# ---- seq_feeder_flat ----
### Routing congestion, seq_feeder_flat

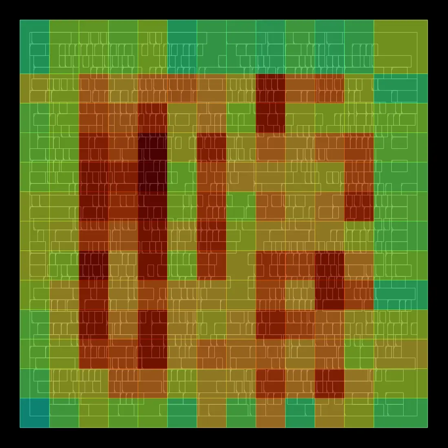

**config.mk**
```make
export PLATFORM = sky130hd
export DESIGN_NAME = seq_feeder_flat
export DESIGN_NICKNAME = d
export VERILOG_FILES = /design/src/rtl/seq_feeder_if.sv /design/src/rtl/seq_feeder.sv /design/src/flat_wrapper.sv
export SDC_FILE = /design/constraint.sdc
export NUM_CORES = 1
export LEC_CHECK = 0
export ABC_AREA = 1
export CAP_MARGIN = 10
export CORE_MARGIN = 2
export CORE_UTILIZATION = 61
export DETAILED_ROUTE_END_ITERATION = 7
export PLACE_DENSITY = 0.93
export REMOVE_ABC_BUFFERS = 1
export SLEW_MARGIN = 20
export SYNTH_ARGS = -nofsm -noshare
export SYNTH_HDL_FRONTEND = slang
export SYNTH_SLANG_ARGS = --single-unit
export TNS_END_PERCENT = 30
```
**constraint.sdc**
```tcl
create_clock -name clk -period 6.5 [get_ports clk]
set_clock_uncertainty 0.2 [all_clocks]
set_input_delay 0.65 -clock clk [delete_from_list [all_inputs] [get_ports clk]]
set_output_delay 0.65 -clock clk [all_outputs]
set_load 0.005 [all_outputs]
```
**src/rtl/seq_feeder_if.sv**
```systemverilog
// Memory-read and systolic-array bus of the sequence feeder.
// master = feeder side, slave = memories plus array side.
interface seq_feeder_if #(
   parameter int unsigned BP_WIDTH   = 2,
   parameter int unsigned ADDR_WIDTH = 12
);
   logic [ADDR_WIDTH-1:0] s_addr_o;
   logic [ADDR_WIDTH-1:0] t_addr_o;
   logic [BP_WIDTH-1:0]   s_rdata_i;
   logic [BP_WIDTH-1:0]   t_rdata_i;
   logic                  array_busy_i;
   logic                  new_seq_o;
   logic                  s_update_o;
   logic                  ack_o;
   logic                  valid_o;
   logic [BP_WIDTH-1:0]   S_o;
   logic [BP_WIDTH-1:0]   T_o;

   modport master (
      output s_addr_o, t_addr_o, new_seq_o, s_update_o, ack_o, valid_o, S_o, T_o,
      input  s_rdata_i, t_rdata_i, array_busy_i
   );

   modport slave (
      input  s_addr_o, t_addr_o, new_seq_o, s_update_o, ack_o, valid_o, S_o, T_o,
      output s_rdata_i, t_rdata_i, array_busy_i
   );
endinterface

```
**src/rtl/seq_feeder.sv**
```systemverilog
// Feeds one S/T pair into an N-PE systolic array: S in reversed N-symbol chunks, T streamed per chunk.
// Optional FEEDER_PERF_EN adds stall_cnt_o, a saturating count of busy cycles in WAIT_ARR.
module seq_feeder #(
   parameter int unsigned N          = 4,
   parameter int unsigned BP_WIDTH   = 2,
   parameter int unsigned LEN_WIDTH  = 12,
   parameter int unsigned ADDR_WIDTH = 12
) (
   input  logic                 clk,
   input  logic                 reset_i,
   input  logic                 start_i,
   input  logic                 abort_i,
   input  logic [LEN_WIDTH-1:0] s_len_i,
   input  logic [LEN_WIDTH-1:0] t_len_i,
   seq_feeder_if.master         bus,
   output logic                 active_o,
   output logic                 done_o,
   output logic                 err_o
`ifdef FEEDER_PERF_EN
   ,
   output logic [15:0]          stall_cnt_o
`endif
);

   // Wide enough to hold a padded symbol index (< s_len + N) without wrapping.
   localparam int unsigned IW = LEN_WIDTH + $clog2(N) + 1;

   typedef enum logic [2:0] {
      StIdle, StNewSeq, StLoadS, StUpdate, StGap, StStreamT, StWaitArr, StDone
   } state_t;

   state_t               r_state, w_state_d;
   logic [LEN_WIDTH-1:0] r_k, w_k_d;
   logic [IW-1:0]        r_base, w_base_d;
   logic [LEN_WIDTH-1:0] r_s_len, w_s_len_d;
   logic [LEN_WIDTH-1:0] r_t_len, w_t_len_d;
   logic                 r_err, w_err_d;
   logic [IW-1:0]        w_s_idx;
   logic                 w_last_chunk;

   // r_base holds j*N, so j+1 < C is equivalent to j*N + N < s_len.
   assign w_s_idx      = r_base + IW'(N - 1) - IW'(r_k);
   assign w_last_chunk = (r_base + IW'(N)) >= IW'(r_s_len);

   always_ff @(posedge clk or posedge reset_i) begin
      if (reset_i) begin
         r_state <= StIdle;
         r_k     <= '0;
         r_base  <= '0;
         r_s_len <= '0;
         r_t_len <= '0;
         r_err   <= 1'b0;
      end else begin
         r_state <= w_state_d;
         r_k     <= w_k_d;
         r_base  <= w_base_d;
         r_s_len <= w_s_len_d;
         r_t_len <= w_t_len_d;
         r_err   <= w_err_d;
      end
   end

   always_comb begin
      w_state_d = r_state;
      w_k_d     = r_k;
      w_base_d  = r_base;
      w_s_len_d = r_s_len;
      w_t_len_d = r_t_len;
      w_err_d   = 1'b0;
      unique case (r_state)
         StIdle: begin
            if (start_i) begin
               if (s_len_i == '0 || t_len_i == '0) begin
                  w_err_d = 1'b1;
               end else begin
                  w_state_d = StNewSeq;
                  w_s_len_d = s_len_i;
                  w_t_len_d = t_len_i;
                  w_base_d  = '0;
               end
            end
         end
         StNewSeq: begin
            w_state_d = StLoadS;
            w_k_d     = '0;
         end
         StLoadS: begin
            if (r_k == LEN_WIDTH'(N - 1)) begin
               w_state_d = StUpdate;
               w_k_d     = '0;
            end else begin
               w_k_d = r_k + LEN_WIDTH'(1);
            end
         end
         StUpdate: w_state_d = StGap;
         StGap: begin
            w_state_d = StStreamT;
            w_k_d     = '0;
         end
         StStreamT: begin
            if (r_k == r_t_len - LEN_WIDTH'(1)) begin
               w_state_d = StWaitArr;
               w_k_d     = '0;
            end else begin
               w_k_d = r_k + LEN_WIDTH'(1);
            end
         end
         StWaitArr: begin
            // r_k only marks "past the first cycle" here, so the minimum stay is two cycles.
            w_k_d = LEN_WIDTH'(1);
            if (r_k != '0 && !bus.array_busy_i) begin
               if (w_last_chunk) begin
                  w_state_d = StDone;
               end else begin
                  w_state_d = StLoadS;
                  w_k_d     = '0;
                  w_base_d  = r_base + IW'(N);
               end
            end
         end
         StDone:  w_state_d = StIdle;
         default: w_state_d = StIdle;
      endcase
      if (abort_i) begin
         w_state_d = StIdle;
         w_k_d     = '0;
         w_err_d   = 1'b0;
      end
   end

   // Addresses lead their data by one cycle; NEWSEQ, GAP and WAIT_ARR prefetch the first symbol.
   always_comb begin
      bus.new_seq_o  = (r_state == StNewSeq);
      bus.s_update_o = (r_state == StUpdate);
      bus.ack_o      = (r_state == StLoadS) || (r_state == StGap) ||
                       (r_state == StStreamT) || (r_state == StWaitArr);
      bus.valid_o    = (r_state == StStreamT);
      active_o       = (r_state != StIdle);
      done_o         = (r_state == StDone);
      err_o          = r_err;
      bus.s_addr_o   = '0;
      bus.t_addr_o   = '0;
      bus.S_o        = '0;
      bus.T_o        = '0;
      case (r_state)
         StNewSeq:  bus.s_addr_o = ADDR_WIDTH'(r_base + IW'(N - 1));
         StLoadS: begin
            bus.s_addr_o = ADDR_WIDTH'(w_s_idx - IW'(1));
            if (w_s_idx < IW'(r_s_len)) bus.S_o = bus.s_rdata_i;
         end
         StGap:     bus.t_addr_o = '0;
         StStreamT: begin
            bus.t_addr_o = ADDR_WIDTH'(r_k + LEN_WIDTH'(1));
            bus.T_o      = bus.t_rdata_i;
         end
         StWaitArr: bus.s_addr_o = ADDR_WIDTH'(r_base + IW'(2 * N - 1));
         default:   bus.s_addr_o = '0;
      endcase
   end

`ifdef FEEDER_PERF_EN
   logic        w_accept;
   logic [15:0] r_stall;

   assign w_accept = (r_state == StIdle) && start_i && !abort_i &&
                     (s_len_i != '0) && (t_len_i != '0);

   always_ff @(posedge clk or posedge reset_i) begin
      if (reset_i) begin
         r_stall <= '0;
      end else if (w_accept) begin
         r_stall <= '0;
      end else if (r_state == StWaitArr && bus.array_busy_i && r_stall != 16'hFFFF) begin
         r_stall <= r_stall + 16'd1;
      end
   end

   assign stall_cnt_o = r_stall;
`endif

endmodule

```
**src/flat_wrapper.sv**
```systemverilog
// flat-port wrapper written by rule: the top's interface ports become plain ports
module seq_feeder_flat 
#(
   parameter int unsigned N          = 4,
   parameter int unsigned BP_WIDTH   = 2,
   parameter int unsigned LEN_WIDTH  = 12,
   parameter int unsigned ADDR_WIDTH = 12
)
  (clk, reset_i, start_i, abort_i, s_len_i, t_len_i, active_o, done_o, err_o, bus_s_addr_o, bus_t_addr_o, bus_new_seq_o, bus_s_update_o, bus_ack_o, bus_valid_o, bus_S_o, bus_T_o, bus_s_rdata_i, bus_t_rdata_i, bus_array_busy_i);
  seq_feeder_if #(.BP_WIDTH(BP_WIDTH), .ADDR_WIDTH(ADDR_WIDTH)) bus_i ();
  input  logic clk;
  input  logic reset_i;
  input  logic start_i;
  input  logic abort_i;
  input  logic [LEN_WIDTH-1:0] s_len_i;
  input  logic [LEN_WIDTH-1:0] t_len_i;
  output logic active_o;
  output logic done_o;
  output logic err_o;
  output wire logic [$bits(bus_i.s_addr_o)-1:0] bus_s_addr_o;
  output wire logic [$bits(bus_i.t_addr_o)-1:0] bus_t_addr_o;
  output wire logic [$bits(bus_i.new_seq_o)-1:0] bus_new_seq_o;
  output wire logic [$bits(bus_i.s_update_o)-1:0] bus_s_update_o;
  output wire logic [$bits(bus_i.ack_o)-1:0] bus_ack_o;
  output wire logic [$bits(bus_i.valid_o)-1:0] bus_valid_o;
  output wire logic [$bits(bus_i.S_o)-1:0] bus_S_o;
  output wire logic [$bits(bus_i.T_o)-1:0] bus_T_o;
  input wire logic [$bits(bus_i.s_rdata_i)-1:0] bus_s_rdata_i;
  input wire logic [$bits(bus_i.t_rdata_i)-1:0] bus_t_rdata_i;
  input wire logic [$bits(bus_i.array_busy_i)-1:0] bus_array_busy_i;
  assign bus_s_addr_o = bus_i.s_addr_o;
  assign bus_t_addr_o = bus_i.t_addr_o;
  assign bus_new_seq_o = bus_i.new_seq_o;
  assign bus_s_update_o = bus_i.s_update_o;
  assign bus_ack_o = bus_i.ack_o;
  assign bus_valid_o = bus_i.valid_o;
  assign bus_S_o = bus_i.S_o;
  assign bus_T_o = bus_i.T_o;
  assign bus_i.s_rdata_i = bus_s_rdata_i;
  assign bus_i.t_rdata_i = bus_t_rdata_i;
  assign bus_i.array_busy_i = bus_array_busy_i;
  seq_feeder #(.N(N), .BP_WIDTH(BP_WIDTH), .LEN_WIDTH(LEN_WIDTH), .ADDR_WIDTH(ADDR_WIDTH)) u_core (.clk(clk), .reset_i(reset_i), .start_i(start_i), .abort_i(abort_i), .s_len_i(s_len_i), .t_len_i(t_len_i), .bus(bus_i), .active_o(active_o), .done_o(done_o), .err_o(err_o));
endmodule
```
# ---- lsu_mem_master_flat ----
$ cat src/rtl/riscv_pkg.sv
// Shared RV32I load/store definitions for the LSU memory master.
package riscv_pkg;

  localparam logic [2:0] F3_B  = 3'd0;
  localparam logic [2:0] F3_H  = 3'd1;
  localparam logic [2:0] F3_W  = 3'd2;
  localparam logic [2:0] F3_BU = 3'd4;
  localparam logic [2:0] F3_HU = 3'd5;

  typedef enum logic [1:0] {IDLE, RD, WR, RESP} lsu_state_t;

  // High for misaligned accesses and for funct3 codes the access type does not support
  function automatic logic lsu_misaligned(input logic we, input logic [2:0] f3,
                                          input logic [1:0] lo);
    logic bad;
    bad = 1'b1;
    case (f3)
      F3_B:    bad = 1'b0;
      F3_H:    bad = lo[0];
      F3_W:    bad = (lo != 2'b00);
      F3_BU:   bad = we;
      F3_HU:   bad = we | lo[0];
      default: bad = 1'b1;
    endcase
    return bad;
  endfunction

endpackage

$ cat src/rtl/lsu_mem_master_if.sv
// Core request/response and data-memory signals of the LSU memory master.
interface lsu_mem_master_if #(
  parameter int unsigned MEM_AW = 6,
  parameter int unsigned XLEN   = 32
);
  logic              req_valid;
  logic              req_ready;
  logic              req_we;
  logic [2:0]        req_funct3;
  logic [XLEN-1:0]   req_addr;
  logic [XLEN-1:0]   req_wdata;
  logic              resp_valid;
  logic              resp_ready;
  logic [XLEN-1:0]   resp_rdata;
  logic              resp_err;
  logic              mem_read;
  logic              mem_write;
  logic [MEM_AW-1:0] mem_addr;
  logic [XLEN-1:0]   mem_wdata;
  logic [XLEN-1:0]   mem_rdata;

  modport master (
    input  req_valid, req_we, req_funct3, req_addr, req_wdata, resp_ready, mem_rdata,
    output req_ready, resp_valid, resp_rdata, resp_err, mem_read, mem_write, mem_addr, mem_wdata
  );

  modport slave (
    output req_valid, req_we, req_funct3, req_addr, req_wdata, resp_ready, mem_rdata,
    input  req_ready, resp_valid, resp_rdata, resp_err, mem_read, mem_write, mem_addr, mem_wdata
  );
endinterface

$ cat src/rtl/lsu_lane_align.sv
// Byte/half lane extraction with sign/zero extension, and store-lane merge into a word.
module lsu_lane_align
  import riscv_pkg::*;
#(
  parameter int unsigned XLEN = 32
) (
  input  logic [XLEN-1:0] word,
  input  logic [XLEN-1:0] wdata,
  input  logic [1:0]      addr_lo,
  input  logic [2:0]      funct3,
  output logic [XLEN-1:0] rdata,
  output logic [XLEN-1:0] wword
);

  logic [4:0]      bsh;
  logic [4:0]      hsh;
  logic [7:0]      b;
  logic [15:0]     h;
  logic [XLEN-1:0] bmask;
  logic [XLEN-1:0] hmask;

  always_comb begin
    bsh   = {addr_lo, 3'b000};
    hsh   = {addr_lo[1], 4'b0000};
    b     = 8'(word >> bsh);
    h     = 16'(word >> hsh);
    bmask = XLEN'(8'hFF) << bsh;
    hmask = XLEN'(16'hFFFF) << hsh;

    rdata = '0;
    case (funct3)
      F3_B:    rdata = {{(XLEN-8){b[7]}}, b};
      F3_H:    rdata = {{(XLEN-16){h[15]}}, h};
      F3_W:    rdata = word;
      F3_BU:   rdata = XLEN'(b);
      F3_HU:   rdata = XLEN'(h);
      default: rdata = '0;
    endcase

    wword = wdata;
    case (funct3)
      F3_B:    wword = (word & ~bmask) | (XLEN'(wdata[7:0]) << bsh);
      F3_H:    wword = (word & ~hmask) | (XLEN'(wdata[15:0]) << hsh);
      default: wword = wdata;
    endcase
  end

endmodule

$ cat src/rtl/lsu_mem_master.sv
// RV32I load/store initiator: one request in flight, RMW for sub-word stores,
// misalignment reported without touching memory.
module lsu_mem_master
  import riscv_pkg::*;
#(
  parameter int unsigned MEM_AW = 6,
  parameter int unsigned XLEN   = 32
) (
  input logic              clk,
  input logic              rst,
  lsu_mem_master_if.master bus
);

  localparam int unsigned AW = MEM_AW + 2;

  lsu_state_t      state;
  logic            we_q;
  logic [2:0]      f3_q;
  logic [AW-1:0]   addr_q;
  logic [XLEN-1:0] word_q;
  logic [XLEN-1:0] rdata_q;
  logic            err_q;
  logic [XLEN-1:0] ld_data;
  logic [XLEN-1:0] st_word;
  logic            req_bad;
  logic            unused_addr_hi;

  assign req_bad        = lsu_misaligned(bus.req_we, bus.req_funct3, bus.req_addr[1:0]);
  assign unused_addr_hi = ^bus.req_addr[XLEN-1:AW];

  // word_q carries store data until RD replaces it with the merged word
  lsu_lane_align #(.XLEN(XLEN)) u_align (
    .word    (bus.mem_rdata),
    .wdata   (word_q),
    .addr_lo (addr_q[1:0]),
    .funct3  (f3_q),
    .rdata   (ld_data),
    .wword   (st_word)
  );

  always_ff @(posedge clk) begin
    if (!rst) begin
      state   <= IDLE;
      we_q    <= 1'b0;
      f3_q    <= 3'd0;
      addr_q  <= '0;
      word_q  <= '0;
      rdata_q <= '0;
      err_q   <= 1'b0;
    end else begin
      case (state)
        IDLE: begin
          if (bus.req_valid) begin
            we_q    <= bus.req_we;
            f3_q    <= bus.req_funct3;
            addr_q  <= bus.req_addr[AW-1:0];
            word_q  <= bus.req_wdata;
            rdata_q <= '0;
            err_q   <= req_bad;
            if (req_bad)                                state <= RESP;
            else if (bus.req_we && bus.req_funct3 == F3_W) state <= WR;
            else                                        state <= RD;
          end
        end
        RD: begin
          if (we_q) begin
            word_q <= st_word;
            state  <= WR;
          end else begin
            rdata_q <= ld_data;
            state   <= RESP;
          end
        end
        WR:      state <= RESP;
        RESP:    if (bus.resp_ready) state <= IDLE;
        default: state <= IDLE;
      endcase
    end
  end

  // Strobes and handshakes drop in the same cycle reset is asserted
  assign bus.req_ready  = rst & (state == IDLE);
  assign bus.mem_read   = rst & (state == RD);
  assign bus.mem_write  = rst & (state == WR);
  assign bus.resp_valid = rst & (state == RESP);
  assign bus.resp_rdata = rdata_q;
  assign bus.resp_err   = err_q;
  assign bus.mem_addr   = addr_q[AW-1:2];
  assign bus.mem_wdata  = word_q;

endmodule

$ cat src/flat_wrapper.sv
// flat-port wrapper written by rule: the top's interface ports become plain ports
module lsu_mem_master_flat import riscv_pkg::*;
#(
  parameter int unsigned MEM_AW = 6,
  parameter int unsigned XLEN   = 32
)
  (clk, rst, bus_req_valid, bus_req_we, bus_req_funct3, bus_req_addr, bus_req_wdata, bus_resp_ready, bus_mem_rdata, bus_req_ready, bus_resp_valid, bus_resp_rdata, bus_resp_err, bus_mem_read, bus_mem_write, bus_mem_addr, bus_mem_wdata);
  lsu_mem_master_if #(.MEM_AW(MEM_AW), .XLEN(XLEN)) bus_i ();
  input logic clk;
  input logic rst;
  input wire logic [$bits(bus_i.req_valid)-1:0] bus_req_valid;
  input wire logic [$bits(bus_i.req_we)-1:0] bus_req_we;
  input wire logic [$bits(bus_i.req_funct3)-1:0] bus_req_funct3;
  input wire logic [$bits(bus_i.req_addr)-1:0] bus_req_addr;
  input wire logic [$bits(bus_i.req_wdata)-1:0] bus_req_wdata;
  input wire logic [$bits(bus_i.resp_ready)-1:0] bus_resp_ready;
  input wire logic [$bits(bus_i.mem_rdata)-1:0] bus_mem_rdata;
  output wire logic [$bits(bus_i.req_ready)-1:0] bus_req_ready;
  output wire logic [$bits(bus_i.resp_valid)-1:0] bus_resp_valid;
  output wire logic [$bits(bus_i.resp_rdata)-1:0] bus_resp_rdata;
  output wire logic [$bits(bus_i.resp_err)-1:0] bus_resp_err;
  output wire logic [$bits(bus_i.mem_read)-1:0] bus_mem_read;
  output wire logic [$bits(bus_i.mem_write)-1:0] bus_mem_write;
  output wire logic [$bits(bus_i.mem_addr)-1:0] bus_mem_addr;
  output wire logic [$bits(bus_i.mem_wdata)-1:0] bus_mem_wdata;
  assign bus_i.req_valid = bus_req_valid;
  assign bus_i.req_we = bus_req_we;
  assign bus_i.req_funct3 = bus_req_funct3;
  assign bus_i.req_addr = bus_req_addr;
  assign bus_i.req_wdata = bus_req_wdata;
  assign bus_i.resp_ready = bus_resp_ready;
  assign bus_i.mem_rdata = bus_mem_rdata;
  assign bus_req_ready = bus_i.req_ready;
  assign bus_resp_valid = bus_i.resp_valid;
  assign bus_resp_rdata = bus_i.resp_rdata;
  assign bus_resp_err = bus_i.resp_err;
  assign bus_mem_read = bus_i.mem_read;
  assign bus_mem_write = bus_i.mem_write;
  assign bus_mem_addr = bus_i.mem_addr;
  assign bus_mem_wdata = bus_i.mem_wdata;
  lsu_mem_master #(.MEM_AW(MEM_AW), .XLEN(XLEN)) u_core (.clk(clk), .rst(rst), .bus(bus_i));
endmodule
$ cat config.mk
export PLATFORM = sky130hd
export DESIGN_NAME = lsu_mem_master_flat
export DESIGN_NICKNAME = d
export VERILOG_FILES = /design/src/rtl/riscv_pkg.sv /design/src/rtl/lsu_mem_master_if.sv /design/src/rtl/lsu_lane_align.sv /design/src/rtl/lsu_mem_master.sv /design/src/flat_wrapper.sv
export SDC_FILE = /design/constraint.sdc
export NUM_CORES = 1
export LEC_CHECK = 0
export ABC_CLOCK_PERIOD_IN_PS = 4000
export CORE_MARGIN = 1.5
export CORE_UTILIZATION = 40
export CTS_CLUSTER_DIAMETER = 120
export DETAILED_ROUTE_END_ITERATION = 16
export PLACE_DENSITY = 0.75
export SLEW_MARGIN = 20
export SYNTH_ARGS = -nofsm -noshare
export SYNTH_HDL_FRONTEND = slang
export SYNTH_SLANG_ARGS = --single-unit
$ cat constraint.sdc
create_clock -name clk -period 4 [get_ports clk]
set_input_delay 0.6 -clock clk [delete_from_list [all_inputs] [get_ports clk]]
set_output_delay 0.6 -clock clk [all_outputs]
set_load 0.02 [all_outputs]
# ---- crc_engine ----
### config.mk
export PLATFORM = sky130hd
export DESIGN_NAME = crc_engine
export DESIGN_NICKNAME = d
export VERILOG_FILES = /design/src/rtl/usb_crc_pkg.sv /design/src/rtl/crc_lfsr.sv /design/src/rtl/crc_engine.sv
export SDC_FILE = /design/constraint.sdc
export NUM_CORES = 1
export LEC_CHECK = 0
export CAP_MARGIN = 10
export CORE_ASPECT_RATIO = 1.2
export CORE_MARGIN = 2
export CORE_UTILIZATION = 51
export DETAILED_ROUTE_END_ITERATION = 7
export GPL_TIMING_DRIVEN = 0
export PLACE_DENSITY = 0.77
export SLEW_MARGIN = 20
export SYNTH_ARGS = -nofsm -noshare
export SYNTH_HDL_FRONTEND = slang
export SYNTH_SLANG_ARGS = --single-unit
### constraint.sdc
create_clock -name clk -period 2.65 [get_ports clk]
set_clock_uncertainty 0.2 [all_clocks]
set_input_delay 0.265 -clock clk [delete_from_list [all_inputs] [get_ports clk]]
set_output_delay 0.265 -clock clk [all_outputs]
set_load 0.05 [all_outputs]
### src/rtl/usb_crc_pkg.sv
// Shared types and USB CRC constants for the serial CRC engine.
package usb_crc_pkg;

   typedef enum logic [1:0] {StIdle, StData, StEmit, StCheck} crc_state_e;

   localparam logic [4:0]  CRC5_POLY     = 5'h05;
   localparam logic [4:0]  CRC5_RESIDUE  = 5'h0C;
   localparam logic [15:0] CRC16_POLY    = 16'h8005;
   localparam logic [15:0] CRC16_RESIDUE = 16'h800D;

endpackage

### src/rtl/crc_lfsr.sv
// Galois-style CRC shift register: loads all ones, absorbs serial data, or shifts the
// finished CRC out MSB first.
module crc_lfsr #(
   parameter int unsigned         CRC_W = 5,
   parameter logic [CRC_W-1:0]    POLY  = 5'h05
) (
   input  logic             clk,
   input  logic             rst_n,
   input  logic             init,
   input  logic             shift_in,
   input  logic             shift_out,
   input  logic             din,
   output logic [CRC_W-1:0] r
);

   logic fb;

   assign fb = din ^ r[CRC_W-1];

   always_ff @(posedge clk or negedge rst_n) begin
      if (!rst_n) begin
         r <= '1;
      end else if (init) begin
         r <= '1;
      end else if (shift_in) begin
         r <= {r[CRC_W-2:0], 1'b0} ^ (fb ? POLY : '0);
      end else if (shift_out) begin
         r <= {r[CRC_W-2:0], 1'b0};
      end
   end

endmodule

### src/rtl/crc_engine.sv
// Serial CRC generator/checker: absorbs len data bits, then either emits the inverted CRC
// with a ready handshake or compares the register against the good-packet residue.
module crc_engine
   import usb_crc_pkg::*;
#(
   parameter int unsigned      CRC_W   = 5,
   parameter logic [CRC_W-1:0] POLY    = CRC5_POLY,
   parameter logic [CRC_W-1:0] RESIDUE = CRC5_RESIDUE,
   parameter int unsigned      LEN_W   = 11
) (
   input  logic             clk,
   input  logic             rst_n,
   input  logic             start,
   input  logic             mode,
   input  logic [LEN_W-1:0] len,
   input  logic             abort,
   input  logic             s_in,
   input  logic             s_valid,
   input  logic             out_ready,
   output logic             crc_out,
   output logic             crc_out_valid,
   output logic             busy,
   output logic             done,
   output logic             crc_ok,
   output logic             crc_err
);

   localparam logic [LEN_W-1:0] EmitLast = LEN_W'(CRC_W - 1);

   crc_state_e       state;
   logic [LEN_W-1:0] cnt;
   logic [LEN_W-1:0] cnt_inc;
   logic [LEN_W-1:0] len_q;
   logic             mode_q;
   logic             ok_q;
   logic             err_q;
   logic [CRC_W-1:0] r;
   logic             init;
   logic             shift_in;
   logic             shift_out;
   logic             match;
   logic             emit_last;

   assign cnt_inc   = cnt + 1'b1;
   assign match     = (r == RESIDUE);
   assign emit_last = (cnt == EmitLast);

   // Abort wins over every register update, including the CRC register itself.
   assign init      = !abort && (state == StIdle) && start;
   assign shift_in  = !abort && (state == StData) && s_valid;
   assign shift_out = !abort && (state == StEmit) && out_ready;

   crc_lfsr #(
      .CRC_W (CRC_W),
      .POLY  (POLY)
   ) u_lfsr (
      .clk       (clk),
      .rst_n     (rst_n),
      .init      (init),
      .shift_in  (shift_in),
      .shift_out (shift_out),
      .din       (s_in),
      .r         (r)
   );

   always_ff @(posedge clk or negedge rst_n) begin
      if (!rst_n) begin
         state  <= StIdle;
         cnt    <= '0;
         len_q  <= '0;
         mode_q <= 1'b0;
         ok_q   <= 1'b0;
         err_q  <= 1'b0;
      end else if (abort) begin
         state <= StIdle;
         cnt   <= '0;
         ok_q  <= 1'b0;
         err_q <= 1'b0;
      end else begin
         unique case (state)
            StIdle: begin
               if (start) begin
                  cnt    <= '0;
                  len_q  <= len;
                  mode_q <= mode;
                  ok_q   <= 1'b0;
                  err_q  <= 1'b0;
                  if (len != '0) state <= StData;
                  else           state <= mode ? StCheck : StEmit;
               end
            end
            StData: begin
               if (s_valid) begin
                  cnt <= cnt_inc;
                  // Counter is reused for the emit handshakes, so rewind it on exit.
                  if (cnt_inc == len_q) begin
                     cnt   <= '0;
                     state <= mode_q ? StCheck : StEmit;
                  end
               end
            end
            StEmit: begin
               if (out_ready) begin
                  cnt <= cnt_inc;
                  if (emit_last) begin
                     cnt   <= '0;
                     state <= StIdle;
                  end
               end
            end
            StCheck: begin
               ok_q  <= match;
               err_q <= !match;
               state <= StIdle;
            end
            default: state <= StIdle;
         endcase
      end
   end

   always_comb begin
      crc_out_valid = (state == StEmit);
      crc_out       = (state == StEmit) ? !r[CRC_W-1] : 1'b0;
      busy          = (state != StIdle);
      done          = !abort && ((state == StCheck) ||
                                 ((state == StEmit) && out_ready && emit_last));
      crc_ok        = (state == StCheck) ? match  : ok_q;
      crc_err       = (state == StCheck) ? !match : err_q;
   end

endmodule


==> notes/layouts.md <==
Pictures saved along the way, in no particular order.

M3 wires.
Plate I
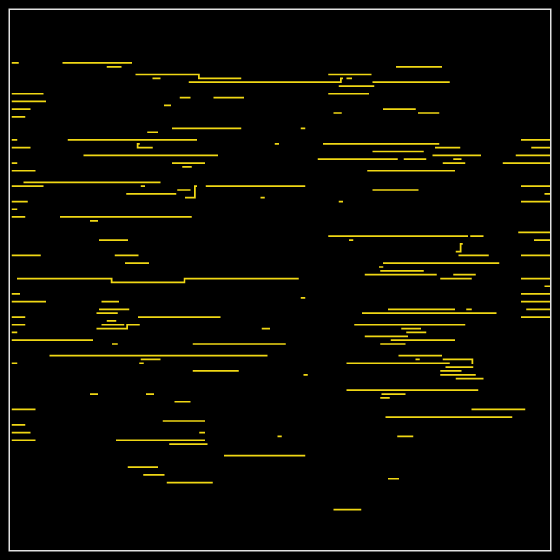
Plate II
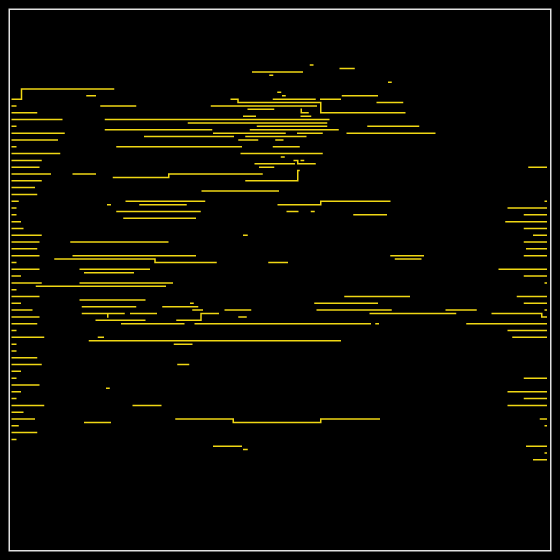
Plate III
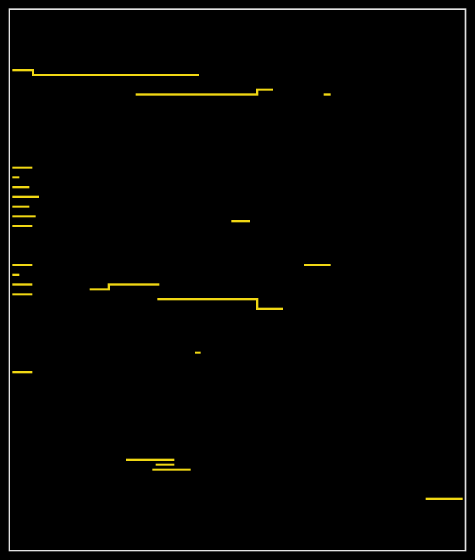
Plate I: seq_feeder_flat
Plate II: lsu_mem_master_flat
Plate III: crc_engine

Key to Plate III:
- nets with wire on the layer: 20
- main direction: horizontal

### Sequential cells colored by netlist name, crc_engine

The bar under the picture is 20 um long. Other sequential cells in the stronger gray, the rest of the logic in the fainter gray.
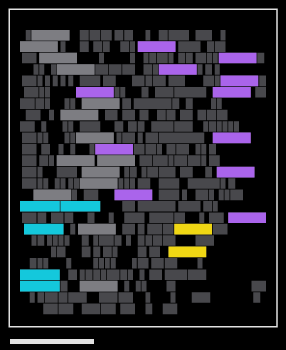
- cnt: purple (flops 11)
- u_lfsr.r: cyan (flops 5)
- state: yellow (flops 2)
- not colored: 14

==> qor.yml, crc_engine <==
placement:
  place_ws_ps: -137
finish:
  comb_cells: 206
  final_cells: 354
setup_path:
  cp_top_family: "AND-OR/OR-AND gates"
  cp.arrival_ps: 2600
  crit_chain: "inv_2 > ha_4 > xor2_1 > a311o_1 > nor4_2 > o2111ai_2 > o31a_1 > buf_6 > nor2_4 > o211ai_1"
  r2r_cells: 10
  crit_cells: 10
outcome:
  status: "finished, final reports clean"
min_path:
  hp-class: "reg -> reg"
yosys:
  synth-xor-area-share: 0.0607
  synthMostInstantiatedCell: "nand2_1"
  ys_sh_adder: 0.0347
detailed_routing:
  wl_met1_um: 2290
  wl_met3_um: 127
power_and_ir_drop:
  seq-power_mw: 0.762
clocking:
  ctsHoldBuffers: 1
  htree_levels: 2
  cts_resized: 7
### Routing congestion, lsu_mem_master_flat

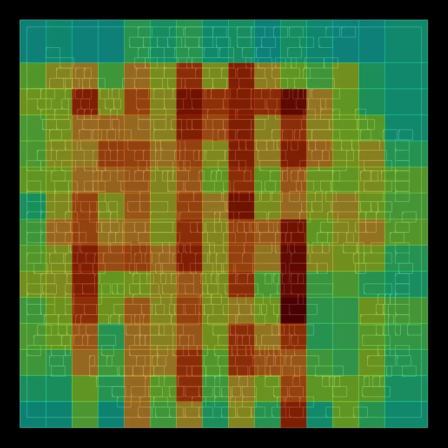
M3 GR Usage: 0.0508
routing usage on met2: 0.423
routed len/inst: 19.6 um
Final Util: 0.572
met1 usage in global routing: 0.349

==> qor.yml, lsu_mem_master_flat <==
detailed_routing:
  ant_nets: 0
  drt-initial-drc-count: 477
setup_path:
  startpoint_type: "flip-flop"
  crit_cells: 7
yosys:
  yosysCellCount: 517
  simple_gate_share: 0.175
  ys_warn_count: 0
  synthArstFlopShare: 0
outcome:
  status: "finished, final reports clean"
placement:
  hpwl_um: 11100
  gp_congestion: 0.898
finish:
  most-common-layout-cells: "clkdlybuf4s50_1 (154), dfxtp_1 (79), nand2_1 (65)"
  clk_share: 0.0385
  buf_share: 0.261
  drive_above_1_share: 0.0728
  signal_buffers: 163
  seq_share: 0.256
floorplanning:
  fp.dieW_um: 108
  chipArea_um2: 11600
sta:
  finClkSkew_ps: 12.8
  tightest_slew_ps: 945
  drv_slew: 0
global_routing:
  grt.overflow.total: 0
### Logic cells by family, seq_feeder_flat

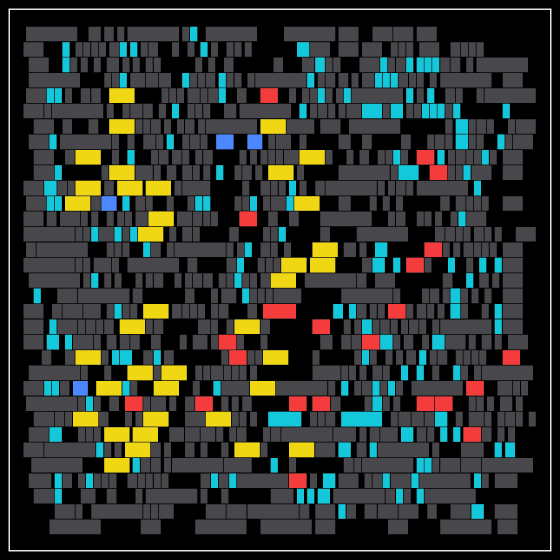
- NOR gates: cyan (cells 140; most used nor2_1; where widely spread)
- XOR/XNOR gates: red (cells 22; most used xor2_1)
- AND-OR and OR-AND gates: blue (cells 4; most used o21a_1)
- adder and majority cells: yellow (cells 37; most used ha_1)
final std cells w/o fill: 965
most instantiated logic cell after routing: nand2_1
Comb area share: 0.548

About 'Routing congestion' of seq_feeder_flat:
Final Util: 0.723
met1 usage in global routing: 0.410
routing usage on met2: 0.586

==> qor.yml, seq_feeder_flat <==
outcome:
  status: "finished, final reports clean"
detailed_routing:
  vias: 5550
  top_layer_used: "met4"
  wl_met3_um: 1030
setup_path:
  crit_chain: "inv_1 > ha_1 > nand2_1 > nand2_1 > nand3_1 > nand2_1 > nand2_1 > nand2_1 > inv_1 > ha_1 > a21oi_1 > o21ai_0 > a21oi_1 > o221ai_1 > nand2_1 > nand3_1 > nor2_1 > clkdlybuf4s50_1"
  cp_common_cell: "nand2_1"
  r2r_start: "u_core.r_base[3]"
power_and_ir_drop:
  power_mw: 1.83
finish:
  buf_share: 0.117
  top_area_cell_class: "logic gates"
  clkbuf_count: 7
min_path:
  min_to: "u_core.r_base[14]"
  holdPathStages: 2
placement:
  placed_area_um2: 5790
  gp_congestion: 0.985
yosys:
  synth.distinct_cells: 41
  ys_seq_share: 0.260
global_routing:
  antenna_found_initial: 0
  grt_pass1_wl_um: 24100

# ---- matmul_addr_gen_flat ----
### Logic cells by family, matmul_addr_gen_flat

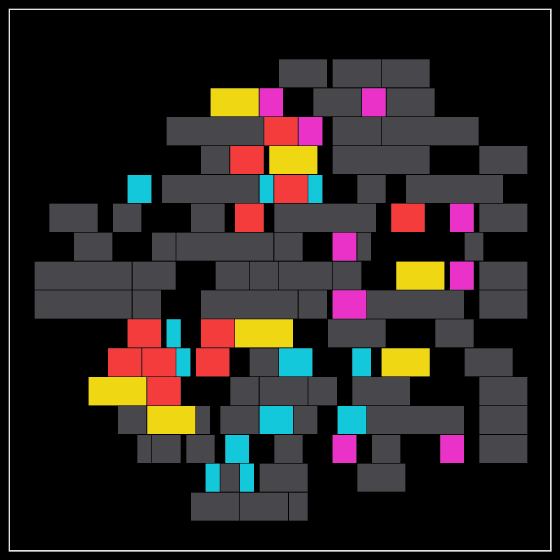

`src/rtl/matmul_addr_gen_if.sv`:
```
// Handshake and address bundle between the matmul loop sequencer and the MAC datapath.
// The slave modport is the sequencer side; the master modport is the controller/datapath side.
interface matmul_addr_gen_if #(
   parameter int N    = 8,
   parameter int LOGN = $clog2(N),
   parameter int AW   = 2 * LOGN
);
   logic          start;
   logic          stall;
   logic          busy;
   logic          done;
   logic          mac_valid;
   logic          mac_clear;
   logic          c_write;
   logic [AW-1:0] addr_A;
   logic [AW-1:0] addr_B;
   logic [AW-1:0] addr_C;

   modport master (
      output start, stall,
      input  busy, done, mac_valid, mac_clear, c_write, addr_A, addr_B, addr_C
   );

   modport slave (
      input  start, stall,
      output busy, done, mac_valid, mac_clear, c_write, addr_A, addr_B, addr_C
   );
endinterface

```
`src/rtl/matmul_addr_gen.sv`:
```
// Loop sequencer for an NxN matrix multiply: walks i/j/k and issues one MAC beat per
// unstalled cycle with row-major A/B/C addresses, accumulate-clear and write-back strobes.
module matmul_addr_gen #(
   parameter int N    = 8,
   parameter int LOGN = $clog2(N),
   parameter int AW   = 2 * LOGN
) (
   input  logic              clk,
   input  logic              rst_n,
   matmul_addr_gen_if.slave  bus
);

   typedef enum logic [1:0] {
      IDLE = 2'd0,
      RUN  = 2'd1,
      DONE = 2'd2
   } state_e;

   localparam logic [LOGN-1:0] IDX_MAX = LOGN'(N - 1);

   state_e          state_q, state_d;
   logic [LOGN-1:0] i_q, i_d;
   logic [LOGN-1:0] j_q, j_d;
   logic [LOGN-1:0] k_q, k_d;

   always_ff @(posedge clk or negedge rst_n) begin
      if (!rst_n) begin
         state_q <= IDLE;
         i_q     <= '0;
         j_q     <= '0;
         k_q     <= '0;
      end else begin
         state_q <= state_d;
         i_q     <= i_d;
         j_q     <= j_d;
         k_q     <= k_d;
      end
   end

   // Each loop wraps explicitly at N-1 and carries into the next-outer loop.
   always_comb begin
      state_d = state_q;
      i_d     = i_q;
      j_d     = j_q;
      k_d     = k_q;
      unique case (state_q)
         IDLE: begin
            if (bus.start) begin
               state_d = RUN;
               i_d     = '0;
               j_d     = '0;
               k_d     = '0;
            end
         end
         RUN: begin
            if (!bus.stall) begin
               if (k_q == IDX_MAX) begin
                  k_d = '0;
                  if (j_q == IDX_MAX) begin
                     j_d = '0;
                     if (i_q == IDX_MAX) begin
                        i_d     = '0;
                        state_d = DONE;
                     end else begin
                        i_d = i_q + 1'b1;
                     end
                  end else begin
                     j_d = j_q + 1'b1;
                  end
               end else begin
                  k_d = k_q + 1'b1;
               end
            end
         end
         DONE: begin
            state_d = IDLE;
         end
         default: begin
            state_d = IDLE;
         end
      endcase
   end

   // Addresses track the counters for the whole of RUN so they stay put during a stall.
   always_comb begin
      bus.busy      = 1'b0;
      bus.done      = 1'b0;
      bus.mac_valid = 1'b0;
      bus.mac_clear = 1'b0;
      bus.c_write   = 1'b0;
      bus.addr_A    = '0;
      bus.addr_B    = '0;
      bus.addr_C    = '0;
      if (state_q == RUN) begin
         bus.busy      = 1'b1;
         bus.mac_valid = !bus.stall;
         bus.mac_clear = !bus.stall && (k_q == '0);
         bus.c_write   = !bus.stall && (k_q == IDX_MAX);
         bus.addr_A    = {i_q, k_q};
         bus.addr_B    = {k_q, j_q};
         bus.addr_C    = {i_q, j_q};
      end else if (state_q == DONE) begin
         bus.done = 1'b1;
      end
   end

endmodule

```
`src/flat_wrapper.sv`:
```
// flat-port wrapper written by rule: the top's interface ports become plain ports
module matmul_addr_gen_flat 
#(
   parameter int N    = 8,
   parameter int LOGN = $clog2(N),
   parameter int AW   = 2 * LOGN
)
  (clk, rst_n, bus_start, bus_stall, bus_busy, bus_done, bus_mac_valid, bus_mac_clear, bus_c_write, bus_addr_A, bus_addr_B, bus_addr_C);
  matmul_addr_gen_if #(.N(N), .LOGN(LOGN), .AW(AW)) bus_i ();
  input  logic clk;
  input  logic rst_n;
  input wire logic [$bits(bus_i.start)-1:0] bus_start;
  input wire logic [$bits(bus_i.stall)-1:0] bus_stall;
  output wire logic [$bits(bus_i.busy)-1:0] bus_busy;
  output wire logic [$bits(bus_i.done)-1:0] bus_done;
  output wire logic [$bits(bus_i.mac_valid)-1:0] bus_mac_valid;
  output wire logic [$bits(bus_i.mac_clear)-1:0] bus_mac_clear;
  output wire logic [$bits(bus_i.c_write)-1:0] bus_c_write;
  output wire logic [$bits(bus_i.addr_A)-1:0] bus_addr_A;
  output wire logic [$bits(bus_i.addr_B)-1:0] bus_addr_B;
  output wire logic [$bits(bus_i.addr_C)-1:0] bus_addr_C;
  assign bus_i.start = bus_start;
  assign bus_i.stall = bus_stall;
  assign bus_busy = bus_i.busy;
  assign bus_done = bus_i.done;
  assign bus_mac_valid = bus_i.mac_valid;
  assign bus_mac_clear = bus_i.mac_clear;
  assign bus_c_write = bus_i.c_write;
  assign bus_addr_A = bus_i.addr_A;
  assign bus_addr_B = bus_i.addr_B;
  assign bus_addr_C = bus_i.addr_C;
  matmul_addr_gen #(.N(N), .LOGN(LOGN), .AW(AW)) u_core (.clk(clk), .rst_n(rst_n), .bus(bus_i));
endmodule
```
`config.mk`:
```
export PLATFORM = sky130hd
export DESIGN_NAME = matmul_addr_gen_flat
export DESIGN_NICKNAME = d
export VERILOG_FILES = /design/src/rtl/matmul_addr_gen_if.sv /design/src/rtl/matmul_addr_gen.sv /design/src/flat_wrapper.sv
export SDC_FILE = /design/constraint.sdc
export NUM_CORES = 1
export LEC_CHECK = 0
export ABC_CLOCK_PERIOD_IN_PS = 1800
export CORE_MARGIN = 2
export CORE_UTILIZATION = 35
export DETAILED_ROUTE_END_ITERATION = 16
export GPL_ROUTABILITY_DRIVEN = 0
export PLACE_DENSITY = 0.74
export SKIP_CTS_REPAIR_TIMING = 1
export SYNTH_ARGS = -nofsm -noshare
export SYNTH_HDL_FRONTEND = slang
export SYNTH_SLANG_ARGS = --single-unit
```
`constraint.sdc`:
```
create_clock -name clk -period 1.8 [get_ports clk]
set_clock_uncertainty 0.1 [all_clocks]
set_input_delay 0.36 -clock clk [delete_from_list [all_inputs] [get_ports clk]]
set_output_delay 0.36 -clock clk [all_outputs]
set_load 0.01 [all_outputs]
```
# ---- core_boot_ctrl ----
**config.mk**
```make
export PLATFORM = sky130hd
export DESIGN_NAME = core_boot_ctrl
export DESIGN_NICKNAME = d
export VERILOG_FILES = /design/src/rtl/core_boot_pkg.sv /design/src/rtl/boot_run_timer.sv /design/src/rtl/core_boot_ctrl.sv
export SDC_FILE = /design/constraint.sdc
export NUM_CORES = 1
export LEC_CHECK = 0
export CELL_PAD_IN_SITES_DETAIL_PLACEMENT = 1
export CELL_PAD_IN_SITES_GLOBAL_PLACEMENT = 2
export CORE_UTILIZATION = 24
export DETAILED_ROUTE_END_ITERATION = 7
export PLACE_DENSITY_LB_ADDON = 0.1
export SYNTH_ARGS = -nofsm -noshare
export SYNTH_HDL_FRONTEND = slang
export SYNTH_SLANG_ARGS = --single-unit
```
**constraint.sdc**
```tcl
create_clock -name clk -period 2 [get_ports clk]
set_input_delay 0.2 -clock clk [delete_from_list [all_inputs] [get_ports clk]]
set_output_delay 0.2 -clock clk [all_outputs]
set_load 0.02 [all_outputs]
```
**src/rtl/core_boot_pkg.sv**
```systemverilog
// Shared types and default widths for the boot controller and the processor's IMEM.
package core_boot_pkg;

    localparam int unsigned DEF_ADDR_W = 8;
    localparam int unsigned DEF_DATA_W = 32;
    localparam int unsigned CYC_W      = 16;

    typedef enum logic [1:0] {
        ST_LOAD = 2'd0,
        ST_HOLD = 2'd1,
        ST_RUN  = 2'd2,
        ST_DONE = 2'd3
    } boot_state_e;

endpackage

```
**src/rtl/boot_run_timer.sv**
```systemverilog
// Reset-hold down-counter and saturating run-cycle counter for the boot controller.
module boot_run_timer
    import core_boot_pkg::*;
#(
    parameter int unsigned RST_HOLD  = 4,
    parameter int unsigned RUN_LIMIT = 20
) (
    input  logic             clk,
    input  logic             rst,
    input  logic             i_hold_load,
    input  logic             i_hold_en,
    input  logic             i_run_en,
    output logic             o_hold_done_c,
    output logic             o_run_limit_c,
    output logic [CYC_W-1:0] o_cycle_count
);

    localparam int unsigned HOLD_W = (RST_HOLD > 1) ? $clog2(RST_HOLD) : 1;

    logic [HOLD_W-1:0] r_hold_cnt;
    logic [CYC_W-1:0]  r_cycle_cnt;

    // Loaded with RST_HOLD-1 so the HOLD state lasts exactly RST_HOLD cycles.
    always_ff @(posedge clk) begin
        if (rst) begin
            r_hold_cnt <= '0;
        end else if (i_hold_load) begin
            r_hold_cnt <= HOLD_W'(RST_HOLD - 1);
        end else if (i_hold_en && (r_hold_cnt != '0)) begin
            r_hold_cnt <= r_hold_cnt - HOLD_W'(1);
        end
    end

    always_ff @(posedge clk) begin
        if (rst) begin
            r_cycle_cnt <= '0;
        end else if (i_run_en && (r_cycle_cnt != '1)) begin
            r_cycle_cnt <= r_cycle_cnt + CYC_W'(1);
        end
    end

    assign o_hold_done_c = (r_hold_cnt == '0);
    assign o_run_limit_c = (r_cycle_cnt == CYC_W'(RUN_LIMIT - 1));
    assign o_cycle_count = r_cycle_cnt;

endmodule

```
**src/rtl/core_boot_ctrl.sv**
```systemverilog
// Loads a program image into IMEM, then sequences the core's reset, run window and termination.
module core_boot_ctrl
    import core_boot_pkg::*;
#(
    parameter int unsigned ADDR_W    = DEF_ADDR_W,
    parameter int unsigned DATA_W    = DEF_DATA_W,
    parameter int unsigned RST_HOLD  = 4,
    parameter int unsigned RUN_LIMIT = 20
) (
    input  logic              clk,
    input  logic              rst,
    input  logic              in_valid,
    input  logic [DATA_W-1:0] in_data,
    input  logic              in_last,
    output logic              in_ready,
    output logic              imem_we,
    output logic [ADDR_W-1:0] imem_addr,
    output logic [DATA_W-1:0] imem_wdata,
    output logic              core_rst,
    input  logic              core_halt,
    output logic              running,
    output logic              done,
    output logic              timeout,
    output logic [CYC_W-1:0]  cycle_count,
    output logic [ADDR_W:0]   words_loaded
);

    localparam int unsigned WL_W = ADDR_W + 1;

    boot_state_e       r_state;
    boot_state_e       w_state_nxt;
    logic [ADDR_W-1:0] w_ptr;
    logic              w_xfer;
    logic              w_hold_load;
    logic              w_hold_en;
    logic              w_run_en;
    logic              w_timeout_set;
    logic              w_hold_done;
    logic              w_run_limit;

    // The low bits of the accepted-word count double as the IMEM write pointer.
    assign w_ptr = words_loaded[ADDR_W-1:0];

    boot_run_timer #(
        .RST_HOLD  (RST_HOLD),
        .RUN_LIMIT (RUN_LIMIT)
    ) u_timer (
        .clk           (clk),
        .rst           (rst),
        .i_hold_load   (w_hold_load),
        .i_hold_en     (w_hold_en),
        .i_run_en      (w_run_en),
        .o_hold_done_c (w_hold_done),
        .o_run_limit_c (w_run_limit),
        .o_cycle_count (cycle_count)
    );

    always_ff @(posedge clk) begin
        if (rst) begin
            r_state <= ST_LOAD;
        end else begin
            r_state <= w_state_nxt;
        end
    end

    always_comb begin
        w_state_nxt   = r_state;
        w_xfer        = 1'b0;
        w_hold_load   = 1'b0;
        w_hold_en     = 1'b0;
        w_run_en      = 1'b0;
        w_timeout_set = 1'b0;
        case (r_state)
            ST_LOAD: begin
                w_xfer = in_valid & in_ready;
                // The top address ends the image even without in_last; no wrap.
                if (w_xfer && (in_last || (w_ptr == '1))) begin
                    w_state_nxt = ST_HOLD;
                    w_hold_load = 1'b1;
                end
            end
            ST_HOLD: begin
                w_hold_en = 1'b1;
                if (w_hold_done) begin
                    w_state_nxt = ST_RUN;
                end
            end
            ST_RUN: begin
                if (core_halt) begin
                    w_state_nxt = ST_DONE;
                end else if (w_run_limit) begin
                    w_state_nxt   = ST_DONE;
                    w_timeout_set = 1'b1;
                end else begin
                    w_run_en = 1'b1;
                end
            end
            ST_DONE: begin
                w_state_nxt = ST_DONE;
            end
            default: begin
                w_state_nxt = ST_LOAD;
            end
        endcase
    end

    // Status outputs follow the next state so they line up with r_state.
    always_ff @(posedge clk) begin
        if (rst) begin
            in_ready <= 1'b1;
            core_rst <= 1'b1;
            running  <= 1'b0;
            done     <= 1'b0;
            timeout  <= 1'b0;
        end else begin
            in_ready <= (w_state_nxt == ST_LOAD);
            core_rst <= (w_state_nxt != ST_RUN);
            running  <= (w_state_nxt == ST_RUN);
            done     <= (w_state_nxt == ST_DONE);
            if (w_timeout_set) begin
                timeout <= 1'b1;
            end
        end
    end

    always_ff @(posedge clk) begin
        if (rst) begin
            imem_we      <= 1'b0;
            imem_addr    <= '0;
            imem_wdata   <= '0;
            words_loaded <= '0;
        end else begin
            imem_we <= w_xfer;
            if (w_xfer) begin
                imem_addr    <= w_ptr;
                imem_wdata   <= in_data;
                words_loaded <= words_loaded + WL_W'(1);
            end
        end
    end

endmodule

```
# ---- adc_spi_capture_flat ----
## config.mk

```make
export PLATFORM = sky130hd
export DESIGN_NAME = adc_spi_capture_flat
export DESIGN_NICKNAME = d
export VERILOG_FILES = /design/src/rtl/adc_spi_capture_if.sv /design/src/rtl/adc_spi_capture.sv /design/src/flat_wrapper.sv
export SDC_FILE = /design/constraint.sdc
export NUM_CORES = 1
export LEC_CHECK = 0
export CELL_PAD_IN_SITES_DETAIL_PLACEMENT = 1
export CELL_PAD_IN_SITES_GLOBAL_PLACEMENT = 1
export CORE_ASPECT_RATIO = 1.1
export CORE_MARGIN = 10
export CORE_UTILIZATION = 41
export CTS_CLUSTER_DIAMETER = 60
export DETAILED_ROUTE_END_ITERATION = 16
export PLACE_DENSITY_LB_ADDON = 0.1
export SYNTH_ARGS = -nofsm -noshare
export SYNTH_HDL_FRONTEND = slang
export SYNTH_SLANG_ARGS = --single-unit
export TNS_END_PERCENT = 1
```

## constraint.sdc

```tcl
create_clock -name clk -period 1.6 [get_ports clk]
set_input_delay 0.32 -clock clk [delete_from_list [all_inputs] [get_ports clk]]
set_output_delay 0.32 -clock clk [all_outputs]
set_load 0.02 [all_outputs]
```

## src/rtl/adc_spi_capture_if.sv

```systemverilog
// adc_spi_capture_if: bundle between the ADC capture block and its surroundings.
// master = capture block (drives SPI pins and the sample bus); slave = the environment
// (drives en and the ADC serial data). Define ADC_LEADZERO_CHECK_EN to add frame_err.
interface adc_spi_capture_if;
    logic        en;
    logic        adc_sdata;
    logic        adc_cs_n;
    logic        adc_sclk;
    logic [11:0] sample;
    logic        sample_valid;
    logic        overrun;
`ifdef ADC_LEADZERO_CHECK_EN
    logic        frame_err;
`endif

    modport master (
        input  en,
        input  adc_sdata,
        output adc_cs_n,
        output adc_sclk,
        output sample,
        output sample_valid,
`ifdef ADC_LEADZERO_CHECK_EN
        output frame_err,
`endif
        output overrun
    );

    modport slave (
        output en,
        output adc_sdata,
        input  adc_cs_n,
        input  adc_sclk,
        input  sample,
        input  sample_valid,
`ifdef ADC_LEADZERO_CHECK_EN
        input  frame_err,
`endif
        input  overrun
    );
endinterface

```

## src/rtl/adc_spi_capture.sv

```systemverilog
// adc_spi_capture: timed SPI frame capture for a 12-bit AD7476-style ADC, one frame per sample period.
// Latency: sample and sample_valid update 1 clk after the final SCLK rise of a frame.
// Backpressure: none; sample_valid is a strobe, a sample tick landing mid-frame sets sticky overrun.
// Ports: clk, rst (async, active-high) plain; adc_if (master modport) carries en, adc_sdata in and
//        adc_cs_n, adc_sclk (idle high), sample[11:0], sample_valid, overrun out.
// Build option: define ADC_LEADZERO_CHECK_EN to add frame_err (leading frame bits not all zero).
module adc_spi_capture #(
    parameter int CLK_DIV       = 4,
    parameter int FRAME_BITS    = 16,
    parameter int CS_SETUP      = 2,
    parameter int SAMPLE_PERIOD = 200
) (
    input  logic                     clk,
    input  logic                     rst,
    adc_spi_capture_if.master        adc_if
);
    localparam int RW = (SAMPLE_PERIOD > 1) ? $clog2(SAMPLE_PERIOD) : 1;
    localparam int SW = $clog2(CS_SETUP + 1);
    localparam int DW = $clog2(CLK_DIV);
    localparam int BW = $clog2(FRAME_BITS + 1);

    localparam logic [RW-1:0] RATE_LAST  = RW'(SAMPLE_PERIOD - 1);
    localparam logic [SW-1:0] SETUP_LAST = SW'(CS_SETUP - 1);
    localparam logic [DW-1:0] DIV_LAST   = DW'(CLK_DIV - 1);
    localparam logic [BW-1:0] BIT_LAST   = BW'(FRAME_BITS - 1);

    // Without the leading-zero check only the 12 data bits matter, so the
    // leading frame bits are simply shifted out of a 12-bit register.
`ifdef ADC_LEADZERO_CHECK_EN
    localparam int SHW = FRAME_BITS;
`else
    localparam int SHW = 12;
`endif

    typedef enum logic [1:0] {
        ST_IDLE,
        ST_SETUP,
        ST_SHIFT,
        ST_DONE
    } state_t;

    state_t          state_q;
    logic [RW-1:0]   rate_cnt_q, rate_cnt_d;
    logic [SW-1:0]   setup_cnt_q;
    logic [DW-1:0]   div_cnt_q;
    logic [BW-1:0]   bit_cnt_q;
    logic [SHW-1:0]  shreg_q;
    logic [11:0]     sample_q;
    logic            cs_n_q;
    logic            sclk_q;
    logic            valid_q;
    logic            overrun_q;
    logic            tick;
`ifdef ADC_LEADZERO_CHECK_EN
    logic            frame_err_q;
`endif

    // Sample-rate counter: parked at 0 while disabled so the first frame
    // after enable starts a full period later.
    always_comb begin
        rate_cnt_d = rate_cnt_q;
        if (!adc_if.en) begin
            rate_cnt_d = '0;
        end else if (rate_cnt_q == RATE_LAST) begin
            rate_cnt_d = '0;
        end else begin
            rate_cnt_d = rate_cnt_q + RW'(1);
        end
    end

    assign tick = adc_if.en && (rate_cnt_q == RATE_LAST);

    always_ff @(posedge clk or posedge rst) begin
        if (rst) begin
            rate_cnt_q <= '0;
        end else begin
            rate_cnt_q <= rate_cnt_d;
        end
    end

    always_ff @(posedge clk or posedge rst) begin
        if (rst) begin
            state_q     <= ST_IDLE;
            setup_cnt_q <= '0;
            div_cnt_q   <= '0;
            bit_cnt_q   <= '0;
            shreg_q     <= '0;
            sample_q    <= '0;
            cs_n_q      <= 1'b1;
            sclk_q      <= 1'b1;
            valid_q     <= 1'b0;
            overrun_q   <= 1'b0;
`ifdef ADC_LEADZERO_CHECK_EN
            frame_err_q <= 1'b0;
`endif
        end else begin
            valid_q <= 1'b0;

            // Sticky overrun; dropping en is the only way to clear it short of reset.
            if (!adc_if.en) begin
                overrun_q <= 1'b0;
            end else if (tick && (state_q != ST_IDLE)) begin
                overrun_q <= 1'b1;
            end

            case (state_q)
                ST_IDLE: begin
                    if (tick) begin
                        cs_n_q      <= 1'b0;
                        setup_cnt_q <= '0;
                        state_q     <= ST_SETUP;
                    end
                end

                ST_SETUP: begin
                    if (setup_cnt_q == SETUP_LAST) begin
                        sclk_q    <= 1'b0;
                        div_cnt_q <= '0;
                        bit_cnt_q <= '0;
                        state_q   <= ST_SHIFT;
                    end else begin
                        setup_cnt_q <= setup_cnt_q + SW'(1);
                    end
                end

                ST_SHIFT: begin
                    if (div_cnt_q == DIV_LAST) begin
                        div_cnt_q <= '0;
                        if (!sclk_q) begin
                            // Rising edge: the ADC set the bit up after the previous fall.
                            sclk_q    <= 1'b1;
                            shreg_q   <= {shreg_q[SHW-2:0], adc_if.adc_sdata};
                            bit_cnt_q <= bit_cnt_q + BW'(1);
                            if (bit_cnt_q == BIT_LAST) begin
                                state_q <= ST_DONE;
                            end
                        end else begin
                            sclk_q <= 1'b0;
                        end
                    end else begin
                        div_cnt_q <= div_cnt_q + DW'(1);
                    end
                end

                ST_DONE: begin
                    cs_n_q   <= 1'b1;
                    sample_q <= shreg_q[11:0];
                    valid_q  <= 1'b1;
`ifdef ADC_LEADZERO_CHECK_EN
                    frame_err_q <= |shreg_q[SHW-1:12];
`endif
                    state_q  <= ST_IDLE;
                end

                default: begin
                    state_q <= ST_IDLE;
                end
            endcase
        end
    end

    assign adc_if.adc_cs_n     = cs_n_q;
    assign adc_if.adc_sclk     = sclk_q;
    assign adc_if.sample       = sample_q;
    assign adc_if.sample_valid = valid_q;
    assign adc_if.overrun      = overrun_q;
`ifdef ADC_LEADZERO_CHECK_EN
    assign adc_if.frame_err    = frame_err_q;
`endif

endmodule
```

## src/flat_wrapper.sv

```systemverilog
// flat-port wrapper written by rule: the top's interface ports become plain ports
module adc_spi_capture_flat 
#(
    parameter int CLK_DIV       = 4,
    parameter int FRAME_BITS    = 16,
    parameter int CS_SETUP      = 2,
    parameter int SAMPLE_PERIOD = 200
)
  (clk, rst, adc_if_en, adc_if_adc_sdata, adc_if_adc_cs_n, adc_if_adc_sclk, adc_if_sample, adc_if_sample_valid, adc_if_overrun);
  adc_spi_capture_if adc_if_i ();
  input  logic clk;
  input  logic rst;
  input wire logic [$bits(adc_if_i.en)-1:0] adc_if_en;
  input wire logic [$bits(adc_if_i.adc_sdata)-1:0] adc_if_adc_sdata;
  output wire logic [$bits(adc_if_i.adc_cs_n)-1:0] adc_if_adc_cs_n;
  output wire logic [$bits(adc_if_i.adc_sclk)-1:0] adc_if_adc_sclk;
  output wire logic [$bits(adc_if_i.sample)-1:0] adc_if_sample;
  output wire logic [$bits(adc_if_i.sample_valid)-1:0] adc_if_sample_valid;
  output wire logic [$bits(adc_if_i.overrun)-1:0] adc_if_overrun;
  assign adc_if_i.en = adc_if_en;
  assign adc_if_i.adc_sdata = adc_if_adc_sdata;
  assign adc_if_adc_cs_n = adc_if_i.adc_cs_n;
  assign adc_if_adc_sclk = adc_if_i.adc_sclk;
  assign adc_if_sample = adc_if_i.sample;
  assign adc_if_sample_valid = adc_if_i.sample_valid;
  assign adc_if_overrun = adc_if_i.overrun;
  adc_spi_capture #(.CLK_DIV(CLK_DIV), .FRAME_BITS(FRAME_BITS), .CS_SETUP(CS_SETUP), .SAMPLE_PERIOD(SAMPLE_PERIOD)) u_core (.clk(clk), .rst(rst), .adc_if(adc_if_i));
endmodule
```

# ---- strobe_gen_multi ----
### src/rtl/strobe_gen_pkg.sv
// Shared types and helpers for the multi-channel strobe generator.
// The config struct width tracks PKG_DIV_W; instantiate with DIV_W equal to it.
package strobe_gen_pkg;

  localparam int PKG_DIV_W = 16;

  typedef enum logic [0:0] {
    IDLE = 1'b0,
    RUN  = 1'b1
  } run_state_t;

  typedef struct packed {
    logic [PKG_DIV_W-1:0] div;
    logic [PKG_DIV_W-1:0] phase;
  } ch_cfg_t;

  // A start phase at or beyond the divider lands on the last count, so the
  // first strobe fires on the first RUN edge.
  function automatic logic [PKG_DIV_W-1:0] clamp_phase(input ch_cfg_t cfg);
    logic [PKG_DIV_W-1:0] res;
    if (cfg.div == '0)
      res = '0;
    else if (cfg.phase >= cfg.div)
      res = cfg.div - PKG_DIV_W'(1);
    else
      res = cfg.phase;
    return res;
  endfunction

endpackage

### src/rtl/strobe_channel.sv
// One strobe channel: counter, active and shadow config, pending flag and
// registered strobe. Shadow config lands on a period boundary while running.
module strobe_channel
  import strobe_gen_pkg::*;
#(
  parameter int          DIV_W       = PKG_DIV_W,
  parameter int unsigned DEFAULT_DIV = 240
) (
  input  logic    i_clk,
  input  logic    i_reset,
  input  logic    i_run,
  input  logic    i_idle,
  input  logic    i_load,
  input  logic    i_wr,
  input  ch_cfg_t i_wr_cfg,
  output logic    o_strobe,
  output logic    o_pending
);

  ch_cfg_t          act;
  ch_cfg_t          shd;
  ch_cfg_t          load_cfg;
  logic [DIV_W-1:0] cnt;
  logic             wrap;

  // An arm edge consumes a same-cycle write or the pending shadow first.
  always_comb begin
    load_cfg = act;
    if (i_wr)
      load_cfg = i_wr_cfg;
    else if (o_pending)
      load_cfg = shd;
  end

  assign wrap = (act.div != '0) && (cnt == act.div - DIV_W'(1));

  always_ff @(posedge i_clk or posedge i_reset) begin
    if (i_reset) begin
      act       <= '{div: DIV_W'(DEFAULT_DIV), phase: '0};
      shd       <= '{div: DIV_W'(DEFAULT_DIV), phase: '0};
      cnt       <= '0;
      o_pending <= 1'b0;
      o_strobe  <= 1'b0;
    end else begin
      o_strobe <= 1'b0;
      if (i_load) begin
        act       <= load_cfg;
        shd       <= load_cfg;
        o_pending <= 1'b0;
        cnt       <= clamp_phase(load_cfg);
      end else begin
        if (i_wr) begin
          shd       <= i_wr_cfg;
          o_pending <= 1'b1;
        end
        if (i_run) begin
          if (act.div == '0) begin
            cnt <= '0;
            if (o_pending) begin
              act       <= shd;
              o_pending <= 1'b0;
            end
          end else if (wrap) begin
            cnt      <= '0;
            o_strobe <= 1'b1;
            if (o_pending) begin
              act       <= shd;
              o_pending <= 1'b0;
            end
          end else begin
            cnt <= cnt + DIV_W'(1);
          end
        end else if (i_idle && o_pending) begin
          act       <= shd;
          o_pending <= 1'b0;
        end
      end
    end
  end

endmodule

### src/rtl/strobe_gen_multi.sv
// Multi-channel programmable strobe generator: global arm/stop FSM, config
// port decode with per-channel ready, and N_CH phase-locked strobe channels.
module strobe_gen_multi
  import strobe_gen_pkg::*;
#(
  parameter int          N_CH        = 4,
  parameter int          DIV_W       = PKG_DIV_W,
  parameter int unsigned DEFAULT_DIV = 240,
  parameter int          CH_W        = (N_CH > 1) ? $clog2(N_CH) : 1
) (
  input  logic             i_clk,
  input  logic             i_reset,
  input  logic             i_arm,
  input  logic             i_stop,
  input  logic             i_cfg_valid,
  output logic             o_cfg_ready,
  input  logic [CH_W-1:0]  i_cfg_ch,
  input  logic [DIV_W-1:0] i_cfg_div,
  input  logic [DIV_W-1:0] i_cfg_phase,
  output logic [N_CH-1:0]  o_strobe,
  output logic             o_running,
  output logic [N_CH-1:0]  o_cfg_pending
);

  run_state_t      state;
  logic            idle;
  logic            arm_go;
  logic            run_cnt;
  logic [N_CH-1:0] wr;
  ch_cfg_t         wr_cfg;

  assign idle      = (state == IDLE);
  assign arm_go    = idle && i_arm && !i_stop;
  assign run_cnt   = (state == RUN) && !i_stop;
  assign o_running = (state == RUN);
  assign wr_cfg    = '{div: i_cfg_div, phase: i_cfg_phase};

  always_ff @(posedge i_clk or posedge i_reset) begin
    if (i_reset)
      state <= IDLE;
    else if (arm_go)
      state <= RUN;
    else if ((state == RUN) && i_stop)
      state <= IDLE;
  end

  // Out-of-range channel selects match no channel: ready stays high, write dropped.
  always_comb begin
    o_cfg_ready = 1'b1;
    wr          = '0;
    for (int i = 0; i < N_CH; i++) begin
      if (i_cfg_ch == CH_W'(i)) begin
        o_cfg_ready = !o_cfg_pending[i];
        wr[i]       = i_cfg_valid && !o_cfg_pending[i];
      end
    end
  end

  for (genvar g = 0; g < N_CH; g++) begin : g_ch
    strobe_channel #(
      .DIV_W       (DIV_W),
      .DEFAULT_DIV (DEFAULT_DIV)
    ) u_ch (
      .i_clk     (i_clk),
      .i_reset   (i_reset),
      .i_run     (run_cnt),
      .i_idle    (idle),
      .i_load    (arm_go),
      .i_wr      (wr[g]),
      .i_wr_cfg  (wr_cfg),
      .o_strobe  (o_strobe[g]),
      .o_pending (o_cfg_pending[g])
    );
  end

endmodule

### config.mk
export PLATFORM = sky130hd
export DESIGN_NAME = strobe_gen_multi
export DESIGN_NICKNAME = d
export VERILOG_FILES = /design/src/rtl/strobe_gen_pkg.sv /design/src/rtl/strobe_channel.sv /design/src/rtl/strobe_gen_multi.sv
export SDC_FILE = /design/constraint.sdc
export NUM_CORES = 1
export LEC_CHECK = 0
export ABC_AREA = 0
export CORE_UTILIZATION = 64
export DETAILED_ROUTE_END_ITERATION = 8
export GPL_TIMING_DRIVEN = 0
export HOLD_SLACK_MARGIN = 0.03
export MAX_ROUTING_LAYER = met4
export PLACE_DENSITY = 0.82
export REMOVE_ABC_BUFFERS = 1
export SLEW_MARGIN = 20
export SYNTH_ARGS = -nofsm -noshare
export SYNTH_HDL_FRONTEND = slang
export SYNTH_SLANG_ARGS = --single-unit
### constraint.sdc
create_clock -name i_clk -period 17.5 [get_ports i_clk]
set_input_delay 5.25 -clock i_clk [delete_from_list [all_inputs] [get_ports i_clk]]
set_output_delay 5.25 -clock i_clk [all_outputs]
set_load 0.1 [all_outputs]
### M3 wires, matmul_addr_gen_flat

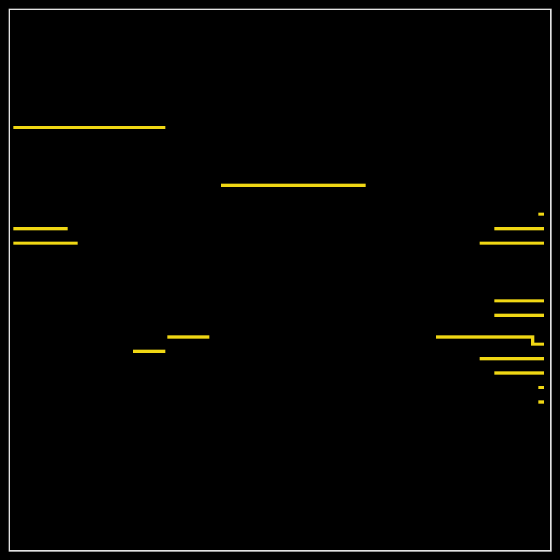
- share of all routed wire: 5.4%
- wire length on this layer: 84.6 um
- main direction: horizontal
- nets with wire on the layer: 16
- longest straight run: 14.0 um
Post-Route WL: 1570 um
M3 GR Usage: 0.0468
vias: 629

About 'Logic cells by family' of matmul_addr_gen_flat:
- AND-OR and OR-AND gates: red (cells 11; most used a22o_1)
- NOR gates: cyan (cells 12; most used nor2_1)
- adder and majority cells: yellow (cells 7; most used ha_1)
- AND and OR gates: magenta (cells 9; most used and2_1)

==> qor.yml, matmul_addr_gen_flat <==
outcome:
  status: "finished with violations"
  violations: "negative setup slack"
yosys:
  yosys.area.top_type: "dfrtp_1"
  ys_sh_adder: 0.114
  synthTopLogicFamily: "simple AND/OR/NAND/NOR gates"
detailed_routing:
  wl_met3_um: 84
placement:
  place_ws_ps: -350
  placed_cells_incl_taps: 127
setup_path:
  required_ps: 1340
  regToRegSetupSlack_ps: 40
power_and_ir_drop:
  intPower_mw: 0.768
  power_mw: 1.13
  power.switching_mw: 0.362
  pg_comb_mw: 0.619
  power_frac_seq: 0.305
sta:
  layout_setup_ws_ps: -113
  setup_viol: 2
  rsz0062_at_grt: "true"
  fin_hold_ws_ps: 322
clocking:
  cts_tree: "done"
finish:
  seq_share: 0.238
  buf_share: 0.339
  layout.cells.most_common: "dlymetal6s2s_1"
global_routing:
  antenna_found_initial: 0
### Signal wires on met2, strobe_gen_multi

The bar under the picture is 50 um long.
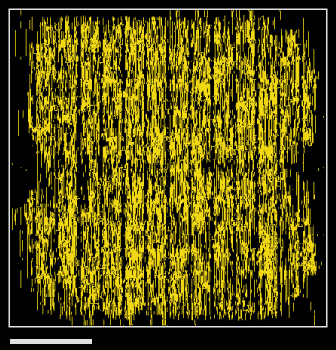
- main direction: vertical
- nets with wire on the layer: 2400
routing usage on met2: 0.601
vias: 22300
Post-Route WL: 74200 um

### Sequential cells colored by netlist name, strobe_gen_multi

The bar under the picture is 50 um long. Other sequential cells in the stronger gray, the rest of the logic in the fainter gray.
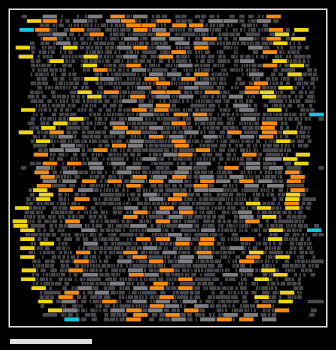
- g_ch.u_ch.o_strobe: cyan (flops 4; where widely spread)
- g_ch.u_ch.act: orange (flops 128; where widely spread)
- g_ch.u_ch.cnt: yellow (flops 64; where widely spread)
- not colored: 133
sequential power: 1.43 mW
Final Util: 0.720
Register Area: 8290 um2
flop share of the area: 0.322

==> qor.yml, strobe_gen_multi <==
power_and_ir_drop:
  sw_frac_of_total: 0.428
  ir_worst_vdd_mv: 0.107
  p_leak_nw: 10.7
setup_path:
  critPathKind: "in -> out"
  required_ps: 12250
global_routing:
  grt_util_met3: 0.0939
  grt_pass1_vias: 21200
sta:
  fin_crit_ps: 13180
detailed_routing:
  drc_errors: 3
  drt-initial-drc-count: 2471
  ant_nets: 0
finish:
  nNonClkInverters: 101
clocking:
  clock_sinks: 329
  clock_path_buffers: 3
outcome:
  status: "finished with violations"
  violations: "design-rule violations"
yosys:
  aoi_share: 0.242
  synthArstFlopShare: 1.00
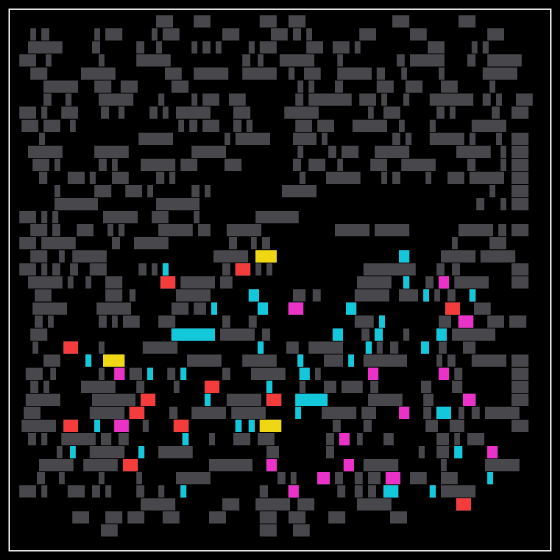
*Logic cells by family, core_boot_ctrl*
- XOR/XNOR gates: red (cells 12; most used xor2_1)
- NOR gates: cyan (cells 39; most used nor2_1)
- AND and OR gates: magenta (cells 16; most used or3_1)
- adder and majority cells: yellow (cells 3; most used ha_1)

==> qor.yml, core_boot_ctrl <==
power_and_ir_drop:
  p_leak_nw: 1.61
  pg_comb_mw: 0.619
  ir_worst_vdd_mv: 0.672
setup_path:
  slowest_stage: "or3_2"
  cp-endpoint: "u_timer.o_cycle_count[2]"
  crit_path_max_fanout: 10
  required_ps: 2260
min_path:
  hp-class: "in -> reg"
  worstHoldStart: "rst"
finish:
  num-fill-cells: 1432
  clk_share: 0.0635
  largest_reg_flops: 32
yosys:
  synth.distinct_cells: 37
  synth-xor-area-share: 0.0359
sta:
  drv_slew: 0
  layout_setup_ws_ps: 126
floorplanning:
  io_pins: 108
clocking:
  cts_resized: 0
  path_clk_slew_ps: 60
  clock_path_buffers: 2
global_routing:
  grt_util_met2: 0.242
  grt-busiest-layer: "met2"
  grt_util_met3: 0.0653
detailed_routing:
  top_layer_used: "met4"
outcome:
  status: "finished, final reports clean"
### Sequential cells colored by netlist name, adc_spi_capture_flat

The bar under the picture is 20 um long. Other sequential cells in the stronger gray, the rest of the logic in the fainter gray.
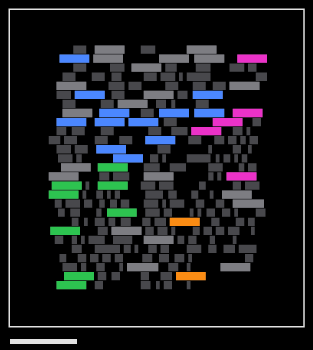
- u_core.bit_cnt_q: magenta (flops 5)
- u_core.rate_cnt_q: green (flops 8)
- u_core.shreg_q: blue (flops 12)
- u_core.setup_cnt_q: orange (flops 2)
- not colored: 20
flop share of the area: 0.436
Final Util: 0.545

==> qor.yml, adc_spi_capture_flat <==
outcome:
  status: "finished with violations"
  violations: "negative setup slack"
detailed_routing:
  viasPerCell: 5.18
power_and_ir_drop:
  ir_worst_vdd_mv: 0.608
  intPower_mw: 1.54
global_routing:
  use_met1: 0.120
clocking:
  root_buffer: "clkbuf_8"
finish:
  mi_logic_area_um2: 882
  layout.cells.most_common: "dfrtp_1"
  seq_area_um2: 1180
  final_cells: 276
  comb_cells: 105
sta:
  setup_viol: 4
  layout_setup_ws_ps: -118
setup_path:
  critPathKind: "reg -> reg"


==> screenshots <==
M3 wires.
shot_01.png
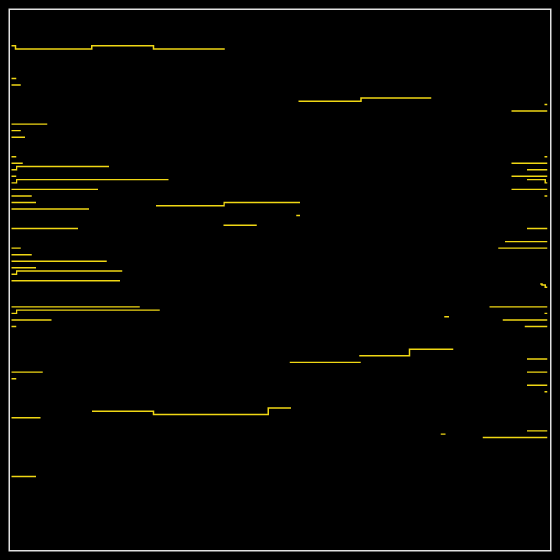
shot_02.png
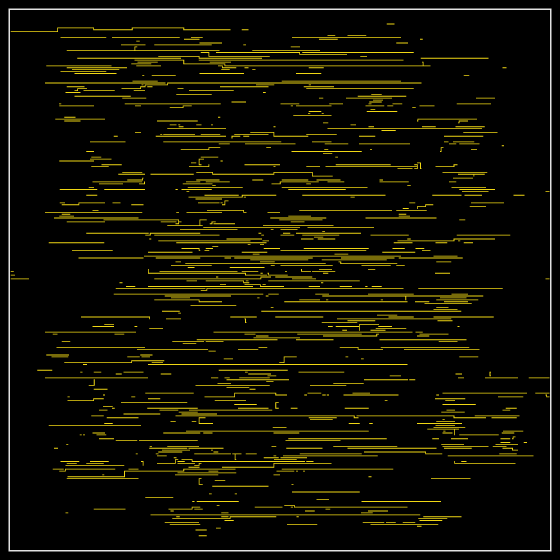
shot_03.png
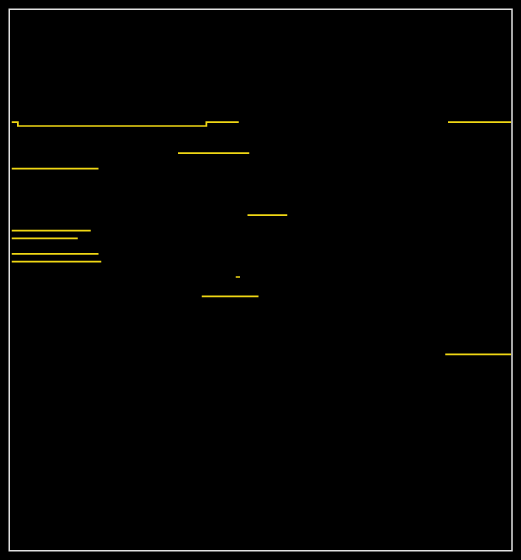
shot_03.png is adc_spi_capture_flat.
shot_01.png is core_boot_ctrl.
shot_02.png is strobe_gen_multi.


==> notes/layouts.md <==
Pictures saved along the way, in no particular order.

Sequential cells colored by netlist name.
The bar under the picture is 20 um long. Other sequential cells in the stronger gray, the rest of the logic in the fainter gray.
(a)
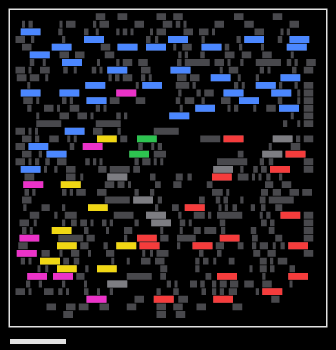
(b)
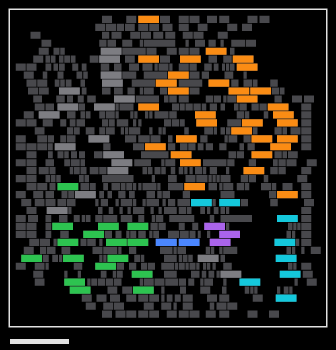
(c)
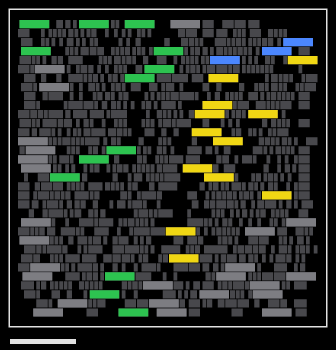
(d)
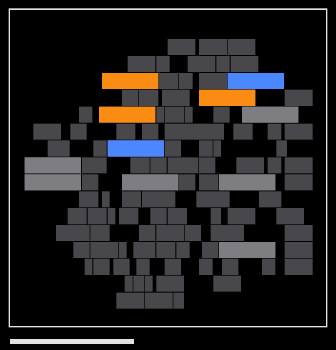
(b) -> lsu_mem_master_flat
(c) -> seq_feeder_flat
(d) -> matmul_addr_gen_flat
(a) -> core_boot_ctrl
- fewest sequential cells: (d)
- smallest die: (d)

Key to (d):
- u_core.i_q: orange (flops 3)
- u_core.state_q: blue (flops 2)
- not colored: 6

Power figures rest on the tool's default switching activity, not on a simulated workload.
